==================== handshake_skid_slice
### Clock wires, drivers and flops, handshake_skid_slice

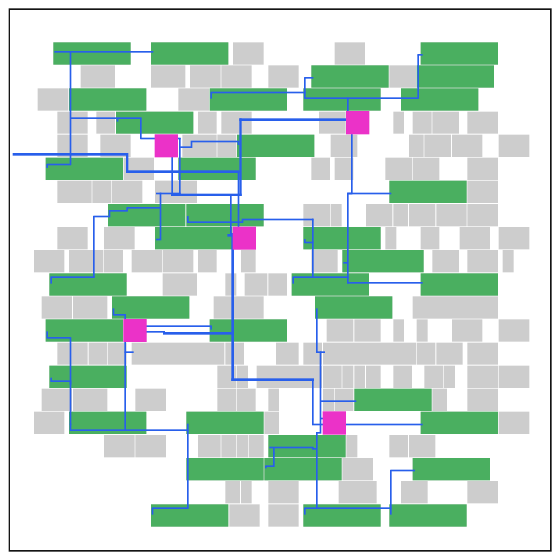

--- config.mk ---
export PLATFORM = sky130hd
export DESIGN_NAME = handshake_skid_slice
export DESIGN_NICKNAME = d
export VERILOG_FILES = /design/src/rtl/handshake_skid_slice_pkg.sv /design/src/rtl/handshake_skid_slice.sv
export SDC_FILE = /design/constraint.sdc
export NUM_CORES = 1
export LEC_CHECK = 0
export CORE_MARGIN = 2
export CORE_UTILIZATION = 45
export DETAILED_ROUTE_END_ITERATION = 10
export GPL_TIMING_DRIVEN = 0
export MAX_ROUTING_LAYER = met4
export PLACE_DENSITY = 0.74
export SETUP_SLACK_MARGIN = 0.5
export SKIP_LAST_GASP = 1
export SYNTH_ARGS = -nofsm -noshare
export SYNTH_HDL_FRONTEND = slang
export SYNTH_SLANG_ARGS = --single-unit
--- constraint.sdc ---
create_clock -name clk -period 2.5 [get_ports clk]
set_clock_uncertainty 0.05 [all_clocks]
set_input_delay 0.5 -clock clk [delete_from_list [all_inputs] [get_ports clk]]
set_output_delay 0.5 -clock clk [all_outputs]
set_load 0.01 [all_outputs]
--- src/rtl/handshake_skid_slice_pkg.sv ---
// Shared types and default widths for the valid/ready handshake stages.
// The state encoding doubles as the basis for the occupancy readout.
package handshake_skid_slice_pkg;

    localparam int HS_DATA_W = 8;
    localparam int HS_CNT_W  = 16;

    typedef enum logic [1:0] {
        ST_EMPTY = 2'd0,
        ST_BUSY  = 2'd1,
        ST_FULL  = 2'd2
    } hsState_t;

    // Number of beats a slice holds while sitting in the given state.
    function automatic logic [1:0] occupancyOf(input hsState_t state);
        case (state)
            ST_BUSY: return 2'd1;
            ST_FULL: return 2'd2;
            default: return 2'd0;
        endcase
    endfunction

endpackage

--- src/rtl/handshake_skid_slice.sv ---
// Two-entry registered valid/ready slice: a main register feeding the output
// and a skid register catching the beat accepted while ready is still high.
module handshake_skid_slice
    import handshake_skid_slice_pkg::*;
#(
    parameter int DATA_W = HS_DATA_W,
    parameter int CNT_W  = HS_CNT_W
) (
    input  logic              clk,
    input  logic              rst,
    input  logic              valid_pre_i,
    input  logic [DATA_W-1:0] data_pre_i,
    output logic              ready_pre_o,
    output logic              valid_post_o,
    output logic [DATA_W-1:0] data_post_o,
    input  logic              ready_post_i,
    output logic [1:0]        occupancy_o,
    output logic [CNT_W-1:0]  beat_count_o
);

    hsState_t          r_state;
    hsState_t          w_nextState;
    logic              r_readyPre;
    logic              r_validPost;
    logic [1:0]        r_occupancy;
    logic [DATA_W-1:0] r_main;
    logic [DATA_W-1:0] r_skid;
    logic [CNT_W-1:0]  r_beatCount;

    logic w_accept;
    logic w_transfer;
    logic w_loadMainIn;
    logic w_loadMainSkid;
    logic w_loadSkid;
    logic w_clearMain;

    assign w_accept   = valid_pre_i && r_readyPre;
    assign w_transfer = r_validPost && ready_post_i;

    always_comb begin
        w_nextState    = r_state;
        w_loadMainIn   = 1'b0;
        w_loadMainSkid = 1'b0;
        w_loadSkid     = 1'b0;
        w_clearMain    = 1'b0;
        case (r_state)
            ST_EMPTY: begin
                if (w_accept) begin
                    w_loadMainIn = 1'b1;
                    w_nextState  = ST_BUSY;
                end
            end
            ST_BUSY: begin
                if (w_accept && w_transfer) begin
                    w_loadMainIn = 1'b1;
                end else if (w_accept) begin
                    w_loadSkid  = 1'b1;
                    w_nextState = ST_FULL;
                end else if (w_transfer) begin
                    // Clearing main keeps the payload at zero whenever valid is low.
                    w_clearMain = 1'b1;
                    w_nextState = ST_EMPTY;
                end
            end
            ST_FULL: begin
                if (w_transfer) begin
                    w_loadMainSkid = 1'b1;
                    w_nextState    = ST_BUSY;
                end
            end
            default: begin
                w_clearMain = 1'b1;
                w_nextState = ST_EMPTY;
            end
        endcase
    end

    // Handshake flags come from the next state, so neither ready nor valid
    // has a combinational path through the slice.
    always_ff @(posedge clk or posedge rst) begin
        if (rst) begin
            r_state     <= ST_EMPTY;
            r_readyPre  <= 1'b0;
            r_validPost <= 1'b0;
            r_occupancy <= 2'd0;
        end else begin
            r_state     <= w_nextState;
            r_readyPre  <= (w_nextState != ST_FULL);
            r_validPost <= (w_nextState != ST_EMPTY);
            r_occupancy <= occupancyOf(w_nextState);
        end
    end

    always_ff @(posedge clk or posedge rst) begin
        if (rst) begin
            r_main <= '0;
            r_skid <= '0;
        end else begin
            if (w_loadMainIn) begin
                r_main <= data_pre_i;
            end else if (w_loadMainSkid) begin
                r_main <= r_skid;
            end else if (w_clearMain) begin
                r_main <= '0;
            end
            if (w_loadSkid) begin
                r_skid <= data_pre_i;
            end
        end
    end

    always_ff @(posedge clk or posedge rst) begin
        if (rst) begin
            r_beatCount <= '0;
        end else if (w_transfer) begin
            r_beatCount <= r_beatCount + CNT_W'(1);
        end
    end

    assign ready_pre_o  = r_readyPre;
    assign valid_post_o = r_validPost;
    assign data_post_o  = r_main;
    assign occupancy_o  = r_occupancy;
    assign beat_count_o = r_beatCount;

endmodule

==================== cordic_hyp_addr_gen
`config.mk`:
```
export PLATFORM = sky130hd
export DESIGN_NAME = cordic_hyp_addr_gen
export DESIGN_NICKNAME = d
export VERILOG_FILES = /design/src/rtl/cordic_hyp_addr_gen.sv
export SDC_FILE = /design/constraint.sdc
export NUM_CORES = 1
export LEC_CHECK = 0
export ABC_AREA = 1
export CORE_ASPECT_RATIO = 0.8
export CORE_MARGIN = 2
export CORE_UTILIZATION = 25
export DETAILED_ROUTE_END_ITERATION = 6
export REMOVE_ABC_BUFFERS = 1
export SYNTH_ARGS = -nofsm -noshare
export SYNTH_HDL_FRONTEND = slang
export SYNTH_SLANG_ARGS = --single-unit
```
`constraint.sdc`:
```
create_clock -name clk -period 1.8 [get_ports clk]
set_input_delay 0.36 -clock clk [delete_from_list [all_inputs] [get_ports clk]]
set_output_delay 0.36 -clock clk [all_outputs]
set_load 0.01 [all_outputs]
```
`src/rtl/cordic_hyp_addr_gen.sv`:
```
// Front-end sequencer for the hyperbolic CORDIC pipeline: buffers signed arguments,
// reduces each one to sign/magnitude and issues ROM reads aligned with the ROM output.
module cordic_hyp_addr_gen #(
    parameter int DEPTH = 4
) (
    input  logic                     clk,
    input  logic                     reset,
    input  logic                     in_valid,
    output logic                     in_ready,
    input  logic [15:0]              in_data,
    input  logic                     run,
    input  logic                     flush,
    output logic                     rom_en,
    output logic [8:0]               rom_addr,
    output logic                     wen,
    output logic [2:0]               index_qua,
    output logic [6:0]               index_cor,
    output logic [5:0]               residual,
    output logic [$clog2(DEPTH):0]   fifo_level,
    output logic [15:0]              issue_cnt
);

    localparam int AW = $clog2(DEPTH);
    localparam logic [AW:0]   FULL_LEVEL = (AW+1)'(DEPTH);
    localparam logic [AW:0]   LEVEL_ONE  = (AW+1)'(1);
    localparam logic [AW-1:0] PTR_ONE    = AW'(1);

    logic [15:0]   r_mem [DEPTH];
    logic [AW-1:0] r_wrPtr;
    logic [AW-1:0] r_rdPtr;
    logic [AW:0]   r_level;
    logic          r_inReady;
    logic [15:0]   r_issueCnt;

    logic          r_romEn;
    logic [8:0]    r_romAddr;
    logic [2:0]    r_quaS1;
    logic [6:0]    r_corS1;
    logic [5:0]    r_resS1;

    logic          r_wen;
    logic [2:0]    r_qua;
    logic [6:0]    r_cor;
    logic [5:0]    r_res;

    logic          w_push;
    logic          w_pop;
    logic [AW:0]   w_levelNext;
    logic [15:0]   w_head;
    logic          w_sign;
    logic [15:0]   w_neg;
    logic [15:0]   w_mag;

    assign w_push = in_valid && r_inReady && !flush;
    assign w_pop  = run && (r_level != '0) && !flush;

    always_comb begin
        w_levelNext = r_level;
        if (flush) begin
            w_levelNext = '0;
        end else if (w_push && !w_pop) begin
            w_levelNext = r_level + LEVEL_ONE;
        end else if (w_pop && !w_push) begin
            w_levelNext = r_level - LEVEL_ONE;
        end
    end

    // Only 0x8000 keeps bit 15 set after negation; clamp it to the largest magnitude.
    assign w_head = r_mem[r_rdPtr];
    assign w_sign = w_head[15];
    assign w_neg  = -w_head;
    assign w_mag  = !w_sign ? w_head : (w_neg[15] ? 16'h7FFF : w_neg);

    always_ff @(posedge clk) begin
        if (w_push) begin
            r_mem[r_wrPtr] <= in_data;
        end
    end

    always_ff @(posedge clk or posedge reset) begin
        if (reset) begin
            r_wrPtr    <= '0;
            r_rdPtr    <= '0;
            r_level    <= '0;
            r_inReady  <= 1'b1;
            r_issueCnt <= '0;
        end else begin
            r_level   <= w_levelNext;
            r_inReady <= (w_levelNext != FULL_LEVEL);
            if (flush) begin
                r_wrPtr <= '0;
                r_rdPtr <= '0;
            end else begin
                if (w_push) begin
                    r_wrPtr <= r_wrPtr + PTR_ONE;
                end
                if (w_pop) begin
                    r_rdPtr    <= r_rdPtr + PTR_ONE;
                    r_issueCnt <= r_issueCnt + 16'd1;
                end
            end
        end
    end

    // S1 issues the ROM read; S2 delays the side information to line up with Q.
    always_ff @(posedge clk or posedge reset) begin
        if (reset) begin
            r_romEn   <= 1'b0;
            r_romAddr <= '0;
            r_quaS1   <= '0;
            r_corS1   <= '0;
            r_resS1   <= '0;
            r_wen     <= 1'b0;
            r_qua     <= '0;
            r_cor     <= '0;
            r_res     <= '0;
        end else begin
            r_romEn <= w_pop;
            if (w_pop) begin
                r_romAddr <= {w_mag[14:13], w_mag[12:6]};
                r_quaS1   <= {w_sign, w_mag[14:13]};
                r_corS1   <= w_mag[12:6];
                r_resS1   <= w_mag[5:0];
            end
            r_wen <= r_romEn;
            if (r_romEn) begin
                r_qua <= r_quaS1;
                r_cor <= r_corS1;
                r_res <= r_resS1;
            end
        end
    end

    assign in_ready   = r_inReady;
    assign rom_en     = r_romEn;
    assign rom_addr   = r_romAddr;
    assign wen        = r_wen;
    assign index_qua  = r_qua;
    assign index_cor  = r_cor;
    assign residual   = r_res;
    assign fifo_level = r_level;
    assign issue_cnt  = r_issueCnt;

endmodule
```
==================== lea_rk_sequencer
**src/rtl/lea_pkg.sv**
```systemverilog
// lea_pkg: shared constants, state encoding and rotate helper for the LEA-128 key schedule
package lea_pkg;
  localparam int LEA_ROUNDS = 24;
  localparam int RK_W = 192;
  localparam int KEY_W = 128;
  localparam logic [31:0] DELTA [4] = '{32'hc3efe9db, 32'h44626b02, 32'h79e27c8a, 32'h78df30ec};
  localparam logic [4:0] T_ROT [4] = '{5'd1, 5'd3, 5'd6, 5'd11};
  typedef enum logic [1:0] {IDLE, GEN, STREAM} state_t;
  function automatic logic [31:0] rol32(input logic [31:0] x, input logic [4:0] n);
    logic [63:0] d;
    d = {x, x} << n;
    return d[63:32];
  endfunction
endpackage

```
**src/rtl/lea_ks_round.sv**
```systemverilog
// lea_ks_round: one combinational LEA-128 key-schedule round update of T0..T3
module lea_ks_round
  import lea_pkg::*;
(
  input  logic [3:0][31:0] t,
  input  logic [4:0]       idx,
  output logic [3:0][31:0] t_next
);
  logic [31:0] d;
  assign d = DELTA[idx[1:0]];
  // 5-bit index arithmetic wraps, giving rotation amounts mod 32 for free
  for (genvar g = 0; g < 4; g++) begin : g_word
    assign t_next[g] = rol32(t[g] + rol32(d, idx + 5'(g)), T_ROT[g]);
  end
endmodule

```
**src/rtl/lea_rk_sequencer.sv**
```systemverilog
// lea_rk_sequencer: iterative LEA-128 round-key expansion, one key per cycle on a valid/ready stream
module lea_rk_sequencer
  import lea_pkg::*;
(
  input  logic             clk,
  input  logic             rst_n,
  input  logic             start,
  input  logic [KEY_W-1:0] key,
  output logic             busy,
  output logic             rk_valid,
  input  logic             rk_ready,
  output logic [RK_W-1:0]  rk,
  output logic [4:0]       rk_idx,
  output logic             done
);
  state_t state, state_next;
  logic [3:0][31:0] t, t_next, prep;
  logic [4:0] round;
  logic xfer, last, advance;
  for (genvar g = 0; g < 4; g++) begin : g_prep
    assign prep[g] = rol32(key[KEY_W-1-32*g -: 32], 5'd8);
  end
  assign round = state == GEN ? 5'd0 : rk_idx + 5'd1;
  assign xfer = rk_valid && rk_ready;
  assign last = rk_idx == 5'(LEA_ROUNDS - 1);
  assign advance = state == GEN || (state == STREAM && xfer && !last);
  lea_ks_round u_round (.t(t), .idx(round), .t_next(t_next));
  always_comb begin
    busy = state != IDLE;
    state_next = state == IDLE ? (start ? GEN : IDLE) :
                 state == GEN  ? STREAM :
                 (xfer && last) ? IDLE : STREAM;
  end
  always_ff @(posedge clk or negedge rst_n) begin
    if (!rst_n) state <= IDLE;
    else state <= state_next;
  end
  // rk is registered so rk_ready never reaches rk or rk_valid combinationally
  always_ff @(posedge clk or negedge rst_n) begin
    if (!rst_n) begin
      t <= '0;
      rk <= '0;
      rk_idx <= '0;
      rk_valid <= 1'b0;
      done <= 1'b0;
    end else begin
      done <= state == STREAM && xfer && last;
      if (state == IDLE && start) t <= prep;
      else if (advance) begin
        t <= t_next;
        rk <= {t_next[0], t_next[1], t_next[2], t_next[1], t_next[3], t_next[1]};
        rk_idx <= round;
        rk_valid <= 1'b1;
      end else if (state == STREAM && xfer) rk_valid <= 1'b0;
    end
  end
endmodule

```
**config.mk**
```make
export PLATFORM = sky130hd
export DESIGN_NAME = lea_rk_sequencer
export DESIGN_NICKNAME = d
export VERILOG_FILES = /design/src/rtl/lea_pkg.sv /design/src/rtl/lea_ks_round.sv /design/src/rtl/lea_rk_sequencer.sv
export SDC_FILE = /design/constraint.sdc
export NUM_CORES = 1
export LEC_CHECK = 0
export CAP_MARGIN = 20
export CORE_ASPECT_RATIO = 1.2
export CORE_MARGIN = 4
export CORE_UTILIZATION = 30
export CTS_BUF_LIST = sky130_fd_sc_hd__clkbuf_16
export CTS_CLUSTER_DIAMETER = 120
export DETAILED_ROUTE_END_ITERATION = 10
export PLACE_DENSITY_LB_ADDON = 0.2
export SLEW_MARGIN = 20
export SYNTH_ARGS = -nofsm -noshare
export SYNTH_HDL_FRONTEND = slang
export SYNTH_SLANG_ARGS = --single-unit
```
**constraint.sdc**
```tcl
create_clock -name clk -period 7.6 [get_ports clk]
set_input_delay 1.14 -clock clk [delete_from_list [all_inputs] [get_ports clk]]
set_output_delay 1.14 -clock clk [all_outputs]
set_load 0.05 [all_outputs]
```
==================== dmem_arbiter
**src/rtl/dmem_arbiter.sv**
```systemverilog
// Data-memory port arbiter: shares one load/store datapath between the MEM stage (port 0) and a DMA/debug loader (port 1).
// Latency: the grant and memory drive are combinational; the response is registered one cycle after the grant.
// Backpressure: req_ready is the per-port grant; a requester holds its fields stable until it sees req_ready.
//
// Ports:
//   clk, rst                 rising-edge clock, synchronous active-high reset
//   req_valid/req_ready      per-port request handshake (bit i = port i)
//   req_we, req_load_type, req_store_type, req_addr, req_wdata
//                            per-port request fields, port i in slice i
//   mem_read/mem_write/mem_load_type/mem_store_type/mem_addr/mem_wdata
//                            drive towards the store datapath and data memory
//   mem_rdata                extended load result from the load datapath (combinational)
//   rsp_valid/rsp_rdata/rsp_err  registered response, one-cycle pulse per access
//   grant_idx                port winning the current cycle (meaningful when req_ready != 0)
module dmem_arbiter #(
  parameter int ARB_MODE     = 0,     // 0 = round-robin, 1 = fixed priority to port 0 with starvation guard
  parameter int STARVE_LIMIT = 4,     // wait cycles before port 1 is forced a grant (ARB_MODE=1), 1..15
  parameter int MEM_BYTES    = 1024
) (
  input  logic        clk,
  input  logic        rst,
  input  logic [1:0]  req_valid,
  output logic [1:0]  req_ready,
  input  logic [1:0]  req_we,
  input  logic [5:0]  req_load_type,
  input  logic [3:0]  req_store_type,
  input  logic [63:0] req_addr,
  input  logic [63:0] req_wdata,
  output logic        mem_read,
  output logic        mem_write,
  output logic [2:0]  mem_load_type,
  output logic [1:0]  mem_store_type,
  output logic [31:0] mem_addr,
  output logic [31:0] mem_wdata,
  input  logic [31:0] mem_rdata,
  output logic [1:0]  rsp_valid,
  output logic [31:0] rsp_rdata,
  output logic        rsp_err,
  output logic        grant_idx
);

  typedef struct packed {
    logic        we;
    logic [2:0]  load_type;
    logic [1:0]  store_type;
    logic [31:0] addr;
    logic [31:0] wdata;
  } req_t;

  localparam logic [2:0]  LD_LB  = 3'b000;
  localparam logic [2:0]  LD_LH  = 3'b001;
  localparam logic [2:0]  LD_LW  = 3'b010;
  localparam logic [2:0]  LD_LBU = 3'b011;
  localparam logic [2:0]  LD_LHU = 3'b100;
  localparam logic [1:0]  ST_SH  = 2'b01;
  localparam logic [1:0]  ST_SW  = 2'b10;
  // Highest start address whose 4-byte window still fits inside the memory.
  localparam logic [31:0] ADDR_MAX   = 32'(MEM_BYTES - 4);
  localparam logic [3:0]  STARVE_MAX = 4'(STARVE_LIMIT);

  req_t       w_req0;
  req_t       w_req1;
  req_t       w_greq;
  req_t       w_mreq;
  logic       w_gidx;
  logic       w_grant;
  logic       w_misalign;
  logic       w_bad_type;
  logic       w_err;
  logic       w_drive;
  logic       r_rr_ptr;
  logic [3:0] r_starve_cnt;

  assign w_req0 = {req_we[0], req_load_type[2:0], req_store_type[1:0], req_addr[31:0],  req_wdata[31:0]};
  assign w_req1 = {req_we[1], req_load_type[5:3], req_store_type[3:2], req_addr[63:32], req_wdata[63:32]};

  // Winner selection. Derived only from req_valid and state, so it stays
  // known even while an idle requester leaves its fields undriven.
  always_comb begin
    w_gidx = 1'b0;
    if (req_valid == 2'b10) begin
      w_gidx = 1'b1;
    end else if (req_valid == 2'b11) begin
      if (ARB_MODE == 0) begin
        w_gidx = r_rr_ptr;
      end else begin
        w_gidx = (r_starve_cnt == STARVE_MAX);
      end
    end
  end

  // No grant while reset is asserted: nothing reaches memory and no response is queued.
  assign w_grant   = ~rst & (|req_valid);
  assign req_ready = w_grant ? (w_gidx ? 2'b10 : 2'b01) : 2'b00;
  assign grant_idx = w_gidx;
  assign w_greq    = w_gidx ? w_req1 : w_req0;

  always_comb begin
    w_misalign = 1'b0;
    w_bad_type = 1'b0;
    if (w_greq.we) begin
      case (w_greq.store_type)
        ST_SH:   w_misalign = w_greq.addr[0];
        ST_SW:   w_misalign = |w_greq.addr[1:0];
        default: w_misalign = 1'b0;
      endcase
    end else begin
      case (w_greq.load_type)
        LD_LB, LD_LBU: w_misalign = 1'b0;
        LD_LH, LD_LHU: w_misalign = w_greq.addr[0];
        LD_LW:         w_misalign = |w_greq.addr[1:0];
        default:       w_bad_type = 1'b1;
      endcase
    end
  end

  assign w_err   = w_misalign | w_bad_type | (w_greq.addr > ADDR_MAX);
  assign w_drive = w_grant & ~w_err;

  // When nothing is driven the field lines follow port 0, but only while it is
  // valid; otherwise they are zeroed so undriven request inputs never leak out.
  assign w_mreq = w_drive ? w_greq : (req_valid[0] ? w_req0 : '0);

  assign mem_read       = w_drive & ~w_mreq.we;
  assign mem_write      = w_drive &  w_mreq.we;
  assign mem_load_type  = w_mreq.load_type;
  assign mem_store_type = w_mreq.store_type;
  assign mem_addr       = w_mreq.addr;
  assign mem_wdata      = w_mreq.wdata;

  always_ff @(posedge clk) begin
    if (rst) begin
      rsp_valid    <= 2'b00;
      rsp_rdata    <= 32'h0;
      rsp_err      <= 1'b0;
      r_rr_ptr     <= 1'b0;
      r_starve_cnt <= 4'd0;
    end else begin
      rsp_valid <= req_ready;
      rsp_err   <= w_grant & w_err;
      rsp_rdata <= mem_read ? mem_rdata : 32'h0;

      if (w_grant) begin
        r_rr_ptr <= ~w_gidx;
      end

      // Counts cycles port 1 waits while valid; never needs to pass the
      // limit because reaching it guarantees the next grant.
      if (!req_valid[1] || (w_grant && w_gidx)) begin
        r_starve_cnt <= 4'd0;
      end else if (r_starve_cnt != STARVE_MAX) begin
        r_starve_cnt <= r_starve_cnt + 4'd1;
      end
    end
  end

endmodule

```
**config.mk**
```make
export PLATFORM = sky130hd
export DESIGN_NAME = dmem_arbiter
export DESIGN_NICKNAME = d
export VERILOG_FILES = /design/src/rtl/dmem_arbiter.sv
export SDC_FILE = /design/constraint.sdc
export NUM_CORES = 1
export LEC_CHECK = 0
export ABC_AREA = 1
export CAP_MARGIN = 20
export CORE_AREA = 2 2 110 112
export CTS_CLUSTER_SIZE = 8
export DETAILED_ROUTE_END_ITERATION = 8
export DIE_AREA = 0 0 112 114
export GPL_TIMING_DRIVEN = 0
export HOLD_SLACK_MARGIN = 0.08
export PLACE_DENSITY = 0.78
export SLEW_MARGIN = 10
export SYNTH_ARGS = -nofsm -noshare
export SYNTH_HDL_FRONTEND = slang
export SYNTH_SLANG_ARGS = --single-unit
```
**constraint.sdc**
```tcl
create_clock -name clk -period 4.7 [get_ports clk]
set_clock_uncertainty 0.2 [all_clocks]
set_input_delay 0.94 -clock clk [delete_from_list [all_inputs] [get_ports clk]]
set_output_delay 0.94 -clock clk [all_outputs]
set_load 0.01 [all_outputs]
```
==================== lcd_spi_master
$ cat src/rtl/lcd_spi_master.sv
// lcd_spi_master
//   SPI transmit master for the LCD panel path. Words {dc, last, data} arrive
//   on a valid/ready stream, are buffered, then shifted out MSB first with a
//   configurable SCLK divider and CPOL/CPHA. CS stays low across words until
//   a word flagged "last" has been sent, followed by a minimum deselect gap.
//
//   Optional feature macro: LCD_SPI_FIFO_EN
//     defined   : FIFO_DEPTH-entry synchronous FIFO input buffer
//     undefined : single holding register (refills while the shifter runs)
//
// Ports
//   clk_i    system clock
//   rst_ni   asynchronous active-low reset
//   valid_i  input word valid
//   ready_o  buffer can accept (registered, = not full)
//   data_i   word to send, MSB first
//   dc_i     data/command flag carried with the word
//   last_i   release CS after this word
//   sclk_o   SPI clock (idles at CPOL)
//   sda_o    SPI data
//   dc_o     data/command line, updated when a word is loaded
//   cs_no    chip select, active low
//   busy_o   buffer non-empty, shifter active or CS low
//   level_o  number of buffered words
module lcd_spi_master #(
    parameter int DATA_W     = 8,
    parameter int CLK_DIV    = 2,
    parameter int CPOL       = 1,
    parameter int CPHA       = 1,
    parameter int FIFO_DEPTH = 16
) (
    input  logic                        clk_i,
    input  logic                        rst_ni,
    input  logic                        valid_i,
    output logic                        ready_o,
    input  logic [DATA_W-1:0]           data_i,
    input  logic                        dc_i,
    input  logic                        last_i,
    output logic                        sclk_o,
    output logic                        sda_o,
    output logic                        dc_o,
    output logic                        cs_no,
    output logic                        busy_o,
    output logic [$clog2(FIFO_DEPTH):0] level_o
);
    localparam int LVL_W = $clog2(FIFO_DEPTH) + 1;
    localparam int ENT_W = DATA_W + 2;
    localparam int CNT_W = $clog2(CLK_DIV + 1);
    localparam int EDG_W = $clog2(2 * DATA_W) + 1;
    localparam logic [CNT_W-1:0] DIV_MAX   = CNT_W'(CLK_DIV - 1);
    localparam logic [EDG_W-1:0] LAST_EDGE = EDG_W'(2 * DATA_W - 1);
    localparam logic             SCLK_IDLE = 1'(CPOL);

    typedef enum logic [2:0] {IDLE, SETUP, SHIFT, HOLD, TAIL, GAP} state_t;

    logic             push;
    logic             pop;
    logic             head_vld;
    logic [ENT_W-1:0] head;
    logic [LVL_W-1:0] level;
    logic             ready_q;

    assign push     = valid_i && ready_q;
    assign ready_o  = ready_q;
    assign level_o  = level;
    assign head_vld = (level != '0);

`ifdef LCD_SPI_FIFO_EN
    localparam int AW = $clog2(FIFO_DEPTH);

    logic [ENT_W-1:0] mem [FIFO_DEPTH];
    logic [AW-1:0]    wr_ptr;
    logic [AW-1:0]    rd_ptr;
    logic [LVL_W-1:0] level_n;

    always_comb begin
        level_n = level;
        if (push && !pop)
            level_n = level + LVL_W'(1);
        else if (pop && !push)
            level_n = level - LVL_W'(1);
    end

    always_ff @(posedge clk_i) begin
        if (push)
            mem[wr_ptr] <= {dc_i, last_i, data_i};
    end

    // ready is derived from the next level, so a full buffer keeps ready low
    // in the cycle of a simultaneous pop and reopens one cycle later.
    always_ff @(posedge clk_i or negedge rst_ni) begin
        if (!rst_ni) begin
            wr_ptr  <= '0;
            rd_ptr  <= '0;
            level   <= '0;
            ready_q <= 1'b0;
        end else begin
            if (push)
                wr_ptr <= wr_ptr + AW'(1);
            if (pop)
                rd_ptr <= rd_ptr + AW'(1);
            level   <= level_n;
            ready_q <= (level_n != LVL_W'(FIFO_DEPTH));
        end
    end

    assign head = mem[rd_ptr];
`else
    logic [ENT_W-1:0] hold_q;
    logic             hold_vld;
    logic             hold_vld_n;

    // push and pop are exclusive here: ready is only high while empty.
    always_comb begin
        hold_vld_n = hold_vld;
        if (push)
            hold_vld_n = 1'b1;
        else if (pop)
            hold_vld_n = 1'b0;
    end

    always_ff @(posedge clk_i) begin
        if (push)
            hold_q <= {dc_i, last_i, data_i};
    end

    always_ff @(posedge clk_i or negedge rst_ni) begin
        if (!rst_ni) begin
            hold_vld <= 1'b0;
            ready_q  <= 1'b0;
        end else begin
            hold_vld <= hold_vld_n;
            ready_q  <= !hold_vld_n;
        end
    end

    assign head  = hold_q;
    assign level = {{(LVL_W-1){1'b0}}, hold_vld};
`endif

    state_t            state, state_n;
    logic [CNT_W-1:0]  cnt, cnt_n;
    logic [EDG_W-1:0]  edge_cnt, edge_n;
    logic [DATA_W-1:0] sh, sh_n;
    logic              sclk_q, sclk_n;
    logic              sda_q, sda_n;
    logic              dc_q, dc_n;
    logic              cs_q, cs_n;
    logic              last_q, last_n;
    logic              tick;
    logic              load;

    assign tick = (cnt == DIV_MAX);
    assign pop  = load;

    always_comb begin
        state_n = state;
        cnt_n   = '0;
        edge_n  = edge_cnt;
        sh_n    = sh;
        sclk_n  = sclk_q;
        sda_n   = sda_q;
        dc_n    = dc_q;
        cs_n    = cs_q;
        last_n  = last_q;
        load    = 1'b0;

        // Half-period divider runs only in the timed states.
        if (state != IDLE && state != HOLD && !tick)
            cnt_n = cnt + CNT_W'(1);

        case (state)
            IDLE, HOLD: load = head_vld;
            SETUP: begin
                if (tick) begin
                    state_n = SHIFT;
                    edge_n  = '0;
                end
            end
            SHIFT: begin
                if (tick) begin
                    sclk_n = ~sclk_q;
                    edge_n = edge_cnt + EDG_W'(1);
                    // Even edge index = leading edge. CPHA=0 already put the
                    // MSB out at load and skips the final trailing edge so the
                    // LSB stays on the line.
                    if ((CPHA != 0) ? !edge_cnt[0]
                                    : (edge_cnt[0] && edge_cnt != LAST_EDGE)) begin
                        sda_n = sh[DATA_W-1];
                        sh_n  = sh << 1;
                    end
                    if (edge_cnt == LAST_EDGE) begin
                        if (last_q)
                            state_n = TAIL;
                        else if (head_vld)
                            load = 1'b1;
                        else
                            state_n = HOLD;
                    end
                end
            end
            TAIL: begin
                if (tick) begin
                    cs_n    = 1'b1;
                    state_n = GAP;
                end
            end
            GAP: begin
                if (tick)
                    state_n = IDLE;
            end
            default: state_n = IDLE;
        endcase

        if (load) begin
            state_n = SETUP;
            dc_n    = head[ENT_W-1];
            last_n  = head[ENT_W-2];
            cs_n    = 1'b0;
            if (CPHA == 0) begin
                sda_n = head[DATA_W-1];
                sh_n  = head[DATA_W-1:0] << 1;
            end else begin
                sh_n  = head[DATA_W-1:0];
            end
        end
    end

    always_ff @(posedge clk_i) begin
        sh <= sh_n;
    end

    always_ff @(posedge clk_i or negedge rst_ni) begin
        if (!rst_ni) begin
            state    <= IDLE;
            cnt      <= '0;
            edge_cnt <= '0;
            sclk_q   <= SCLK_IDLE;
            sda_q    <= 1'b0;
            dc_q     <= 1'b0;
            cs_q     <= 1'b1;
            last_q   <= 1'b0;
        end else begin
            state    <= state_n;
            cnt      <= cnt_n;
            edge_cnt <= edge_n;
            sclk_q   <= sclk_n;
            sda_q    <= sda_n;
            dc_q     <= dc_n;
            cs_q     <= cs_n;
            last_q   <= last_n;
        end
    end

    assign sclk_o = sclk_q;
    assign sda_o  = sda_q;
    assign dc_o   = dc_q;
    assign cs_no  = cs_q;
    assign busy_o = head_vld || (state != IDLE) || !cs_q;

endmodule

$ cat config.mk
export PLATFORM = sky130hd
export DESIGN_NAME = lcd_spi_master
export DESIGN_NICKNAME = d
export VERILOG_FILES = /design/src/rtl/lcd_spi_master.sv
export SDC_FILE = /design/constraint.sdc
export NUM_CORES = 1
export LEC_CHECK = 0
export CAP_MARGIN = 10
export CORE_MARGIN = 2
export CORE_UTILIZATION = 57
export DETAILED_ROUTE_END_ITERATION = 8
export PLACE_DENSITY = 0.94
export SLEW_MARGIN = 10
export SYNTH_ARGS = -nofsm -noshare
export SYNTH_HDL_FRONTEND = slang
export SYNTH_SLANG_ARGS = --single-unit
export TNS_END_PERCENT = 20
$ cat constraint.sdc
create_clock -name clk_i -period 6.35 [get_ports clk_i]
set_input_delay 0.635 -clock clk_i [delete_from_list [all_inputs] [get_ports clk_i]]
set_output_delay 0.635 -clock clk_i [all_outputs]
set_load 0.02 [all_outputs]

==> layout pictures side by side <==
Clock wires, drivers and flops.
image #1
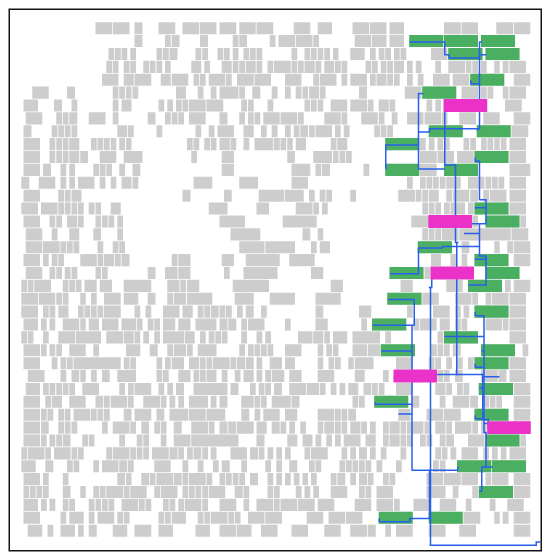
image #2
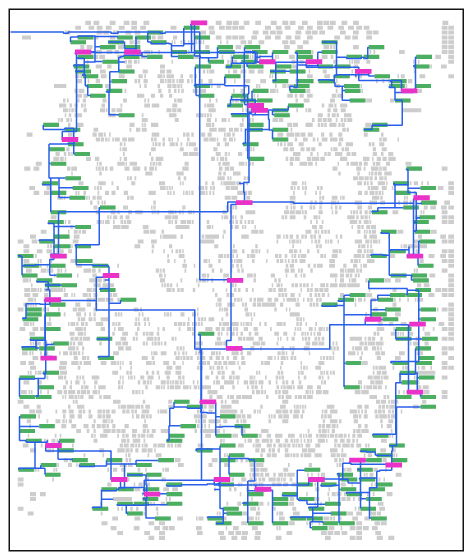
image #3
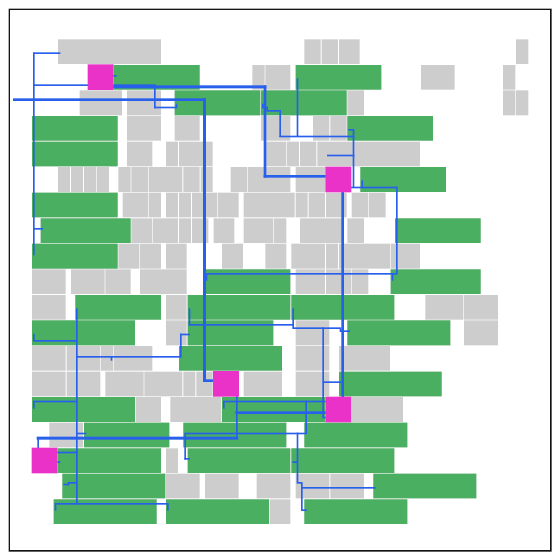
image #4
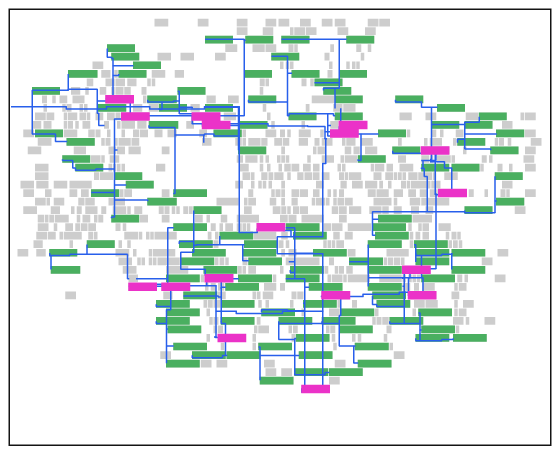
| picture | from |
|---|---|
| image #3 | lcd_spi_master |
| image #1 | dmem_arbiter |
| image #4 | cordic_hyp_addr_gen |
| image #2 | lea_rk_sequencer |
- most sequential cells: image #2

Key to image #3:
- blue: clock wires (length 413 um)
- magenta: cells driving clock nets (count 5)
- green: flip-flops (count 35)
- routed clock nets: 6

### Met4 routing, dmem_arbiter

Bar = 20 um. Supply wires on this layer in grey.
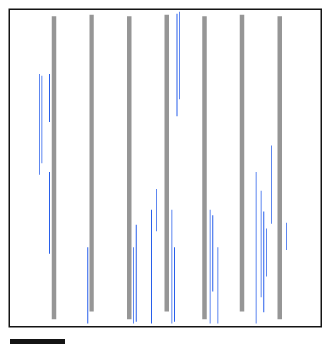
- nets with wire on the layer: 21
- main direction: vertical
- longest straight run: 54.4 um
- wire length on this layer: 672 um
- share of all routed wire: 4.0%

==> impl_metrics.json, dmem_arbiter <==
{
  "route.met2.wl_mm": 8.401,
  "p_seq_frac": 0.258,
  "cts_hold_buf": 0,
  "area_delta_synth_final_pct": 92.13,
  "die_y_um": 114,
  "post-route-util": 0.6127,
  "status": "finished clean",
  "endpoint_kind": "output port",
  "wl_met1_mm": 6.451,
  "largest_area_cell": "nand2_1",
  "io_buffers": 283,
  "clk_pin_slew_ns": 0.06,
  "routed_via_density": 4.588,
  "post_cts_resized": 186,
  "total_power_mw": 1.197,
  "sh_comb_area": 0.3158,
  "die_area_um2": 12770,
  "seq-power_mw": 0.308,
  "r2r_setup_slack_ns": 1.90,
  "ys_sh_simple": 0.5625,
  "r2r_end": "rsp_rdata[4]",
  "timing.setup.tns_ns": 0,
  "final_layout_top_logic_cell": "nand2_1",
  "seq_share": 0.1004,
  "use_met1": 0.2895,
  "startpoint_type": "input port"
}
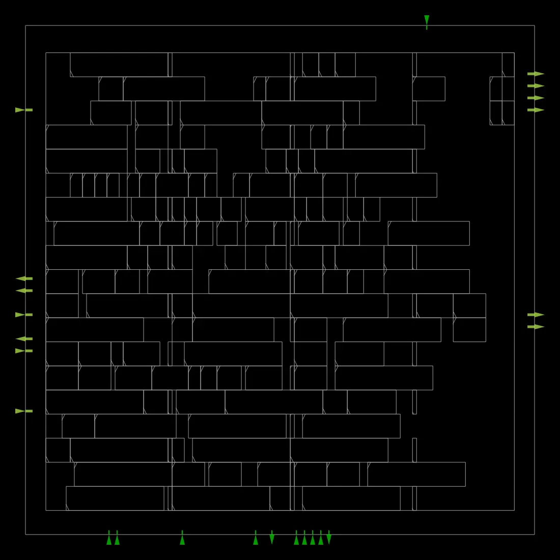
*Placed standard cells, lcd_spi_master*
Layout Cells excl Fill: 178
tapcell count: 31
flop share of the area: 0.5116
core box area: 2734 um^2

==> impl_metrics.json, lcd_spi_master <==
{
  "status": "finished clean",
  "crit_path_top_delay_cell": "or3_1",
  "yosysMostFrequentCell": "edfxtp_1",
  "clk_pin_slew_ns": 0.10,
  "synthTopCellsByCount": "18 x edfxtp_1, 15 x dfrtp_1",
  "io_buffers": 19,
  "dpl_cell_area_um2": 1792,
  "ys.flop_type": "edfxtp_1",
  "path_common_cell": "ha_1",
  "total_power_mw": 0.9037,
  "r2r_cells": 6,
  "synth.cell_area_um2": 1630,
  "cts.sinks": 35,
  "antenna-diode-count": 0,
  "largest_reg_flops": 10,
  "critPathMaxStageDelay_ns": 0.54,
  "use_met1": 0.2431,
  "maxCapViolCount": 0,
  "ys_seq_elements": 35,
  "critPathRequiredTime_ns": 6.36,
  "sh_comb_area": 0.3020
}
### Cells by drive strength, handshake_skid_slice

Bar = 20 um.
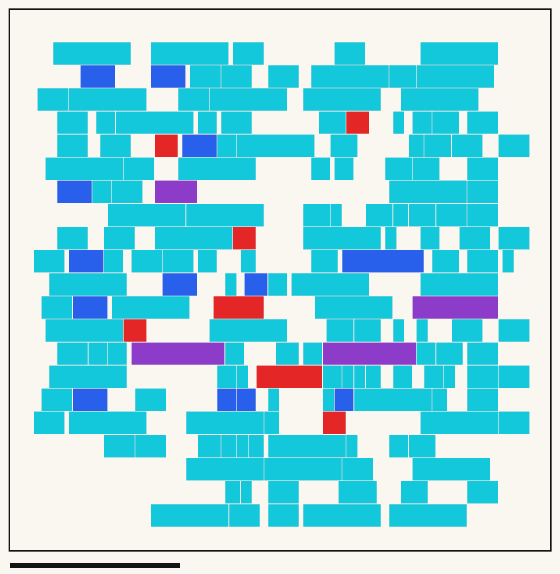
- blue: drive 2 (cells 13; share 7.5%)
- purple: drive 6 and up (cells 4; share 2.3%)
- cyan: drive 1 or less (cells 150; share 86%)
- red: drive 3 to 4 (cells 7; share 4.0%)
Syn-to-layout area delta: 36.81%
worst setup margin: 0.5744 ns
Non-clk bufs: 41
final instance area: 2186 um^2

### Sequential cells grouped by signal name, handshake_skid_slice

Other sequential cells in the stronger grey, the rest of the logic in the fainter grey.
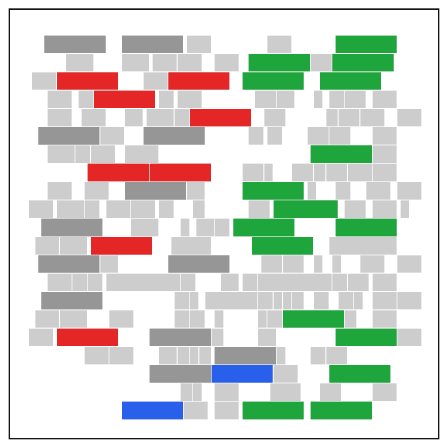
- red: data_post_o (placed flops 8)
- green: beat_count_o (placed flops 16)
- blue: occupancy_o (placed flops 2)
Register Area: 952.2 um^2
Flop+latch power: 0.979 mW
flop share of the area: 0.4356
Post-Route Utilization: 0.6499

About 'Clock wires, drivers and flops' of handshake_skid_slice:
- green: flip-flops (count 38)
- blue: clock wires (length 459 um)
- magenta: cells driving clock nets (count 5)
- flops lie: all over the die

==> impl_metrics.json, handshake_skid_slice <==
{
  "status": "finished clean",
  "syn_inst": 126,
  "synthTopCellsByCount": "38 x dfrtp_1, 12 x xnor2_1, 9 x and2_1",
  "powerDensity_nw_per_um2": 1048,
  "hold_viol_final": 0,
  "power_leader": "sequential cells",
  "place.gp.congestion": 0.7877,
  "met2_usage": 0.3039,
  "cts_tree": "built",
  "critPathTopFamily": "buffers and inverters",
  "largest_class": "sequential cells",
  "edf_count": 0,
  "top_area_frac": 0.5951,
  "clockBufferDepth": 2,
  "drive_gt1_frac": 0.1379,
  "yosysWarningCount": 0,
  "path_max_fanout": 5,
  "r2r_cells": 5,
  "track_usage": 0.1891,
  "critPathMaxStageDelay_ns": 0.57,
  "irDropWorstVdd_uv": 609.6
}
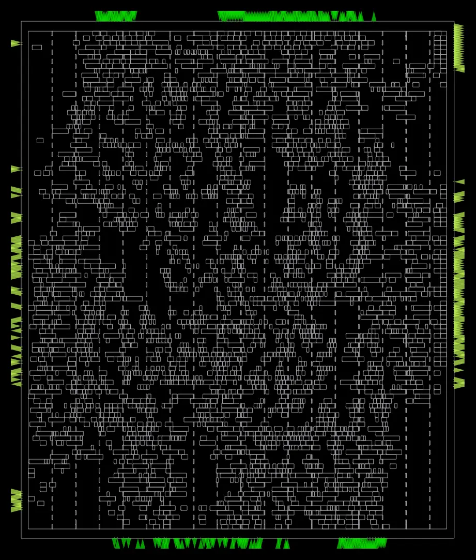
*Placed standard cells, lea_rk_sequencer*
Layout fillers: 7344
Flops: 265

==> impl_metrics.json, lea_rk_sequencer <==
{
  "status": "finished clean",
  "cts_max_level": 1,
  "die_y_um": 302.3,
  "xor_area_frac": 0.04507,
  "finalNonFillerCells": 3856,
  "ys_area_um2": 21660,
  "final_layout_top_logic_cell": "nand2_1",
  "synth_seq_share": 0.3062,
  "total_power_mw": 3.054,
  "top_regs": "rk (128), t (128), rk_idx (5)",
  "layout_top_cells": "469 x nand2_1, 330 x clkdlybuf4s50_1, 265 x dfrtp_1, 258 x a21oi_1, 217 x nor2_1",
  "inv_count": 52,
  "crit_chain": "nand2b_1 -> buf_4 -> nand2_1 -> buf_4 -> ha_1 -> inv_1 -> nand3_1 -> nand2_1 -> mux4_2 -> mux2i_1 -> nor2_1 -> or2_1 -> ha_1 -> a211oi_1 -> o21bai_1 -> o31ai_1 -> buf_4 -> o31ai_1 -> o21ai_0 -> o31ai_1 -> nand2b_1 -> mux2i_1 -> a221o_1",
  "synth.area.mux_share": 0.04414,
  "fin_crit_ns": 7.090,
  "drt-total-wl_mm": 84.25,
  "area_delta_synth_final_pct": 22.17,
  "use_met1": 0.2685,
  "grt.busiest_layer": "met2",
  "pwr-share-comb": 0.035,
  "p_seq_frac": 0.462,
  "powerDensity_nw_per_um2": 115.4,
  "root_buffer": "clkbuf_16",
  "hold_viol_final": 0,
  "dr.pass1.iters": 6,
  "final_net_count": 3178,
  "whs_ns": 0.4662,
  "r2r_setup_slack_ns": 0.51,
  "tightest_slew_ns": 0.9117
}
### Sequential cells grouped by signal name, cordic_hyp_addr_gen

Other sequential cells in the stronger grey, the rest of the logic in the fainter grey.
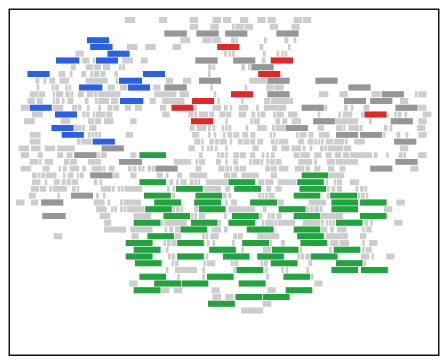
- blue: issue_cnt (placed flops 16; where top left)
- red: rom_addr (placed flops 8; where top middle)
- green: r_mem (placed flops 64)
- not coloured: 34
flop share of the area: 0.4192
Flop+latch power: 3.68 mW
Register Area: 3381 um^2
Post-Route Utilization: 0.3604

==> impl_metrics.json, cordic_hyp_addr_gen <==
{
  "drtIter0Drc": 232,
  "comb_area_um2": 2106,
  "n_all_buffers": 145,
  "total_power_mw": 9.690,
  "tightest_slew_ns": 0.3949,
  "xor_area_frac": 0.03091,
  "setup_ws_ns": -0.01422,
  "violations": "negative setup slack",
  "route.detailed.drc": 0,
  "ys_area_um2": 5668,
  "finalSetupViolations": 2,
  "netSwitchingPower_mw": 2.939,
  "ant_nets": 0,
  "cts_tree": "built",
  "path_common_cell": "nand2_1",
  "post_cts_buffers": 2,
  "final_net_count": 712,
  "worstReg2RegStart": "r_rdPtr[0]",
  "pre_cts_ws_ns": -0.1759,
  "powerComb_mw": 2.82,
  "ys_sh_simple": 0.2331,
  "status": "finished, violations left",
  "synth.area.mux_share": 0.01192
}

==================== alu_issue_ctrl
### Placed standard cells, alu_issue_ctrl

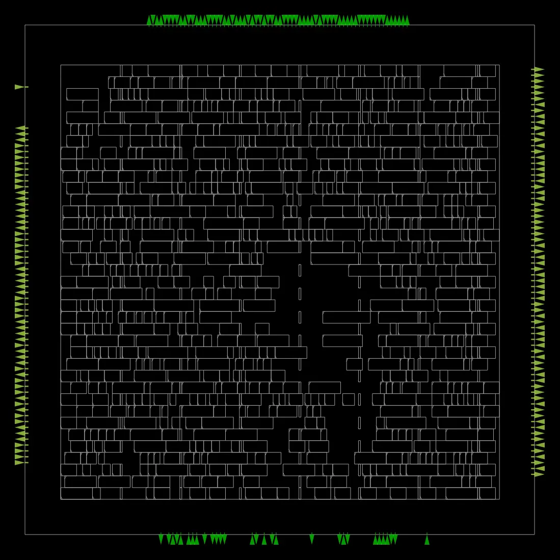

==> config.mk <==
export PLATFORM = sky130hd
export DESIGN_NAME = alu_issue_ctrl
export DESIGN_NICKNAME = d
export VERILOG_FILES = /design/src/rtl/alu_issue_ctrl.sv
export SDC_FILE = /design/constraint.sdc
export NUM_CORES = 1
export LEC_CHECK = 0
export CAP_MARGIN = 30
export CORE_MARGIN = 8
export CORE_UTILIZATION = 43
export DETAILED_ROUTE_END_ITERATION = 10
export HOLD_SLACK_MARGIN = 0.12
export PLACE_DENSITY_LB_ADDON = 0.3
export SLEW_MARGIN = 20
export SYNTH_ARGS = -nofsm -noshare
export SYNTH_HDL_FRONTEND = slang
export SYNTH_SLANG_ARGS = --single-unit
==> constraint.sdc <==
create_clock -name clk -period 5.2 [get_ports clk]
set_clock_uncertainty 0.2 [all_clocks]
set_input_delay 1.3 -clock clk [delete_from_list [all_inputs] [get_ports clk]]
set_output_delay 1.3 -clock clk [all_outputs]
set_load 0.05 [all_outputs]
==> src/rtl/alu_issue_ctrl.sv <==
// alu_issue_ctrl
// Execute-stage sequencer on the requester side of the ALU start/done interface.
// It accepts one decoded op per req handshake and starts the ALU with a one-cycle
// enable. It then waits for the done level and returns result/zero/taken/tag/err
// over the rsp handshake. Only one op is in flight at a time.
//
// Ports
//   clk, reset             clock (posedge) and synchronous active-high reset
//   req_valid_i/ready_o    request handshake; ready only while idle
//   req_op_i               0000 ADD, 0001 SUB, 0010 AND, 0011 OR, others illegal
//   req_a_i, req_b_i       operands
//   req_br_i               00 none, 01 BEQ, 10 BNE, 11 none
//   req_tag_i              tag echoed on the response
//   ctrl_alu_op_enable     ALU start pulse
//   operand1/2, alu_control  registered ALU inputs
//   alu_result_i, stat_execution_done  ALU result and done level
//   rsp_valid_o/ready_i    response handshake
//   rsp_result_o, rsp_zero_o, rsp_taken_o, rsp_tag_o, rsp_err_o  response payload
//
// state   | meaning
// S_IDLE  | ready for a request
// S_ISSUE | ALU start pulse, operands presented
// S_WAIT  | counting cycles until done or timeout
// S_RESP  | response valid, held until accepted
module alu_issue_ctrl #(
   parameter int ALU_LATENCY = 1,
   parameter int TIMEOUT     = 16,
   parameter int TAG_W       = 5
) (
   input  logic             clk,
   input  logic             reset,
   input  logic             req_valid_i,
   output logic             req_ready_o,
   input  logic [3:0]       req_op_i,
   input  logic [31:0]      req_a_i,
   input  logic [31:0]      req_b_i,
   input  logic [1:0]       req_br_i,
   input  logic [TAG_W-1:0] req_tag_i,
   output logic             ctrl_alu_op_enable,
   output logic [31:0]      operand1,
   output logic [31:0]      operand2,
   output logic [3:0]       alu_control,
   input  logic [31:0]      alu_result_i,
   input  logic             stat_execution_done,
   output logic             rsp_valid_o,
   input  logic             rsp_ready_i,
   output logic [31:0]      rsp_result_o,
   output logic             rsp_zero_o,
   output logic             rsp_taken_o,
   output logic [TAG_W-1:0] rsp_tag_o,
   output logic [1:0]       rsp_err_o
);

   localparam int CNT_W = $clog2(TIMEOUT + 1);

   typedef enum logic [1:0] {
      S_IDLE  = 2'd0,
      S_ISSUE = 2'd1,
      S_WAIT  = 2'd2,
      S_RESP  = 2'd3
   } state_t;

   state_t             r_state;
   state_t             w_state_nxt;

   logic [3:0]         r_op;
   logic [31:0]        r_a;
   logic [31:0]        r_b;
   logic [1:0]         r_br;
   logic [TAG_W-1:0]   r_tag;
   logic [CNT_W-1:0]   r_wait_cnt;
   logic [31:0]        r_result;
   logic               r_zero;
   logic               r_taken;
   logic [1:0]         r_err;

   logic               w_accept;
   logic               w_illegal;
   logic               w_capture;
   logic               w_timeout;
   logic               w_res_zero;
   logic               w_br_taken;

   always_comb begin
      w_accept   = (r_state == S_IDLE) && req_valid_i;
      w_illegal  = (req_op_i[3:2] != 2'b00);
      // Capture wins over timeout when both hit on the same WAIT cycle.
      w_capture  = (r_state == S_WAIT) && stat_execution_done &&
                   (r_wait_cnt >= CNT_W'(ALU_LATENCY));
      w_timeout  = (r_state == S_WAIT) && !w_capture &&
                   (r_wait_cnt == CNT_W'(TIMEOUT));
      w_res_zero = (alu_result_i == 32'd0);
      w_br_taken = 1'b0;
      if (r_br == 2'b01) begin
         w_br_taken = w_res_zero;
      end else if (r_br == 2'b10) begin
         w_br_taken = !w_res_zero;
      end
   end

   always_ff @(posedge clk) begin
      if (reset) begin
         r_state <= S_IDLE;
      end else begin
         r_state <= w_state_nxt;
      end
   end

   always_comb begin
      w_state_nxt        = r_state;
      req_ready_o        = 1'b0;
      ctrl_alu_op_enable = 1'b0;
      rsp_valid_o        = 1'b0;
      case (r_state)
         S_IDLE: begin
            req_ready_o = 1'b1;
            if (w_accept) begin
               w_state_nxt = w_illegal ? S_RESP : S_ISSUE;
            end
         end
         S_ISSUE: begin
            ctrl_alu_op_enable = 1'b1;
            w_state_nxt        = S_WAIT;
         end
         S_WAIT: begin
            if (w_capture || w_timeout) begin
               w_state_nxt = S_RESP;
            end
         end
         S_RESP: begin
            rsp_valid_o = 1'b1;
            if (rsp_ready_i) begin
               w_state_nxt = S_IDLE;
            end
         end
         default: w_state_nxt = S_IDLE;
      endcase
   end

   always_ff @(posedge clk) begin
      if (reset) begin
         r_op       <= 4'd0;
         r_a        <= 32'd0;
         r_b        <= 32'd0;
         r_br       <= 2'd0;
         r_tag      <= '0;
         r_wait_cnt <= '0;
         r_result   <= 32'd0;
         r_zero     <= 1'b0;
         r_taken    <= 1'b0;
         r_err      <= 2'd0;
      end else begin
         if (w_accept) begin
            r_op  <= req_op_i;
            r_a   <= req_a_i;
            r_b   <= req_b_i;
            r_br  <= req_br_i;
            r_tag <= req_tag_i;
            if (w_illegal) begin
               r_result <= 32'd0;
               r_zero   <= 1'b1;
               r_taken  <= 1'b0;
               r_err    <= 2'b01;
            end
         end
         if (r_state == S_ISSUE) begin
            r_wait_cnt <= CNT_W'(1);
         end
         if (r_state == S_WAIT) begin
            if (w_capture) begin
               r_result   <= alu_result_i;
               r_zero     <= w_res_zero;
               r_taken    <= w_br_taken;
               r_err      <= 2'b00;
               r_wait_cnt <= '0;
            end else if (w_timeout) begin
               // A timed-out op never redirects the PC.
               r_result   <= 32'd0;
               r_zero     <= 1'b1;
               r_taken    <= 1'b0;
               r_err      <= 2'b10;
               r_wait_cnt <= '0;
            end else begin
               r_wait_cnt <= r_wait_cnt + CNT_W'(1);
            end
         end
      end
   end

   assign operand1     = r_a;
   assign operand2     = r_b;
   assign alu_control  = r_op;
   assign rsp_result_o = r_result;
   assign rsp_zero_o   = r_zero;
   assign rsp_taken_o  = r_taken;
   assign rsp_tag_o    = r_tag;
   assign rsp_err_o    = r_err;

endmodule
==================== uart_tx_arbiter_flat
[src/rtl/uart_tx_arbiter_if.sv]
// uart_tx_arbiter_if: requester/transmitter/holding-register signals of the UART TX arbiter.
interface uart_tx_arbiter_if #(
    parameter int WORD_LENGTH = 16,
    parameter int NUM_REQ     = 4
);
    localparam int ID_W = (NUM_REQ > 1) ? $clog2(NUM_REQ) : 1;
    logic [NUM_REQ-1:0]             req;
    logic [NUM_REQ*WORD_LENGTH-1:0] req_data;
    logic                           tx_done;
    logic                           flush;
    logic [NUM_REQ-1:0]             grant;
    logic [ID_W-1:0]                grant_id;
    logic                           reg_enable;
    logic                           reg_sync_reset;
    logic [WORD_LENGTH-1:0]         reg_data;
    logic                           tx_start;
    logic                           busy;
    logic                           timeout_err;
    modport slave (
        input  req, req_data, tx_done, flush,
        output grant, grant_id, reg_enable, reg_sync_reset, reg_data, tx_start, busy, timeout_err
    );
    modport master (
        output req, req_data, tx_done, flush,
        input  grant, grant_id, reg_enable, reg_sync_reset, reg_data, tx_start, busy, timeout_err
    );
endinterface

[src/rtl/uart_tx_arbiter.sv]
// uart_tx_arbiter: round-robin sharing of one UART transmitter and its holding register,
// with a saturating watchdog that forces recovery when tx_done never arrives.
module uart_tx_arbiter #(
    parameter int WORD_LENGTH    = 16,
    parameter int NUM_REQ        = 4,
    parameter int TIMEOUT_CYCLES = 4096
) (
    input  logic             clk,
    input  logic             reset,
    uart_tx_arbiter_if.slave bus
);
    localparam int ID_W = (NUM_REQ > 1) ? $clog2(NUM_REQ) : 1;
    localparam int CW   = $clog2(TIMEOUT_CYCLES + 1);

    typedef enum logic [2:0] {S_IDLE, S_LOAD, S_START, S_WAIT, S_CLEAR} state_t;

    state_t          r_state;
    logic [ID_W-1:0] r_ptr;
    logic [ID_W-1:0] r_grant_id;
    logic [CW-1:0]   r_cnt;
    logic            r_err;
    logic            w_found;
    logic [ID_W-1:0] w_win;
    logic [ID_W-1:0] w_idx;

    // Scan from ptr+NUM_REQ down to ptr+1 so the nearest set bit after ptr wins last.
    always_comb begin
        w_found = 1'b0;
        w_win   = '0;
        w_idx   = '0;
        for (int k = NUM_REQ; k >= 1; k--) begin
            w_idx = ID_W'((int'(r_ptr) + k) % NUM_REQ);
            if (bus.req[w_idx]) begin
                w_found = 1'b1;
                w_win   = w_idx;
            end
        end
    end

    always_ff @(posedge clk or negedge reset) begin
        if (!reset) begin
            r_state    <= S_IDLE;
            r_ptr      <= ID_W'(NUM_REQ - 1);
            r_grant_id <= '0;
            r_cnt      <= '0;
            r_err      <= 1'b0;
        end else begin
            case (r_state)
                S_IDLE: begin
                    if (bus.flush) begin
                        r_state <= S_CLEAR;
                    end else if (w_found) begin
                        r_state    <= S_LOAD;
                        r_grant_id <= w_win;
                        r_ptr      <= w_win;
                    end
                end
                S_LOAD:  r_state <= bus.flush ? S_CLEAR : S_START;
                S_START: begin
                    r_state <= bus.flush ? S_CLEAR : S_WAIT;
                    r_cnt   <= '0;
                end
                S_WAIT: begin
                    if (r_cnt != {CW{1'b1}}) r_cnt <= r_cnt + 1'b1;
                    if (bus.flush || bus.tx_done) begin
                        r_state <= S_CLEAR;
                    end else if (r_cnt == CW'(TIMEOUT_CYCLES - 1)) begin
                        r_state <= S_CLEAR;
                        r_err   <= 1'b1;
                    end
                end
                S_CLEAR: begin
                    r_state <= S_IDLE;
                    r_err   <= 1'b0;
                end
                default: r_state <= S_IDLE;
            endcase
        end
    end

    assign bus.grant          = (r_state == S_LOAD) ? NUM_REQ'(1) << r_grant_id : '0;
    assign bus.grant_id       = r_grant_id;
    assign bus.reg_enable     = (r_state == S_LOAD) || (r_state == S_CLEAR);
    assign bus.reg_sync_reset = (r_state == S_CLEAR);
    assign bus.reg_data       = (r_state == S_LOAD) ? bus.req_data[int'(r_grant_id)*WORD_LENGTH +: WORD_LENGTH] : '0;
    assign bus.tx_start       = (r_state == S_START);
    assign bus.busy           = (r_state != S_IDLE);
    assign bus.timeout_err    = (r_state == S_CLEAR) && r_err;
endmodule

[src/flat_wrapper.sv]
// flat-port wrapper written by rule: the top's interface ports become plain ports
module uart_tx_arbiter_flat 
#(
    parameter int WORD_LENGTH    = 16,
    parameter int NUM_REQ        = 4,
    parameter int TIMEOUT_CYCLES = 4096
)
  (clk, reset, bus_req, bus_req_data, bus_tx_done, bus_flush, bus_grant, bus_grant_id, bus_reg_enable, bus_reg_sync_reset, bus_reg_data, bus_tx_start, bus_busy, bus_timeout_err);
  uart_tx_arbiter_if #(.WORD_LENGTH(WORD_LENGTH), .NUM_REQ(NUM_REQ)) bus_i ();
  input  logic clk;
  input  logic reset;
  input wire logic [$bits(bus_i.req)-1:0] bus_req;
  input wire logic [$bits(bus_i.req_data)-1:0] bus_req_data;
  input wire logic [$bits(bus_i.tx_done)-1:0] bus_tx_done;
  input wire logic [$bits(bus_i.flush)-1:0] bus_flush;
  output wire logic [$bits(bus_i.grant)-1:0] bus_grant;
  output wire logic [$bits(bus_i.grant_id)-1:0] bus_grant_id;
  output wire logic [$bits(bus_i.reg_enable)-1:0] bus_reg_enable;
  output wire logic [$bits(bus_i.reg_sync_reset)-1:0] bus_reg_sync_reset;
  output wire logic [$bits(bus_i.reg_data)-1:0] bus_reg_data;
  output wire logic [$bits(bus_i.tx_start)-1:0] bus_tx_start;
  output wire logic [$bits(bus_i.busy)-1:0] bus_busy;
  output wire logic [$bits(bus_i.timeout_err)-1:0] bus_timeout_err;
  assign bus_i.req = bus_req;
  assign bus_i.req_data = bus_req_data;
  assign bus_i.tx_done = bus_tx_done;
  assign bus_i.flush = bus_flush;
  assign bus_grant = bus_i.grant;
  assign bus_grant_id = bus_i.grant_id;
  assign bus_reg_enable = bus_i.reg_enable;
  assign bus_reg_sync_reset = bus_i.reg_sync_reset;
  assign bus_reg_data = bus_i.reg_data;
  assign bus_tx_start = bus_i.tx_start;
  assign bus_busy = bus_i.busy;
  assign bus_timeout_err = bus_i.timeout_err;
  uart_tx_arbiter #(.WORD_LENGTH(WORD_LENGTH), .NUM_REQ(NUM_REQ), .TIMEOUT_CYCLES(TIMEOUT_CYCLES)) u_core (.clk(clk), .reset(reset), .bus(bus_i));
endmodule
[config.mk]
export PLATFORM = sky130hd
export DESIGN_NAME = uart_tx_arbiter_flat
export DESIGN_NICKNAME = d
export VERILOG_FILES = /design/src/rtl/uart_tx_arbiter_if.sv /design/src/rtl/uart_tx_arbiter.sv /design/src/flat_wrapper.sv
export SDC_FILE = /design/constraint.sdc
export NUM_CORES = 1
export LEC_CHECK = 0
export ABC_AREA = 0
export CORE_UTILIZATION = 29
export CTS_BUF_LIST = sky130_fd_sc_hd__clkbuf_8
export CTS_CLUSTER_DIAMETER = 30
export CTS_CLUSTER_SIZE = 20
export DETAILED_ROUTE_END_ITERATION = 10
export PLACE_DENSITY = 0.74
export REMOVE_ABC_BUFFERS = 1
export SLEW_MARGIN = 10
export SYNTH_ARGS = -nofsm -noshare
export SYNTH_HDL_FRONTEND = slang
export SYNTH_SLANG_ARGS = --single-unit
[constraint.sdc]
create_clock -name clk -period 2.9 [get_ports clk]
set_clock_uncertainty 0.05 [all_clocks]
set_input_delay 0.725 -clock clk [delete_from_list [all_inputs] [get_ports clk]]
set_output_delay 0.725 -clock clk [all_outputs]
set_load 0.02 [all_outputs]
==================== timer_bus_bridge
[config.mk]
export PLATFORM = sky130hd
export DESIGN_NAME = timer_bus_bridge
export DESIGN_NICKNAME = d
export VERILOG_FILES = /design/src/rtl/timer_bus_bridge.sv
export SDC_FILE = /design/constraint.sdc
export NUM_CORES = 1
export LEC_CHECK = 0
export CORE_UTILIZATION = 33
export DETAILED_ROUTE_END_ITERATION = 16
export GPL_TIMING_DRIVEN = 0
export MAX_ROUTING_LAYER = met4
export PLACE_DENSITY = 0.76
export SETUP_SLACK_MARGIN = 0.2
export SYNTH_ARGS = -nofsm -noshare
export SYNTH_HDL_FRONTEND = slang
export SYNTH_SLANG_ARGS = --single-unit
[constraint.sdc]
create_clock -name CLK_I -period 1.7 [get_ports CLK_I]
set_clock_uncertainty 0.1 [all_clocks]
set_input_delay 0.34 -clock CLK_I [delete_from_list [all_inputs] [get_ports CLK_I]]
set_output_delay 0.34 -clock CLK_I [all_outputs]
set_load 0.01 [all_outputs]
[src/rtl/timer_bus_bridge.sv]
// CPU-to-timer bus bridge: latches one load/store, decodes it to one of two timer windows,
// drives the device bus and returns ready/data. Optional macro BRIDGE_IRQ_LATCH_EN makes cpu_hwint sticky.
module timer_bus_bridge #(
    parameter logic [31:0] TIMER0_BASE = 32'h0000_7F00,
    parameter logic [31:0] TIMER1_BASE = 32'h0000_7F10,
    parameter int unsigned WIN_BITS    = 4
) (
    input  logic        CLK_I,
    input  logic        RST_I,
    input  logic [31:0] cpu_addr,
    input  logic [31:0] cpu_wdata,
    input  logic        cpu_we,
    input  logic        cpu_re,
    output logic [31:0] cpu_rdata,
    output logic        cpu_ready,
    output logic        bus_err,
    output logic [5:0]  cpu_hwint,
    input  logic [5:0]  int_ack,
    output logic [1:0]  dev_addr,
    output logic [31:0] dev_wdata,
    output logic        dev0_we,
    output logic        dev1_we,
    input  logic [31:0] dev0_rdata,
    input  logic [31:0] dev1_rdata,
    input  logic        dev0_irq,
    input  logic        dev1_irq,
    input  logic [3:0]  ext_irq
);

    typedef enum logic [1:0] {
        IDLE,
        ACCESS,
        DONE,
        ERR
    } state_e;

    state_e      state_q;
    logic        is_write_q;
    logic        sel1_q;
    logic [31:0] rdata_q;
    logic        ready_q;
    logic        err_q;
    logic        we0_q;
    logic        we1_q;
    logic [1:0]  daddr_q;
    logic [31:0] dwdata_q;
    logic [5:0]  hwint_q;
    logic [5:0]  hwint_d;

    logic        req;
    logic        hit0;
    logic        hit1;
    logic [5:0]  irq_src;

    assign req     = cpu_we | cpu_re;
    assign hit0    = (cpu_addr[31:WIN_BITS] == TIMER0_BASE[31:WIN_BITS]);
    assign hit1    = (cpu_addr[31:WIN_BITS] == TIMER1_BASE[31:WIN_BITS]);
    assign irq_src = {ext_irq, dev1_irq, dev0_irq};

    always_ff @(posedge CLK_I) begin
        if (RST_I) begin
            state_q    <= IDLE;
            is_write_q <= 1'b0;
            sel1_q     <= 1'b0;
            rdata_q    <= '0;
            ready_q    <= 1'b0;
            err_q      <= 1'b0;
            we0_q      <= 1'b0;
            we1_q      <= 1'b0;
            daddr_q    <= '0;
            dwdata_q   <= '0;
        end else begin
            case (state_q)
                IDLE: begin
                    ready_q <= 1'b0;
                    err_q   <= 1'b0;
                    rdata_q <= '0;
                    if (req) begin
                        if (hit0 || hit1) begin
                            // Device bus is loaded only on a hit so it keeps its last valid word otherwise
                            daddr_q    <= cpu_addr[3:2];
                            dwdata_q   <= cpu_wdata;
                            is_write_q <= cpu_we;
                            sel1_q     <= ~hit0;
                            we0_q      <= cpu_we & hit0;
                            we1_q      <= cpu_we & ~hit0;
                            state_q    <= ACCESS;
                        end else begin
                            ready_q <= 1'b1;
                            err_q   <= 1'b1;
                            state_q <= ERR;
                        end
                    end
                end
                ACCESS: begin
                    we0_q   <= 1'b0;
                    we1_q   <= 1'b0;
                    ready_q <= 1'b1;
                    if (is_write_q) begin
                        rdata_q <= '0;
                    end else if (sel1_q) begin
                        rdata_q <= dev1_rdata;
                    end else begin
                        rdata_q <= dev0_rdata;
                    end
                    state_q <= DONE;
                end
                DONE: begin
                    ready_q <= 1'b0;
                    rdata_q <= '0;
                    state_q <= IDLE;
                end
                ERR: begin
                    ready_q <= 1'b0;
                    err_q   <= 1'b0;
                    state_q <= IDLE;
                end
                default: begin
                    state_q <= IDLE;
                end
            endcase
        end
    end

`ifdef BRIDGE_IRQ_LATCH_EN
    // Sticky: a source high in the same cycle as its ack keeps the bit set
    always_comb begin
        hwint_d = irq_src | (hwint_q & ~int_ack);
    end

    logic unused_bits;
    assign unused_bits = ^cpu_addr[1:0];
`else
    always_comb begin
        hwint_d = irq_src;
    end

    logic unused_bits;
    assign unused_bits = ^{cpu_addr[1:0], int_ack};
`endif

    always_ff @(posedge CLK_I) begin
        if (RST_I) begin
            hwint_q <= '0;
        end else begin
            hwint_q <= hwint_d;
        end
    end

    assign cpu_rdata = rdata_q;
    assign cpu_ready = ready_q;
    assign bus_err   = err_q;
    assign cpu_hwint = hwint_q;
    assign dev_addr  = daddr_q;
    assign dev_wdata = dwdata_q;
    assign dev0_we   = we0_q;
    assign dev1_we   = we1_q;

endmodule

==================== instr_fetch_unit
**src/rtl/instr_fetch_unit_pkg.sv**
```systemverilog
// Shared definitions for the fetch path: PC update commands and the canonical NOP.
package instr_fetch_unit_pkg;

    typedef enum logic [2:0] {
        PCHold   = 3'd0,
        PCAdd4   = 3'd1,
        PCAddImm = 3'd2,
        PCSetImm = 3'd3
    } pc_op_e;

    localparam logic [31:0] NOP = 32'h0000_0013;

endpackage

```
**src/rtl/instr_fetch_unit_fifo.sv**
```systemverilog
// Synchronous FIFO with flush; a push into a full FIFO is accepted when a pop frees a slot the same cycle.
module fetch_fifo #(
    parameter int WIDTH = 32,
    parameter int DEPTH = 2
) (
    input  logic                       clk,
    input  logic                       reset,
    input  logic                       flush,
    input  logic                       push,
    input  logic [WIDTH-1:0]           wdata,
    input  logic                       pop,
    output logic [WIDTH-1:0]           rdata,
    output logic [$clog2(DEPTH):0]     count
);
    localparam int PW = $clog2(DEPTH);
    localparam int CW = PW + 1;
    localparam logic [CW-1:0] FULL_COUNT = CW'(DEPTH);

    logic [WIDTH-1:0] mem [DEPTH];
    logic [PW-1:0]    wr_ptr;
    logic [PW-1:0]    rd_ptr;
    logic             do_push;
    logic             do_pop;

    assign do_pop  = pop & (count != '0) & ~flush;
    assign do_push = push & ((count != FULL_COUNT) | do_pop) & ~flush;
    assign rdata   = mem[rd_ptr];

    always_ff @(posedge clk or posedge reset) begin
        if (reset) begin
            wr_ptr <= '0;
            rd_ptr <= '0;
            count  <= '0;
        end else if (flush) begin
            wr_ptr <= '0;
            rd_ptr <= '0;
            count  <= '0;
        end else begin
            if (do_push) wr_ptr <= wr_ptr + 1'b1;
            if (do_pop)  rd_ptr <= rd_ptr + 1'b1;
            count <= count + CW'(do_push) - CW'(do_pop);
        end
    end

    // Storage carries no reset; count gates every read.
    always_ff @(posedge clk) begin
        if (do_push) mem[wr_ptr] <= wdata;
    end

endmodule

```
**src/rtl/instr_fetch_unit.sv**
```systemverilog
// Fetch unit: issues PC-addressed memory requests under a credit limit and queues PC-tagged
// instructions for decode, discarding in-flight responses after a redirect.
module instr_fetch_unit
    import instr_fetch_unit_pkg::*;
#(
    parameter int DEPTH = 2
) (
    input  logic        clk,
    input  logic        reset,
    input  logic [31:0] pc_rdata,
    output logic [2:0]  pc_op,
    output logic [31:0] pc_wdata,
    output logic        imem_req_valid,
    output logic [31:0] imem_req_addr,
    input  logic        imem_req_ready,
    input  logic        imem_resp_valid,
    input  logic [31:0] imem_resp_data,
    input  logic        redirect_valid,
    input  logic [31:0] redirect_target,
    output logic        out_valid,
    input  logic        out_ready,
    output logic [31:0] out_instr,
    output logic [31:0] out_pc
);
    localparam int CW = $clog2(DEPTH) + 1;
    localparam logic [CW:0]   CREDIT_LIMIT = (CW + 1)'(DEPTH);
    localparam logic [CW-1:0] FULL_COUNT   = CW'(DEPTH);

    logic [CW-1:0] inflight;
    logic [CW-1:0] drop;
    logic [CW-1:0] q_count;
    logic [CW-1:0] a_count;
    logic [CW:0]   occupancy;
    logic          redirect;
    logic          credit;
    logic          handshake;
    logic          resp_drop;
    logic          q_push;
    logic          q_pop;
    logic [31:0]   a_pc;
    logic [63:0]   q_head;

    // Outputs are held quiet while reset is asserted, not just after the first edge.
    assign redirect       = redirect_valid & ~reset;
    assign occupancy      = {1'b0, inflight} + {1'b0, q_count};
    assign credit         = ~reset & (occupancy < CREDIT_LIMIT);
    assign imem_req_valid = credit & ~redirect_valid;
    assign imem_req_addr  = pc_rdata;
    assign handshake      = imem_req_valid & imem_req_ready;

    always_comb begin
        pc_op    = PCHold;
        pc_wdata = '0;
        if (redirect) begin
            pc_op    = PCSetImm;
            pc_wdata = redirect_target;
        end else if (handshake) begin
            pc_op = PCAdd4;
        end
    end

    assign resp_drop = (drop != '0) | redirect_valid;
    assign q_push    = imem_resp_valid & ~resp_drop;
    assign q_pop     = out_valid & out_ready;

    fetch_fifo #(.WIDTH(32), .DEPTH(DEPTH)) u_addr_fifo (
        .clk   (clk),
        .reset (reset),
        .flush (1'b0),
        .push  (handshake),
        .wdata (pc_rdata),
        .pop   (imem_resp_valid),
        .rdata (a_pc),
        .count (a_count)
    );

    fetch_fifo #(.WIDTH(64), .DEPTH(DEPTH)) u_out_fifo (
        .clk   (clk),
        .reset (reset),
        .flush (redirect_valid),
        .push  (q_push),
        .wdata ({imem_resp_data, a_pc}),
        .pop   (q_pop),
        .rdata (q_head),
        .count (q_count)
    );

    always_ff @(posedge clk or posedge reset) begin
        if (reset) begin
            inflight <= '0;
            drop     <= '0;
        end else begin
            inflight <= inflight + CW'(handshake) - CW'(imem_resp_valid);
            // Everything still outstanding after this cycle's response belongs to the old stream.
            if (redirect_valid)
                drop <= inflight - CW'(imem_resp_valid);
            else if (imem_resp_valid && drop != '0)
                drop <= drop - 1'b1;
        end
    end

    assign out_valid = (q_count != '0);
    assign out_instr = q_head[63:32];
    assign out_pc    = q_head[31:0];

    a_resp_needs_inflight: assert property (@(posedge clk) disable iff (reset)
        imem_resp_valid |-> (inflight != '0));
    a_q_no_overflow: assert property (@(posedge clk) disable iff (reset)
        !(q_push && q_count == FULL_COUNT && !q_pop));
    a_drop_bounded: assert property (@(posedge clk) disable iff (reset)
        drop <= inflight);
    a_addr_tracks_inflight: assert property (@(posedge clk) disable iff (reset)
        a_count == inflight);

endmodule

```
**config.mk**
```make
export PLATFORM = sky130hd
export DESIGN_NAME = instr_fetch_unit
export DESIGN_NICKNAME = d
export VERILOG_FILES = /design/src/rtl/instr_fetch_unit_pkg.sv /design/src/rtl/instr_fetch_unit_fifo.sv /design/src/rtl/instr_fetch_unit.sv
export SDC_FILE = /design/constraint.sdc
export NUM_CORES = 1
export LEC_CHECK = 0
export ABC_CLOCK_PERIOD_IN_PS = 6800
export CAP_MARGIN = 20
export CELL_PAD_IN_SITES_DETAIL_PLACEMENT = 0
export CELL_PAD_IN_SITES_GLOBAL_PLACEMENT = 1
export CORE_MARGIN = 2
export CORE_UTILIZATION = 35
export CTS_CLUSTER_SIZE = 24
export DETAILED_ROUTE_END_ITERATION = 10
export GPL_ROUTABILITY_DRIVEN = 1
export PLACE_DENSITY = 0.83
export SLEW_MARGIN = 40
export SYNTH_ARGS = -nofsm -noshare
export SYNTH_HDL_FRONTEND = slang
export SYNTH_SLANG_ARGS = --single-unit
```
**constraint.sdc**
```tcl
create_clock -name clk -period 6.8 [get_ports clk]
set_input_delay 1.02 -clock clk [delete_from_list [all_inputs] [get_ports clk]]
set_output_delay 1.02 -clock clk [all_outputs]
set_load 0.02 [all_outputs]
```
### Met4 routing, timer_bus_bridge

Bar = 20 um. Supply wires on this layer in grey.
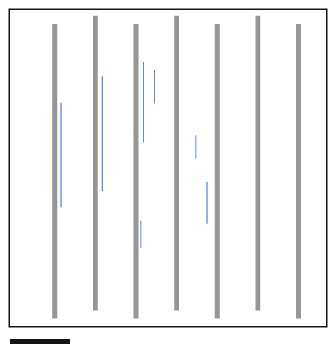
- main direction: vertical
- nets with wire on the layer: 4

### Clock wires, drivers and flops, timer_bus_bridge

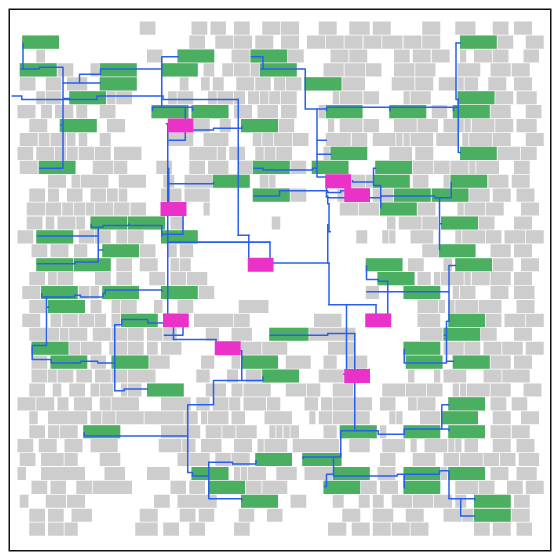
- blue: clock wires (length 990 um)
- green: flip-flops (count 80)
- magenta: cells driving clock nets (count 9)
- routed clock nets: 10
Power Clock: 1.34 mW
Clk pwr share: 0.293
Late-Pin Clk Latency: 0.35 ns

==> impl_metrics.json, timer_bus_bridge <==
{
  "status": "finished clean",
  "ys_area_um2": 3538,
  "route.met2.wl_mm": 6.523,
  "path_common_cell": "buf_6",
  "grt_pass1_wl_mm": 19.82,
  "synth-async-reset-ratio": 0,
  "worstReg2RegStart": "state_q[1]",
  "xor_area_frac": 0,
  "edf_count": 0,
  "ys_top_cells_by_area": "dfxtp_1 45%, mux2_1 9.2%, a22oi_1 6.8%, nand4_1 6.4%, a21oi_1 5.2%",
  "initCoreUtil": 0.3412,
  "drive_gt1_frac": 0.2992,
  "grt_max_degree": 15,
  "die_w_um": 105.6,
  "die_y_um": 105.6,
  "fp_nets": 517,
  "yosys.area_share.adder": 0.01414,
  "hold_depth": 2,
  "power_leader": "sequential cells",
  "clk_pin_slew_ns": 0.09,
  "wl_met3_mm": 1.058,
  "final_cell_area_um2": 6867,
  "ys_cells": 369,
  "root_buffer": "clkbuf_8",
  "timing.setup.tns_ns": 0,
  "powerComb_mw": 1.23,
  "crit_chain": "inv_2 -> ha_4 -> buf_12 -> nor4_4 -> buf_6 -> buf_6 -> a22oi_2 -> nor2_1",
  "r2r_end": "cpu_rdata[26]",
  "clkbuf_count": 11,
  "p_seq_frac": 0.439
}
### Routed metal per tile, alu_issue_ctrl

Bar = 20 um. The die is cut into 24 by 24 equal tiles; dark purple is low, yellow is high, scaled to the fullest tile. Values are wire area over tile area, all layers added.
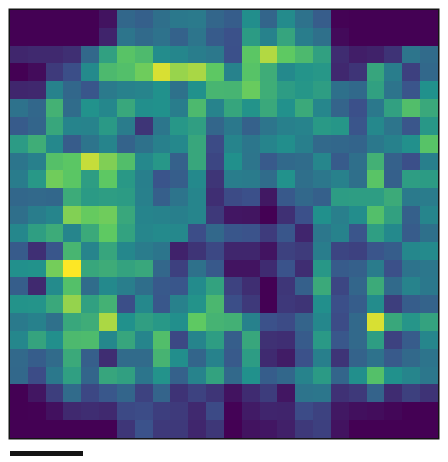
- nearly empty tiles: 7.6%
- tiles over half the peak: 25%
- mean over tiles: 0.18
- fullest tile: 0.50
total number of vias: 4608
Post-Route WL: 15.19 mm

Notes on 'Placed standard cells' of alu_issue_ctrl above:
Layout Cells excl Fill: 909
core box area: 10230 um^2
flop share of the area: 0.3233

==> impl_metrics.json, alu_issue_ctrl <==
{
  "fin_crit_sh": 0.6968,
  "setup_ws_ns": 1.577,
  "r2r_setup_slack_ns": 2.69,
  "syn_inst": 554,
  "routedWlPerCell_um": 16.71,
  "pre_cts_ws_ns": 1.654,
  "final_net_count": 879,
  "path_max_fanout": 8,
  "r2r_end": "rsp_result_o[4]",
  "crit_path_top_delay_cell": "clkdlybuf4s50_1",
  "xor_area_frac": 0.005866,
  "dpl.cell_count": 877,
  "buf_share": 0.3113,
  "cts_max_level": 4,
  "tightest_slew_ns": 0.9106,
  "clkCellAreaFrac": 0.07757,
  "synthTopCellsByCount": "185 x nand2_1, 118 x dfxtp_1, 110 x a21oi_1",
  "critPathTopFamily": "buffers and inverters",
  "clockBufferDepth": 2,
  "hold_viol_final": 0,
  "met2_usage": 0.3663,
  "final_layout_top_logic_cell": "clkdlybuf4s50_1",
  "track_usage": 0.2133,
  "ys_sh_simple": 0.2455,
  "status": "finished clean"
}
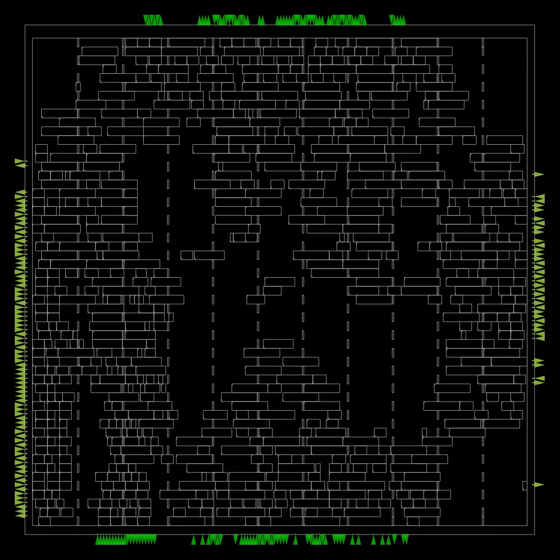
*Placed standard cells, instr_fetch_unit*
Layout Cells excl Fill: 957
Layout fillers: 1890
Std-Cell Rows: 55
core box area: 22710 um^2

==> impl_metrics.json, instr_fetch_unit <==
{
  "ys_sh_simple": 0.03927,
  "routedWlPerCell_um": 17.39,
  "cts.sinks": 204,
  "wl_met3_mm": 1.055,
  "endpoint_kind": "output port",
  "root_buffer": "clkbuf_16",
  "powerDensity_nw_per_um2": 311.5,
  "pre_cts_ws_ns": 2.416,
  "r2r_cells": 7,
  "top_area_frac": 0.7097,
  "hold_depth": 1,
  "status": "finished clean",
  "grt.busiest_layer": "met2",
  "setup_ws_ns": 2.467,
  "crit_chain": "clkdlybuf4s50_1 -> and2b_1 -> and2_1 -> clkdlybuf4s50_1",
  "pwr-share-comb": 0.229,
  "hp-start": "inflight[0]",
  "fp_nets": 552,
  "fmax_ghz": 0.2308,
  "num_vias": 4381,
  "route.detailed.drc": 0,
  "place.gp.congestion": 0.7504,
  "clk_pin_slew_ns": 0.06,
  "top_logic_kind": "multiplexers",
  "grt_pass1_vias": 4939,
  "irDropWorstVdd_uv": 147.5,
  "clockBufferDepth": 3,
  "synth.cell_area_um2": 8124,
  "crit_path_top_delay_cell": "clkdlybuf4s50_1",
  "die_w_um": 156.4
}
### Routed metal per tile, uart_tx_arbiter_flat

Bar = 20 um. The die is cut into 16 by 16 equal tiles; dark purple is low, yellow is high, scaled to the fullest tile. Values are wire area over tile area, all layers added.
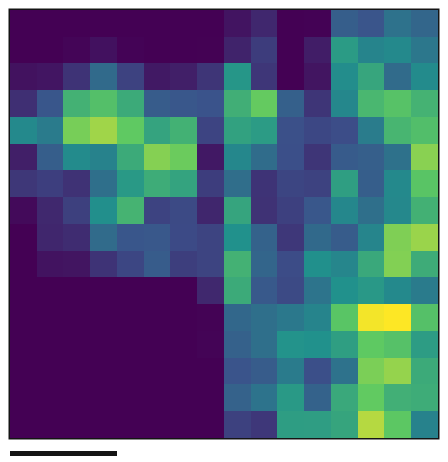
- densest ninth of the die: bottom right
- fullest tile: 0.46
- tiles over half the peak: 25%
- nearly empty tiles: 27%
- emptiest ninth of the die: bottom left

==> impl_metrics.json, uart_tx_arbiter_flat <==
{
  "status": "finished clean",
  "r2r_end": "u_core.r_state[1]",
  "clkbuf_count": 3,
  "ys_area_um2": 1755,
  "ant_nets": 0,
  "clkCellAreaFrac": 0.01558,
  "flop_area_um2": 528.0,
  "dr.pass1.iters": 4,
  "dpl_cell_area_um2": 2855,
  "whs_ns": 0.4316,
  "layout_top_cells": "79 x clkdlybuf4s50_1, 19 x dfrtp_1, 16 x mux4_2, 15 x dlygate4sd2_1, 12 x nor2b_1",
  "powerComb_mw": 0.750,
  "ys_top_cells_by_area": "dfrtp_1 27%, mux4_2 21%, nor2b_1 4.3%, dfstp_2 3.0%, mux2i_1 2.9%",
  "track_usage": 0.1630,
  "num_tap_cells": 72,
  "fin_crit_ns": 2.850,
  "netSwitchingPower_mw": 0.4316,
  "avgSynthCellArea_um2": 10.33,
  "worstSetupEndpoint": "bus_reg_data[0]",
  "grt_pass1_wl_mm": 8.204,
  "p_sw_frac": 0.3276,
  "worstReg2RegStart": "u_core.r_cnt[8]",
  "comb_area_um2": 1145,
  "antenna-diode-count": 0,
  "area_delta_synth_final_pct": 64.72,
  "largest_class": "multi-input combinational cells",
  "wl_met3_um": 572
}

==> layout pictures side by side <==
Sequential cells grouped by signal name.
Other sequential cells in the stronger grey, the rest of the logic in the fainter grey.
shot_01.png
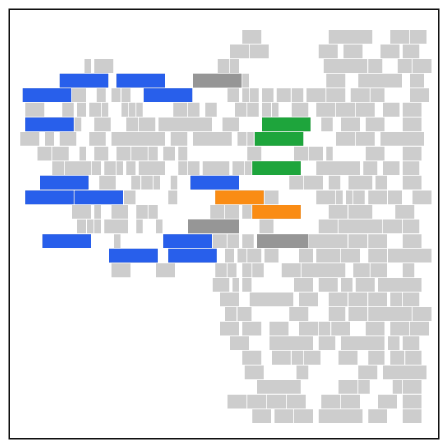
shot_02.png
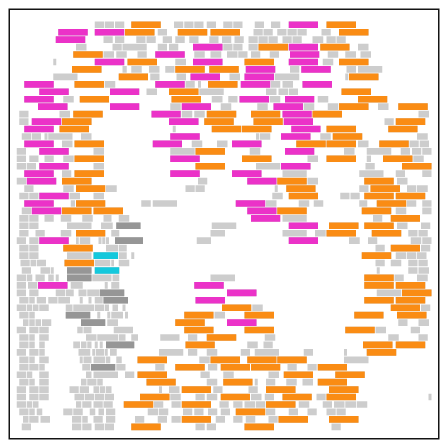
shot_03.png
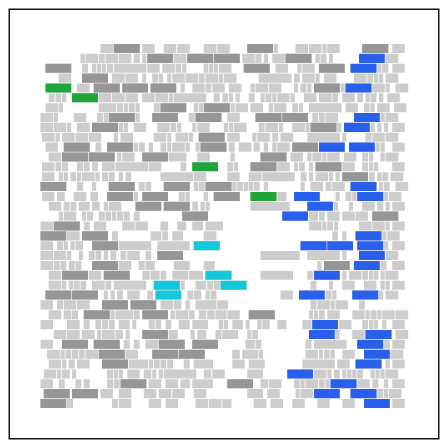
shot_04.png
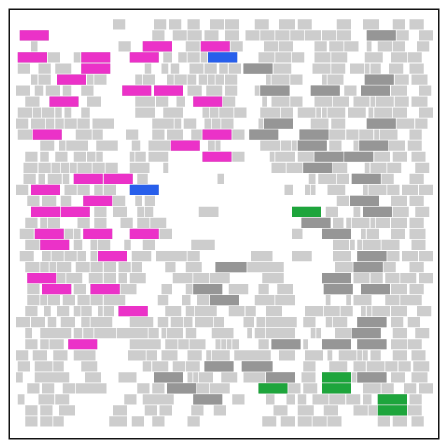
The one with the fewest sequential cells is shot_01.png.
timer_bus_bridge: shot_04.png
instr_fetch_unit: shot_02.png
alu_issue_ctrl: shot_03.png
uart_tx_arbiter_flat: shot_01.png


==================== xaui_tx_idle_gen
## src/rtl/xaui_pkg.sv

```systemverilog
`default_nettype none
// xaui_pkg: XGMII/XAUI code constants, lane/column index helpers and the per-column
// idle-to-||A||/||K||/||R|| mapper shared by xaui_tx_idle_gen.
package xaui_pkg;

   localparam logic [7:0] CODE_IDLE = 8'h07;
   localparam logic [7:0] CODE_A    = 8'h7C;
   localparam logic [7:0] CODE_K    = 8'hBC;
   localparam logic [7:0] CODE_R    = 8'h1C;
   localparam logic [7:0] CODE_S    = 8'hFB;
   localparam logic [7:0] CODE_T    = 8'hFD;
   localparam logic [7:0] CODE_Q    = 8'h9C;
   localparam logic [7:0] CODE_E    = 8'hFE;

   localparam int LANES = 4;
   localparam int COLS  = 2;

   typedef struct packed {
      logic [31:0] bytes;
      logic [3:0]  k;
      logic [4:0]  a_next;
      logic        a_sent;
   } col_res_t;

   // Bit offset of lane l, column c on the XGMII side.
   function automatic int txd_pos(input int c, input int l);
      return c * 32 + l * 8;
   endfunction

   // Bit offset of lane l, column c on the MGT side; steer reverses lane order.
   function automatic int out_byte_pos(input int l, input int c, input bit steer);
      return (steer ? (LANES - 1 - l) : l) * 16 + c * 8;
   endfunction

   function automatic int out_k_pos(input int l, input int c, input bit steer);
      return (steer ? (LANES - 1 - l) : l) * 2 + c;
   endfunction

   function automatic logic ctrl_ok(input logic [7:0] b);
      return (b == CODE_IDLE) || (b == CODE_S) || (b == CODE_T) ||
             (b == CODE_Q) || (b == CODE_E);
   endfunction

   // One column: idle columns become A/K/R, others pass with control sanitising.
   function automatic col_res_t col_map(input logic        en,
                                        input logic [31:0] d,
                                        input logic [3:0]  c,
                                        input logic [6:0]  prbs,
                                        input logic [4:0]  a_cnt,
                                        input logic [4:0]  a_base);
      col_res_t   r;
      logic       idle;
      logic [7:0] b;
      r    = '0;
      b    = '0;
      idle = !en || ((c == 4'hF) && (d == {4{CODE_IDLE}}));
      if (idle) begin
         r.k = 4'hF;
         if (a_cnt == 5'd0) begin
            r.bytes  = {4{CODE_A}};
            r.a_next = a_base + {1'b0, prbs[3:0]};
            r.a_sent = 1'b1;
         end else begin
            r.bytes  = prbs[0] ? {4{CODE_K}} : {4{CODE_R}};
            r.a_next = a_cnt - 5'd1;
         end
      end else begin
         // A zero count is held so the pending ||A|| lands on the next idle column.
         r.a_next = (a_cnt == 5'd0) ? 5'd0 : a_cnt - 5'd1;
         r.k      = c;
         for (int l = 0; l < LANES; l++) begin
            b = d[l*8 +: 8];
            if (!c[l])
               r.bytes[l*8 +: 8] = b;
            else if (b == CODE_IDLE)
               r.bytes[l*8 +: 8] = CODE_K;
            else if (ctrl_ok(b))
               r.bytes[l*8 +: 8] = b;
            else
               r.bytes[l*8 +: 8] = CODE_E;
         end
      end
      return r;
   endfunction

endpackage
`default_nettype wire

```

## src/rtl/xaui_prbs7.sv

```systemverilog
`default_nettype none
// xaui_prbs7: one step of the x^7+x^6+1 PRBS; next_state[0] is the generated bit.
module xaui_prbs7 (
   input  logic [6:0] state,
   output logic [6:0] next_state
);

   assign next_state = {state[5:0], state[6] ^ state[5]};

endmodule
`default_nettype wire

```

## src/rtl/xaui_tx_idle_gen.sv

```systemverilog
`default_nettype none
// xaui_tx_idle_gen: XGMII quad (2 columns/cycle) to GTX txdata/txcharisk with XAUI idle
// randomisation. Define XAUI_TX_LANE_STEER_EN to reverse output lane order.
module xaui_tx_idle_gen
   import xaui_pkg::*;
#(
   parameter int         A_MIN     = 16,
   parameter logic [6:0] PRBS_SEED = 7'h7F
) (
   input  logic        xaui_clk,
   input  logic        mgt_tx_rst,
   input  logic        tx_en,
   input  logic [63:0] xgmii_txd,
   input  logic [7:0]  xgmii_txc,
   output logic [63:0] mgt_txdata,
   output logic [7:0]  mgt_txcharisk,
   output logic [15:0] align_cnt
);

`ifdef XAUI_TX_LANE_STEER_EN
   localparam bit STEER = 1'b1;
`else
   localparam bit STEER = 1'b0;
`endif

   // A_MIN-1+15 must fit the 5-bit counter, so A_MIN is limited to 17.
   localparam logic [4:0] A_BASE = 5'(A_MIN - 1);

   logic [6:0]  prbs_q;
   logic [6:0]  prbs_mid;
   logic [6:0]  prbs_nxt;
   logic [4:0]  a_cnt_q;
   col_res_t    res0;
   col_res_t    res1;
   logic [63:0] data_nxt;
   logic [7:0]  k_nxt;

   xaui_prbs7 u_prbs_col0 (.state(prbs_q),   .next_state(prbs_mid));
   xaui_prbs7 u_prbs_col1 (.state(prbs_mid), .next_state(prbs_nxt));

   always_comb begin
      res0 = col_map(tx_en, xgmii_txd[txd_pos(0, 0) +: 32], xgmii_txc[3:0],
                     prbs_q, a_cnt_q, A_BASE);
      res1 = col_map(tx_en, xgmii_txd[txd_pos(1, 0) +: 32], xgmii_txc[7:4],
                     prbs_mid, res0.a_next, A_BASE);
      data_nxt = '0;
      k_nxt    = '0;
      for (int l = 0; l < LANES; l++) begin
         data_nxt[out_byte_pos(l, 0, STEER) +: 8] = res0.bytes[l*8 +: 8];
         data_nxt[out_byte_pos(l, 1, STEER) +: 8] = res1.bytes[l*8 +: 8];
         k_nxt[out_k_pos(l, 0, STEER)]            = res0.k[l];
         k_nxt[out_k_pos(l, 1, STEER)]            = res1.k[l];
      end
   end

   always_ff @(posedge xaui_clk) begin
      if (mgt_tx_rst) begin
         prbs_q        <= PRBS_SEED;
         a_cnt_q       <= 5'd0;
         mgt_txdata    <= {8{CODE_K}};
         mgt_txcharisk <= 8'hFF;
         align_cnt     <= 16'd0;
      end else begin
         prbs_q        <= prbs_nxt;
         a_cnt_q       <= res1.a_next;
         mgt_txdata    <= data_nxt;
         mgt_txcharisk <= k_nxt;
         align_cnt     <= align_cnt + 16'(res0.a_sent) + 16'(res1.a_sent);
      end
   end

endmodule
`default_nettype wire

```

## config.mk

```make
export PLATFORM = sky130hd
export DESIGN_NAME = xaui_tx_idle_gen
export DESIGN_NICKNAME = d
export VERILOG_FILES = /design/src/rtl/xaui_pkg.sv /design/src/rtl/xaui_prbs7.sv /design/src/rtl/xaui_tx_idle_gen.sv
export SDC_FILE = /design/constraint.sdc
export NUM_CORES = 1
export LEC_CHECK = 0
export ABC_AREA = 1
export CAP_MARGIN = 20
export CORE_MARGIN = 2
export CORE_UTILIZATION = 45
export CTS_BUF_LIST = sky130_fd_sc_hd__clkbuf_4
export DETAILED_ROUTE_END_ITERATION = 8
export GPL_ROUTABILITY_DRIVEN = 0
export PLACE_DENSITY = 0.81
export REMOVE_ABC_BUFFERS = 1
export SLEW_MARGIN = 20
export SYNTH_ARGS = -nofsm -noshare
export SYNTH_HDL_FRONTEND = slang
export SYNTH_SLANG_ARGS = --single-unit
```

## constraint.sdc

```tcl
create_clock -name xaui_clk -period 4.25 [get_ports xaui_clk]
set_input_delay 0.425 -clock xaui_clk [delete_from_list [all_inputs] [get_ports xaui_clk]]
set_output_delay 0.425 -clock xaui_clk [all_outputs]
set_load 0.02 [all_outputs]
```

==================== corefifo_gray_bin_pipe
## src/rtl/corefifo_gray_bin_pipe.sv

```systemverilog
// corefifo_gray_bin_pipe: pipelined gray<->binary converter with valid/ready stages
// and an optional checker flagging gray steps that flip more than one bit.
module corefifo_gray_bin_pipe #(
   parameter int ADDRWIDTH = 3,
   parameter int STAGES = 2,
   parameter int MODE = 0,
   parameter int CHECK_EN = 1
) (
   input  logic clk,
   input  logic reset,
   input  logic [ADDRWIDTH:0] in_data,
   input  logic in_valid,
   output logic in_ready,
   output logic [ADDRWIDTH:0] out_data,
   output logic out_valid,
   input  logic out_ready,
   output logic step_err
);
   localparam int W = ADDRWIDTH + 1;
   localparam int SEG = (W + STAGES - 1) / STAGES;
   logic [ADDRWIDTH:0] last_gray, diff;
   logic first, err;
   assign diff = in_data ^ last_gray;
   // x & (x-1) is nonzero exactly when more than one bit of x is set
   assign err = CHECK_EN == 1 && MODE == 0 && !first && ((diff & (diff - W'(1))) != '0);
   always_ff @(posedge clk)
      if (reset) begin
         last_gray <= '0;
         first <= 1'b1;
      end else if (in_valid && in_ready) begin
         last_gray <= in_data;
         first <= 1'b0;
      end
   for (genvar k = 0; k < STAGES; k++) begin : st
      localparam int HI = W - 1 - k * SEG;
      localparam int LO = W - (k + 1) * SEG > 0 ? W - (k + 1) * SEG : 0;
      logic [ADDRWIDTH:0] sg, sr, nr, t, r;
      logic sv, se, dn, ld, v, e;
      if (k == 0) begin : src
         assign sg = in_data;
         assign sr = MODE == 1 ? in_data ^ (in_data >> 1) : '0;
         assign sv = in_valid;
         assign se = err;
      end else begin : src
         assign sg = st[k-1].gw.g;
         assign sr = st[k-1].r;
         assign sv = st[k-1].v;
         assign se = st[k-1].e;
      end
      if (k == STAGES - 1) begin : dnl
         assign dn = out_ready;
      end else begin : dnl
         assign dn = st[k+1].ld;
      end
      // the raw gray word is only needed by a following stage
      if (k < STAGES - 1) begin : gw
         logic [ADDRWIDTH:0] g;
         always_ff @(posedge clk)
            if (reset) g <= '0;
            else if (ld) g <= sg;
      end
      assign ld = !v || dn;
      always_comb begin
         nr = sr;
         t = '0;
         if (MODE == 0)
            for (int i = W - 1; i >= 0; i--)
               if (i >= LO && i <= HI) begin
                  t = nr >> 1;
                  nr[i] = sg[i] ^ t[i];
               end
      end
      always_ff @(posedge clk)
         if (reset) begin
            v <= 1'b0;
            e <= 1'b0;
            r <= '0;
         end else if (ld) begin
            v <= sv;
            e <= sv && se;
            r <= nr;
         end
   end
   assign in_ready = !reset && st[0].ld;
   assign out_valid = st[STAGES-1].v;
   assign out_data = st[STAGES-1].r;
   assign step_err = st[STAGES-1].e;
endmodule

```

## config.mk

```make
export PLATFORM = sky130hd
export DESIGN_NAME = corefifo_gray_bin_pipe
export DESIGN_NICKNAME = d
export VERILOG_FILES = /design/src/rtl/corefifo_gray_bin_pipe.sv
export SDC_FILE = /design/constraint.sdc
export NUM_CORES = 1
export LEC_CHECK = 0
export CAP_MARGIN = 0
export CORE_ASPECT_RATIO = 0.7
export CORE_UTILIZATION = 35
export CTS_CLUSTER_DIAMETER = 150
export DETAILED_ROUTE_END_ITERATION = 16
export PLACE_DENSITY = 0.56
export SLEW_MARGIN = 20
export SYNTH_ARGS = -nofsm -noshare
export SYNTH_HDL_FRONTEND = slang
export SYNTH_SLANG_ARGS = --single-unit
```

## constraint.sdc

```tcl
create_clock -name clk -period 1 [get_ports clk]
set_input_delay 0.3 -clock clk [delete_from_list [all_inputs] [get_ports clk]]
set_output_delay 0.3 -clock clk [all_outputs]
set_load 0.05 [all_outputs]
```

==================== cram_config_ctrl_flat
--- src/rtl/cram_config_ctrl_if.sv ---
// Host, chain and fabric signals of the CRAM configuration sequencer.
// The master modport is the host side and the slave modport is the controller side.
interface cram_config_ctrl_if #(
  parameter int WORD_W = 32
);
  logic              start;
  logic              abort;
  logic [WORD_W-1:0] word_data;
  logic              word_valid;
  logic              word_ready;
  logic              chain_en;
  logic              chain_data_out;
  logic              chain_data_in;
  logic [WORD_W-1:0] rb_word;
  logic              rb_valid;
  logic              fabric_en;
  logic              fabric_nrst;
  logic              busy;
  logic              done;
  logic              aborted;

  modport master (
    output start, abort, word_data, word_valid, chain_data_in,
    input  word_ready, chain_en, chain_data_out, rb_word, rb_valid,
           fabric_en, fabric_nrst, busy, done, aborted
  );

  modport slave (
    input  start, abort, word_data, word_valid, chain_data_in,
    output word_ready, chain_en, chain_data_out, rb_word, rb_valid,
           fabric_en, fabric_nrst, busy, done, aborted
  );
endinterface

--- src/rtl/cram_config_ctrl.sv ---
// Serialises host bitstream words LSB-first into a daisy-chained CRAM column,
// captures readback words from the chain tail, and sequences fabric enable/reset.
module cram_config_ctrl #(
  parameter int WORD_W    = 32,
  parameter int CHAIN_LEN = 1024,
  parameter int RST_HOLD  = 4
) (
  input  logic                  clk,
  input  logic                  nrst,
  cram_config_ctrl_if.slave     bus
);

  localparam int BIT_W = $clog2(CHAIN_LEN + 1);
  localparam int SH_W  = $clog2(WORD_W + 1);
  localparam int RB_W  = $clog2(WORD_W);
  localparam int ST_W  = (RST_HOLD > 1) ? $clog2(RST_HOLD) : 1;

  localparam logic [BIT_W-1:0] LAST_BIT = BIT_W'(CHAIN_LEN - 1);
  localparam logic [SH_W-1:0]  FULL_CNT = SH_W'(WORD_W);
  localparam logic [RB_W-1:0]  RB_LAST  = RB_W'(WORD_W - 1);
  localparam logic [ST_W-1:0]  ST_LAST  = ST_W'(RST_HOLD - 1);

  typedef enum logic [1:0] {
    S_IDLE,
    S_LOAD,
    S_SETTLE,
    S_DONE
  } state_e;

  state_e            state_q,    state_d;
  logic [WORD_W-1:0] sh_q,       sh_d;
  logic [SH_W-1:0]   sh_cnt_q,   sh_cnt_d;
  logic [BIT_W-1:0]  bit_cnt_q,  bit_cnt_d;
  logic [WORD_W-2:0] rb_sh_q,    rb_sh_d;
  logic [RB_W-1:0]   rb_cnt_q,   rb_cnt_d;
  logic [WORD_W-1:0] rb_word_q,  rb_word_d;
  logic              rb_valid_q, rb_valid_d;
  logic [ST_W-1:0]   settle_q,   settle_d;
  logic              aborted_q,  aborted_d;
  logic              busy_q,     busy_d;
  logic              done_q,     done_d;
  logic              fab_en_q,   fab_en_d;
  logic              fab_nrst_q, fab_nrst_d;

  logic in_load;
  logic shifting;
  logic last_bit;
  logic word_ready;
  logic accept;

  // The last bit blocks word_ready so a held word_valid cannot sneak in an extra word.
  always_comb begin
    in_load    = (state_q == S_LOAD);
    shifting   = in_load && (sh_cnt_q != '0);
    last_bit   = shifting && (bit_cnt_q == LAST_BIT);
    word_ready = in_load && (sh_cnt_q <= SH_W'(1)) && !last_bit;
    accept     = word_ready && bus.word_valid;
  end

  assign bus.word_ready     = word_ready;
  assign bus.chain_en       = shifting;
  assign bus.chain_data_out = shifting & sh_q[0];
  assign bus.rb_word        = rb_word_q;
  assign bus.rb_valid       = rb_valid_q;
  assign bus.fabric_en      = fab_en_q;
  assign bus.fabric_nrst    = fab_nrst_q;
  assign bus.busy           = busy_q;
  assign bus.done           = done_q;
  assign bus.aborted        = aborted_q;

  always_comb begin
    state_d    = state_q;
    sh_d       = sh_q;
    sh_cnt_d   = sh_cnt_q;
    bit_cnt_d  = bit_cnt_q;
    rb_sh_d    = rb_sh_q;
    rb_cnt_d   = rb_cnt_q;
    rb_word_d  = rb_word_q;
    rb_valid_d = 1'b0;
    settle_d   = settle_q;
    aborted_d  = aborted_q;

    unique case (state_q)
      S_IDLE, S_DONE: begin
        if (bus.start) begin
          state_d   = S_LOAD;
          sh_cnt_d  = '0;
          bit_cnt_d = '0;
          rb_cnt_d  = '0;
          aborted_d = 1'b0;
        end
      end

      S_LOAD: begin
        if (accept) begin
          sh_d     = bus.word_data;
          sh_cnt_d = FULL_CNT;
        end else if (shifting) begin
          sh_d     = sh_q >> 1;
          sh_cnt_d = sh_cnt_q - SH_W'(1);
        end

        if (shifting) begin
          bit_cnt_d = bit_cnt_q + BIT_W'(1);
          rb_sh_d   = {bus.chain_data_in, rb_sh_q[WORD_W-2:1]};
          if (rb_cnt_q == RB_LAST) begin
            rb_cnt_d = '0;
            if (!bus.abort) begin
              rb_word_d  = {bus.chain_data_in, rb_sh_q};
              rb_valid_d = 1'b1;
            end
          end else begin
            rb_cnt_d = rb_cnt_q + RB_W'(1);
          end
        end

        if (bus.abort) begin
          state_d   = S_IDLE;
          aborted_d = 1'b1;
        end else if (last_bit) begin
          state_d  = S_SETTLE;
          settle_d = '0;
        end
      end

      S_SETTLE: begin
        if (bus.abort) begin
          state_d   = S_IDLE;
          aborted_d = 1'b1;
        end else if (settle_q == ST_LAST) begin
          state_d = S_DONE;
        end else begin
          settle_d = settle_q + ST_W'(1);
        end
      end

      default: state_d = S_IDLE;
    endcase

    busy_d     = (state_d == S_LOAD) || (state_d == S_SETTLE);
    done_d     = (state_d == S_DONE);
    fab_en_d   = (state_d == S_DONE);
    fab_nrst_d = (state_d == S_DONE);
  end

  always_ff @(posedge clk or negedge nrst) begin
    if (!nrst) begin
      state_q    <= S_IDLE;
      sh_q       <= '0;
      sh_cnt_q   <= '0;
      bit_cnt_q  <= '0;
      rb_sh_q    <= '0;
      rb_cnt_q   <= '0;
      rb_word_q  <= '0;
      rb_valid_q <= 1'b0;
      settle_q   <= '0;
      aborted_q  <= 1'b0;
      busy_q     <= 1'b0;
      done_q     <= 1'b0;
      fab_en_q   <= 1'b0;
      fab_nrst_q <= 1'b0;
    end else begin
      state_q    <= state_d;
      sh_q       <= sh_d;
      sh_cnt_q   <= sh_cnt_d;
      bit_cnt_q  <= bit_cnt_d;
      rb_sh_q    <= rb_sh_d;
      rb_cnt_q   <= rb_cnt_d;
      rb_word_q  <= rb_word_d;
      rb_valid_q <= rb_valid_d;
      settle_q   <= settle_d;
      aborted_q  <= aborted_d;
      busy_q     <= busy_d;
      done_q     <= done_d;
      fab_en_q   <= fab_en_d;
      fab_nrst_q <= fab_nrst_d;
    end
  end

endmodule
--- src/flat_wrapper.sv ---
// flat-port wrapper written by rule: the top's interface ports become plain ports
module cram_config_ctrl_flat 
#(
  parameter int WORD_W    = 32,
  parameter int CHAIN_LEN = 1024,
  parameter int RST_HOLD  = 4
)
  (clk, nrst, bus_start, bus_abort, bus_word_data, bus_word_valid, bus_chain_data_in, bus_word_ready, bus_chain_en, bus_chain_data_out, bus_rb_word, bus_rb_valid, bus_fabric_en, bus_fabric_nrst, bus_busy, bus_done, bus_aborted);
  cram_config_ctrl_if #(.WORD_W(WORD_W)) bus_i ();
  input  logic clk;
  input  logic nrst;
  input wire logic [$bits(bus_i.start)-1:0] bus_start;
  input wire logic [$bits(bus_i.abort)-1:0] bus_abort;
  input wire logic [$bits(bus_i.word_data)-1:0] bus_word_data;
  input wire logic [$bits(bus_i.word_valid)-1:0] bus_word_valid;
  input wire logic [$bits(bus_i.chain_data_in)-1:0] bus_chain_data_in;
  output wire logic [$bits(bus_i.word_ready)-1:0] bus_word_ready;
  output wire logic [$bits(bus_i.chain_en)-1:0] bus_chain_en;
  output wire logic [$bits(bus_i.chain_data_out)-1:0] bus_chain_data_out;
  output wire logic [$bits(bus_i.rb_word)-1:0] bus_rb_word;
  output wire logic [$bits(bus_i.rb_valid)-1:0] bus_rb_valid;
  output wire logic [$bits(bus_i.fabric_en)-1:0] bus_fabric_en;
  output wire logic [$bits(bus_i.fabric_nrst)-1:0] bus_fabric_nrst;
  output wire logic [$bits(bus_i.busy)-1:0] bus_busy;
  output wire logic [$bits(bus_i.done)-1:0] bus_done;
  output wire logic [$bits(bus_i.aborted)-1:0] bus_aborted;
  assign bus_i.start = bus_start;
  assign bus_i.abort = bus_abort;
  assign bus_i.word_data = bus_word_data;
  assign bus_i.word_valid = bus_word_valid;
  assign bus_i.chain_data_in = bus_chain_data_in;
  assign bus_word_ready = bus_i.word_ready;
  assign bus_chain_en = bus_i.chain_en;
  assign bus_chain_data_out = bus_i.chain_data_out;
  assign bus_rb_word = bus_i.rb_word;
  assign bus_rb_valid = bus_i.rb_valid;
  assign bus_fabric_en = bus_i.fabric_en;
  assign bus_fabric_nrst = bus_i.fabric_nrst;
  assign bus_busy = bus_i.busy;
  assign bus_done = bus_i.done;
  assign bus_aborted = bus_i.aborted;
  cram_config_ctrl #(.WORD_W(WORD_W), .CHAIN_LEN(CHAIN_LEN), .RST_HOLD(RST_HOLD)) u_core (.clk(clk), .nrst(nrst), .bus(bus_i));
endmodule
--- config.mk ---
export PLATFORM = sky130hd
export DESIGN_NAME = cram_config_ctrl_flat
export DESIGN_NICKNAME = d
export VERILOG_FILES = /design/src/rtl/cram_config_ctrl_if.sv /design/src/rtl/cram_config_ctrl.sv /design/src/flat_wrapper.sv
export SDC_FILE = /design/constraint.sdc
export NUM_CORES = 1
export LEC_CHECK = 0
export CAP_MARGIN = 20
export CORE_ASPECT_RATIO = 1.5
export CORE_MARGIN = 3
export CORE_UTILIZATION = 40
export DETAILED_ROUTE_END_ITERATION = 10
export SLEW_MARGIN = 0
export SYNTH_ARGS = -nofsm -noshare
export SYNTH_HDL_FRONTEND = slang
export SYNTH_SLANG_ARGS = --single-unit
--- constraint.sdc ---
create_clock -name clk -period 2.9 [get_ports clk]
set_input_delay 0.29 -clock clk [delete_from_list [all_inputs] [get_ports clk]]
set_output_delay 0.29 -clock clk [all_outputs]
set_load 0.05 [all_outputs]
==================== read_fifo
**config.mk**
```make
export PLATFORM = sky130hd
export DESIGN_NAME = read_fifo
export DESIGN_NICKNAME = d
export VERILOG_FILES = /design/src/rtl/read_fifo_pkg.sv /design/src/rtl/cxd_skid_buf.sv /design/src/rtl/read_fifo.sv
export SDC_FILE = /design/constraint.sdc
export NUM_CORES = 1
export LEC_CHECK = 0
export ABC_AREA = 1
export CAP_MARGIN = 15
export CORE_ASPECT_RATIO = 0.5
export CORE_MARGIN = 4
export CORE_UTILIZATION = 42
export DETAILED_ROUTE_END_ITERATION = 12
export PLACE_DENSITY = 0.81
export SYNTH_ARGS = -nofsm -noshare
export SYNTH_HDL_FRONTEND = slang
export SYNTH_SLANG_ARGS = --single-unit
```
**constraint.sdc**
```tcl
create_clock -name clk_dwt -period 4.5 [get_ports clk_dwt]
set_input_delay 1.125 -clock clk_dwt [delete_from_list [all_inputs] [get_ports clk_dwt]]
set_output_delay 1.125 -clock clk_dwt [all_outputs]
set_load 0.02 [all_outputs]
```
**src/rtl/read_fifo_pkg.sv**
```systemverilog
// Shared lane/field constants and FSM encodings for the
// MQ-coder lane FIFO bank (read and write sides).
package read_fifo_pkg;

  localparam int NLANE = 10;
  localparam int DW    = 8;
  localparam int CX_HI = 5;
  localparam int CX_LO = 1;
  localparam int D_BIT = 0;

  localparam logic [3:0] LAST_LANE = 4'd9;

  localparam logic [1:0] S_RUN   = 2'd0;
  localparam logic [1:0] S_DRAIN = 2'd1;
  localparam logic [1:0] S_DONE  = 2'd2;

  function automatic logic [3:0] next_lane(
    input logic [3:0] p
  );
    return (p == LAST_LANE) ? 4'd0 : p + 4'd1;
  endfunction

endpackage

```
**src/rtl/cxd_skid_buf.sv**
```systemverilog
// Two-entry valid/ready buffer holding CX/D bytes
// between the lane mux and the MQ coder.
module cxd_skid_buf
  import read_fifo_pkg::*;
(
  input  logic          clk_dwt,
  input  logic          rst,
  input  logic          rst_syn,
  input  logic          push,
  input  logic [DW-1:0] din,
  input  logic          pop,
  output logic [DW-1:0] dout,
  output logic          vld,
  output logic [1:0]    count
);

  logic [DW-1:0] mem [2];
  logic          wr_ptr;
  logic          rd_ptr;
  logic          push_ok;
  logic          pop_ok;

  assign push_ok = push & (count != 2'd2);
  assign pop_ok  = pop & (count != 2'd0);
  assign dout    = mem[rd_ptr];
  assign vld     = (count != 2'd0);

  // Storage, pointers and occupancy; a push that
  // meets a pop leaves the count unchanged.
  always_ff @(posedge clk_dwt or negedge rst) begin
    if (!rst) begin
      mem[0] <= '0;
      mem[1] <= '0;
      wr_ptr <= 1'b0;
      rd_ptr <= 1'b0;
      count  <= 2'd0;
    end else if (rst_syn) begin
      mem[0] <= '0;
      mem[1] <= '0;
      wr_ptr <= 1'b0;
      rd_ptr <= 1'b0;
      count  <= 2'd0;
    end else begin
      if (push_ok) begin
        mem[wr_ptr] <= din;
        wr_ptr      <= ~wr_ptr;
      end
      if (pop_ok) begin
        rd_ptr <= ~rd_ptr;
      end
      case ({push_ok, pop_ok})
        2'b10:   count <= count + 2'd1;
        2'b01:   count <= count - 2'd1;
        default: count <= count;
      endcase
    end
  end

endmodule

```
**src/rtl/read_fifo.sv**
```systemverilog
// Round-robin drain of the 10 lane FIFOs into the
// MQ coder, with code-block flush completion.
module read_fifo
  import read_fifo_pkg::*;
(
  input  logic          clk_dwt,
  input  logic          rst,
  input  logic          rst_syn,
  input  logic [DW-1:0] fifo_out0,
  input  logic [DW-1:0] fifo_out1,
  input  logic [DW-1:0] fifo_out2,
  input  logic [DW-1:0] fifo_out3,
  input  logic [DW-1:0] fifo_out4,
  input  logic [DW-1:0] fifo_out5,
  input  logic [DW-1:0] fifo_out6,
  input  logic [DW-1:0] fifo_out7,
  input  logic [DW-1:0] fifo_out8,
  input  logic [DW-1:0] fifo_out9,
  input  logic [9:0]    rdempty,
  output logic [9:0]    rdreq,
  input  logic          flush,
  input  logic          mq_ready,
  output logic [DW-1:0] cxd_out,
  output logic [4:0]    cx,
  output logic          d,
  output logic          cxd_vld,
  output logic          flush_done
);

  logic [DW-1:0]    lane [NLANE];
  logic [3:0]       rd_point;
  logic [3:0]       inflight_lane;
  logic             inflight;
  logic [1:0]       state;
  logic [1:0]       buf_count;
  logic [NLANE-1:0] sel;
  logic [DW-1:0]    lane_data;
  logic [2:0]       occ;
  logic             lane_empty;
  logic             run_ok;
  logic             pop;
  logic             issue;
  logic             drained;

  assign lane[0] = fifo_out0;
  assign lane[1] = fifo_out1;
  assign lane[2] = fifo_out2;
  assign lane[3] = fifo_out3;
  assign lane[4] = fifo_out4;
  assign lane[5] = fifo_out5;
  assign lane[6] = fifo_out6;
  assign lane[7] = fifo_out7;
  assign lane[8] = fifo_out8;
  assign lane[9] = fifo_out9;

  // Pointer decode for the request side and the
  // capture mux for the lane read last cycle.
  always_comb begin
    sel        = '0;
    lane_empty = 1'b1;
    lane_data  = '0;
    for (int i = 0; i < NLANE; i++) begin
      if (rd_point == i[3:0]) begin
        sel[i]     = 1'b1;
        lane_empty = rdempty[i];
      end
      if (inflight_lane == i[3:0]) begin
        lane_data = lane[i];
      end
    end
  end

  assign run_ok = rst & ~rst_syn;
  assign pop    = cxd_vld & mq_ready;
  assign occ    = {1'b0, buf_count}
                + {2'b00, inflight}
                - {2'b00, pop};
  assign issue  = run_ok
                & ~lane_empty
                & (occ < 3'd2)
                & (state != S_DONE);
  assign rdreq  = issue ? sel : '0;

  assign drained = (rdempty == 10'h3FF)
                 & ~inflight
                 & (buf_count == 2'd0);

  assign cx         = cxd_out[CX_HI:CX_LO];
  assign d          = cxd_out[D_BIT];
  assign flush_done = (state == S_DONE);

  // Lane pointer and one-deep read tracking; the
  // pointer survives flush to stay aligned with
  // the write side across code blocks.
  always_ff @(posedge clk_dwt or negedge rst) begin
    if (!rst) begin
      rd_point      <= 4'd0;
      inflight      <= 1'b0;
      inflight_lane <= 4'd0;
    end else if (rst_syn) begin
      rd_point      <= 4'd0;
      inflight      <= 1'b0;
      inflight_lane <= 4'd0;
    end else begin
      inflight      <= issue;
      inflight_lane <= rd_point;
      if (issue) begin
        rd_point <= next_lane(rd_point);
      end
    end
  end

  // Flush sequencing: drain everything, then hold
  // done until flush is withdrawn.
  always_ff @(posedge clk_dwt or negedge rst) begin
    if (!rst) begin
      state <= S_RUN;
    end else if (rst_syn) begin
      state <= S_RUN;
    end else begin
      case (state)
        S_RUN: begin
          if (flush) state <= S_DRAIN;
        end
        S_DRAIN: begin
          if (!flush)       state <= S_RUN;
          else if (drained) state <= S_DONE;
        end
        S_DONE: begin
          if (!flush) state <= S_RUN;
        end
        default: state <= S_RUN;
      endcase
    end
  end

  cxd_skid_buf u_buf (
    .clk_dwt (clk_dwt),
    .rst     (rst),
    .rst_syn (rst_syn),
    .push    (inflight),
    .din     (lane_data),
    .pop     (pop),
    .dout    (cxd_out),
    .vld     (cxd_vld),
    .count   (buf_count)
  );

endmodule

```
### Met4 routing, xaui_tx_idle_gen

Bar = 20 um. Supply wires on this layer in grey.
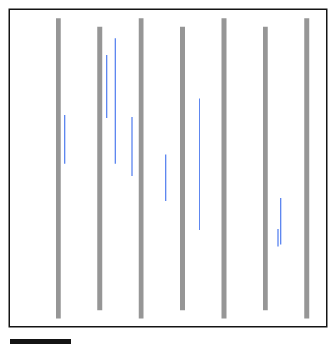
- main direction: vertical
- wire length on this layer: 174 um
- share of all routed wire: 1.4%
Post-Route WL: 12.28 mm
total number of vias: 4585

### Sequential cells grouped by signal name, xaui_tx_idle_gen

Other sequential cells in the stronger grey, the rest of the logic in the fainter grey.
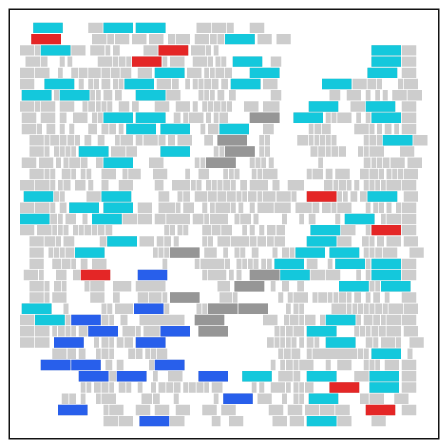
- cyan: mgt_txdata (placed flops 64; where all over the die)
- red: mgt_txcharisk (placed flops 8; where all over the die)
- blue: align_cnt (placed flops 16)
- not coloured: 12

==> impl_metrics.json, xaui_tx_idle_gen <==
{
  "status": "finished clean",
  "clkbuf_count": 9,
  "ys_sh_aoi": 0.1182,
  "route.detailed.drc": 0,
  "powerComb_mw": 0.843,
  "drtIter0Drc": 234,
  "cts_buffers": 9,
  "post_cts_resized": 0,
  "grt.busiest_layer": "met2",
  "p_int_mw": 1.601,
  "antenna_found_initial": 0,
  "num_tap_cells": 133,
  "area_delta_synth_final_pct": 43.79,
  "met3_usage": 0.07111,
  "routed_via_density": 4.973,
  "cts_hold_buf": 0,
  "worstSetupEndpoint": "align_cnt[14]",
  "ant_nets": 0
}
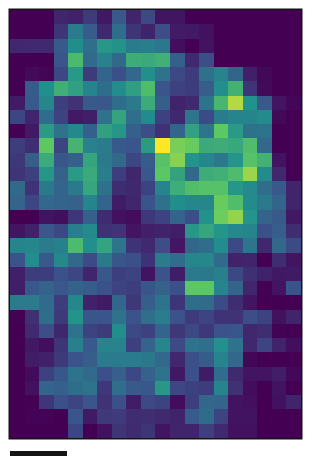
*Routed metal per tile, cram_config_ctrl_flat*
Bar = 20 um. The die is cut into 20 by 30 equal tiles; dark purple is low, yellow is high, scaled to the fullest tile. Values are wire area over tile area, all layers added.
- mean over tiles: 0.12
- emptiest ninth of the die: bottom right
- nearly empty tiles: 15%
WL/cell: 16.00 um
total number of vias: 4087
gr usage total: 0.1705
Post-Route WL: 12.24 mm

==> impl_metrics.json, cram_config_ctrl_flat <==
{
  "status": "finished clean",
  "top_layer": "met4",
  "routed_via_density": 5.342,
  "placementRows": 52,
  "crit_chain": "inv_1 -> ha_1 -> inv_1 -> o21ai_4 -> or4_4 -> o2111a_1 -> buf_4",
  "core_area_um2": 13600,
  "route.met2.wl_mm": 6.453,
  "use_met1": 0.2099,
  "cts_tree": "built",
  "ys_cells": 507,
  "setup_ws_ns": 0.1899,
  "p_int_mw": 4.580,
  "path_max_fanout": 11,
  "total_power_mw": 7.246,
  "critPathTopFamily": "simple AND/OR/NAND/NOR gates",
  "grt_pass1_vias": 4170
}
### Cells by drive strength, corefifo_gray_bin_pipe

Bar = 20 um.
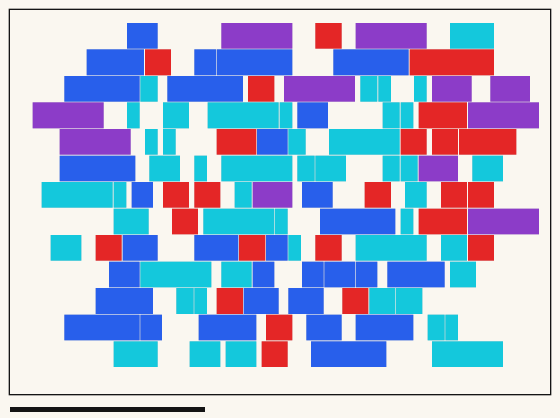
- cyan: drive 1 or less (cells 48; share 42%)
- blue: drive 2 (cells 31; share 27%)
- purple: drive 6 and up (cells 11; share 9.6%)
- red: drive 3 to 4 (cells 24; share 21%)
worst setup margin: -0.3864 ns
Non-clk bufs: 34
Syn-to-layout area delta: 77.24%
final instance area: 1237 um^2

### Routed metal per tile, corefifo_gray_bin_pipe

Bar = 20 um. The die is cut into 11 by 8 equal tiles; dark purple is low, yellow is high, scaled to the fullest tile. Values are wire area over tile area, all layers added.
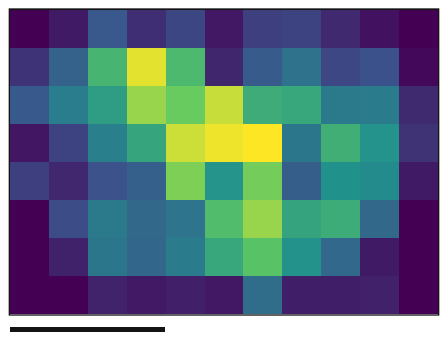
- densest ninth of the die: middle
- tiles over half the peak: 30%
- fullest tile: 0.37
- nearly empty tiles: 10%
- emptiest ninth of the die: bottom left
WL/cell: 12.90 um
Post-Route WL: 1.754 mm
gr usage total: 0.1699
total number of vias: 671

==> impl_metrics.json, corefifo_gray_bin_pipe <==
{
  "clkbuf_count": 4,
  "ys_top_cells_by_area": "dfxtp_1 49%, xnor2_1 8.8%, a21oi_1 8.6%, nand2_1 7.5%, nand3_1 5.7%",
  "post-route-util": 0.6615,
  "status": "finished, violations left",
  "top_logic_kind": "simple AND/OR/NAND/NOR gates",
  "clock_power_mw": 0.376,
  "crit_path_top_delay_cell": "dfxtp_4",
  "routed_via_density": 4.934,
  "synthTopCellsByCount": "17 x dfxtp_1, 14 x nand2_1, 12 x a21oi_1",
  "edf_count": 0,
  "use_met1": 0.2260,
  "violations": "negative setup slack",
  "dr.pass1.iters": 4,
  "tool_warnings": 29,
  "setup_ws_ns": -0.3864,
  "finalSetupViolations": 21,
  "rsz0062_at_grt": "true",
  "p_int_mw": 1.092
}
### Sequential cells grouped by signal name, read_fifo

Other sequential cells in the stronger grey, the rest of the logic in the fainter grey.
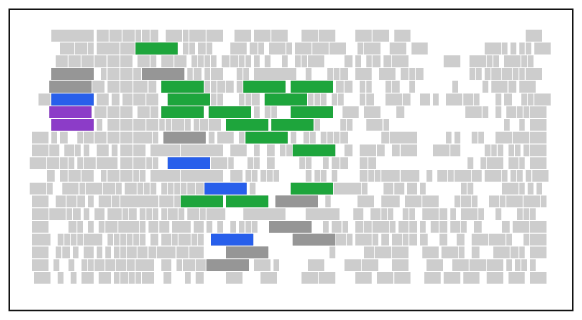
- purple: state (placed flops 2)
- blue: rd_point (placed flops 4)
- green: u_buf.mem (placed flops 16)
- not coloured: 9

### Met4 routing, read_fifo

Bar = 20 um. Supply wires on this layer in grey.
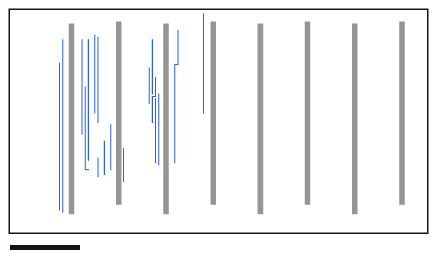
- wire length on this layer: 409 um
- nets with wire on the layer: 17

==> impl_metrics.json, read_fifo <==
{
  "startpoint_type": "input port",
  "powerComb_mw": 0.675,
  "clkCellAreaFrac": 0.03229,
  "dr.pass1.iters": 5,
  "status": "finished clean",
  "top_area_frac": 0.2950,
  "critPathTopFamily": "buffers and inverters",
  "tightest_slew_ns": 0.6938,
  "yosys.area_share.adder": 0.01237,
  "crit_path_top_delay_cell": "buf_4",
  "synth-async-reset-ratio": 1.000,
  "design.seq.count": 31,
  "initCoreUtil": 0.4343,
  "fin_worst_skew_ns": 0.004499,
  "die_area_um2": 7669,
  "comb_area_um2": 1607,
  "post_cts_buffers": 47,
  "r2r_cells": 31,
  "synth.cell_area_um2": 2630,
  "fmax_ghz": 0.2242,
  "powerDensity_nw_per_um2": 300.1,
  "endpoint_kind": "flop",
  "irDropWorstVdd_uv": 360.0,
  "pwr-share-comb": 0.504,
  "num_vias": 3383,
  "worstReg2RegStart": "u_buf.count[0]",
  "grt_pass1_vias": 3271,
  "tool_warnings": 26
}


## Gallery

Routed metal per tile.
(a)
Bar = 20 um. The die is cut into 11 by 11 equal tiles; dark purple is low, yellow is high, scaled to the fullest tile. Values are wire area over tile area, all layers added.
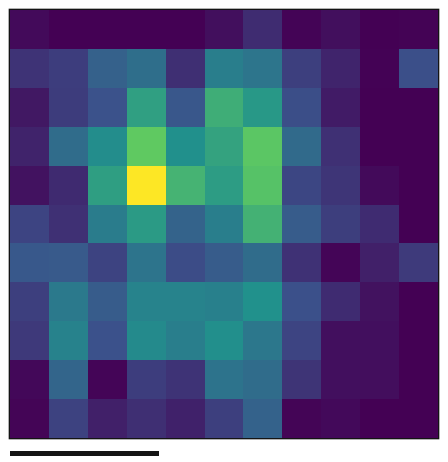
(b)
Bar = 50 um. The die is cut into 31 by 31 equal tiles; dark purple is low, yellow is high, scaled to the fullest tile. Values are wire area over tile area, all layers added.
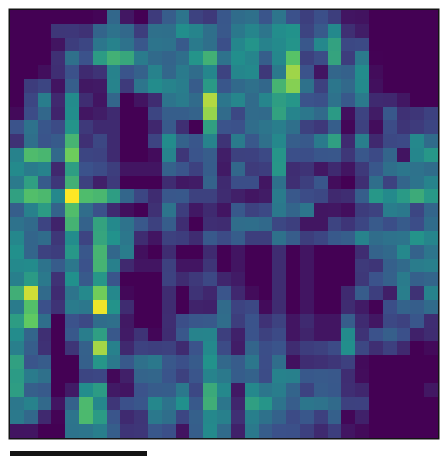
(c)
Bar = 20 um. The die is cut into 24 by 13 equal tiles; dark purple is low, yellow is high, scaled to the fullest tile. Values are wire area over tile area, all layers added.
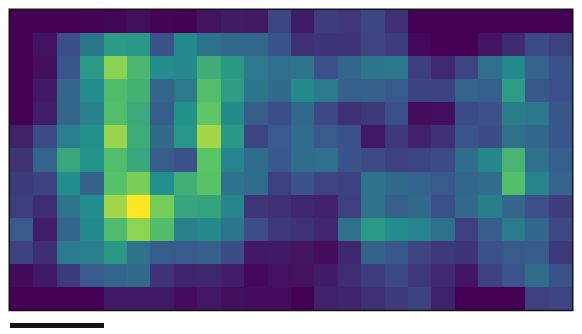
(d)
Bar = 20 um. The die is cut into 22 by 23 equal tiles; dark purple is low, yellow is high, scaled to the fullest tile. Values are wire area over tile area, all layers added.
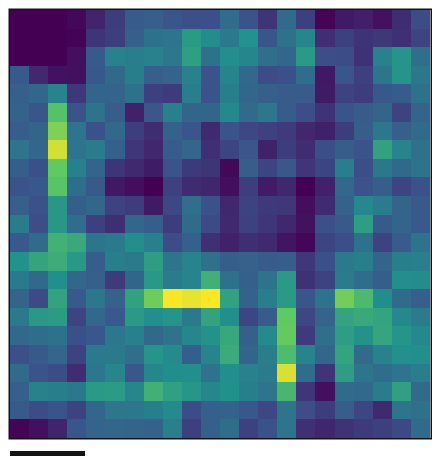
(e)
Bar = 20 um. The die is cut into 13 by 13 equal tiles; dark purple is low, yellow is high, scaled to the fullest tile. Values are wire area over tile area, all layers added.
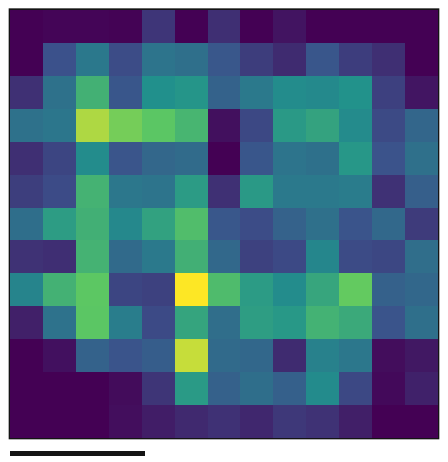
(f)
Bar = 100 um. The die is cut into 25 by 30 equal tiles; dark purple is low, yellow is high, scaled to the fullest tile. Values are wire area over tile area, all layers added.
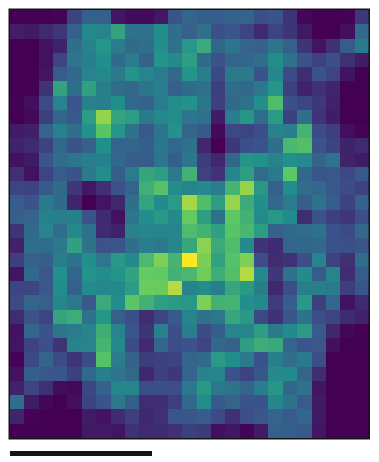
| from | picture |
|---|---|
| lea_rk_sequencer | (f) |
| dmem_arbiter | (d) |
| read_fifo | (c) |
| instr_fetch_unit | (b) |
| lcd_spi_master | (a) |
| handshake_skid_slice | (e) |
The one with the largest die is (f).

Key to (b):
- emptiest ninth of the die: bottom right
- nearly empty tiles: 16%
- tiles over half the peak: 8.3%
- mean over tiles: 0.11


==> screenshots <==
Routed metal per tile.
picture 1
Bar = 50 um. The die is cut into 34 by 28 equal tiles; dark purple is low, yellow is high, scaled to the fullest tile. Values are wire area over tile area, all layers added.
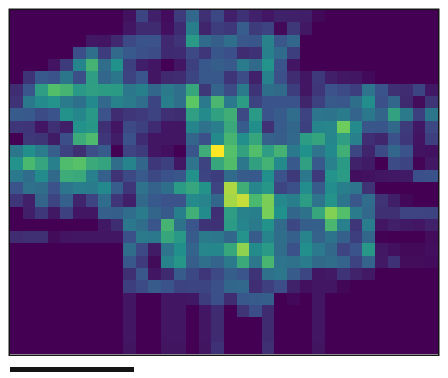
picture 2
Bar = 20 um. The die is cut into 21 by 21 equal tiles; dark purple is low, yellow is high, scaled to the fullest tile. Values are wire area over tile area, all layers added.
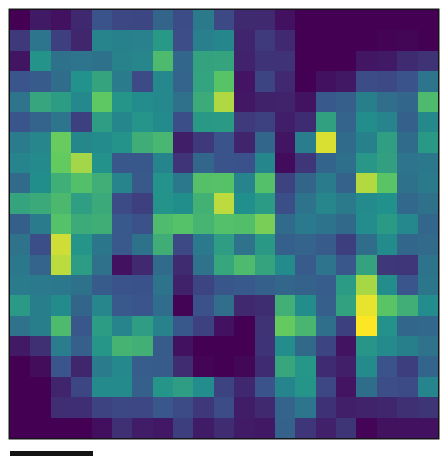
picture 3
Bar = 20 um. The die is cut into 21 by 21 equal tiles; dark purple is low, yellow is high, scaled to the fullest tile. Values are wire area over tile area, all layers added.
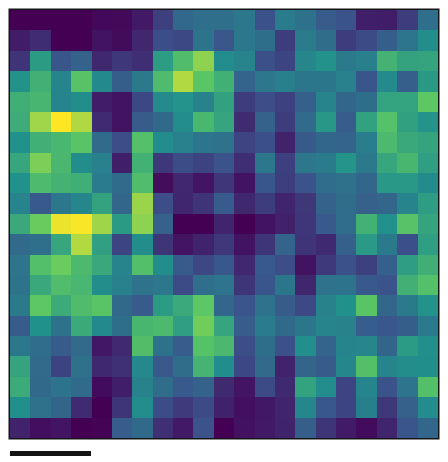
| picture | from |
|---|---|
| picture 2 | xaui_tx_idle_gen |
| picture 3 | timer_bus_bridge |
| picture 1 | cordic_hyp_addr_gen |
Of these, largest die: picture 1

Power figures rest on the tool's default switching activity, not on a simulated workload.
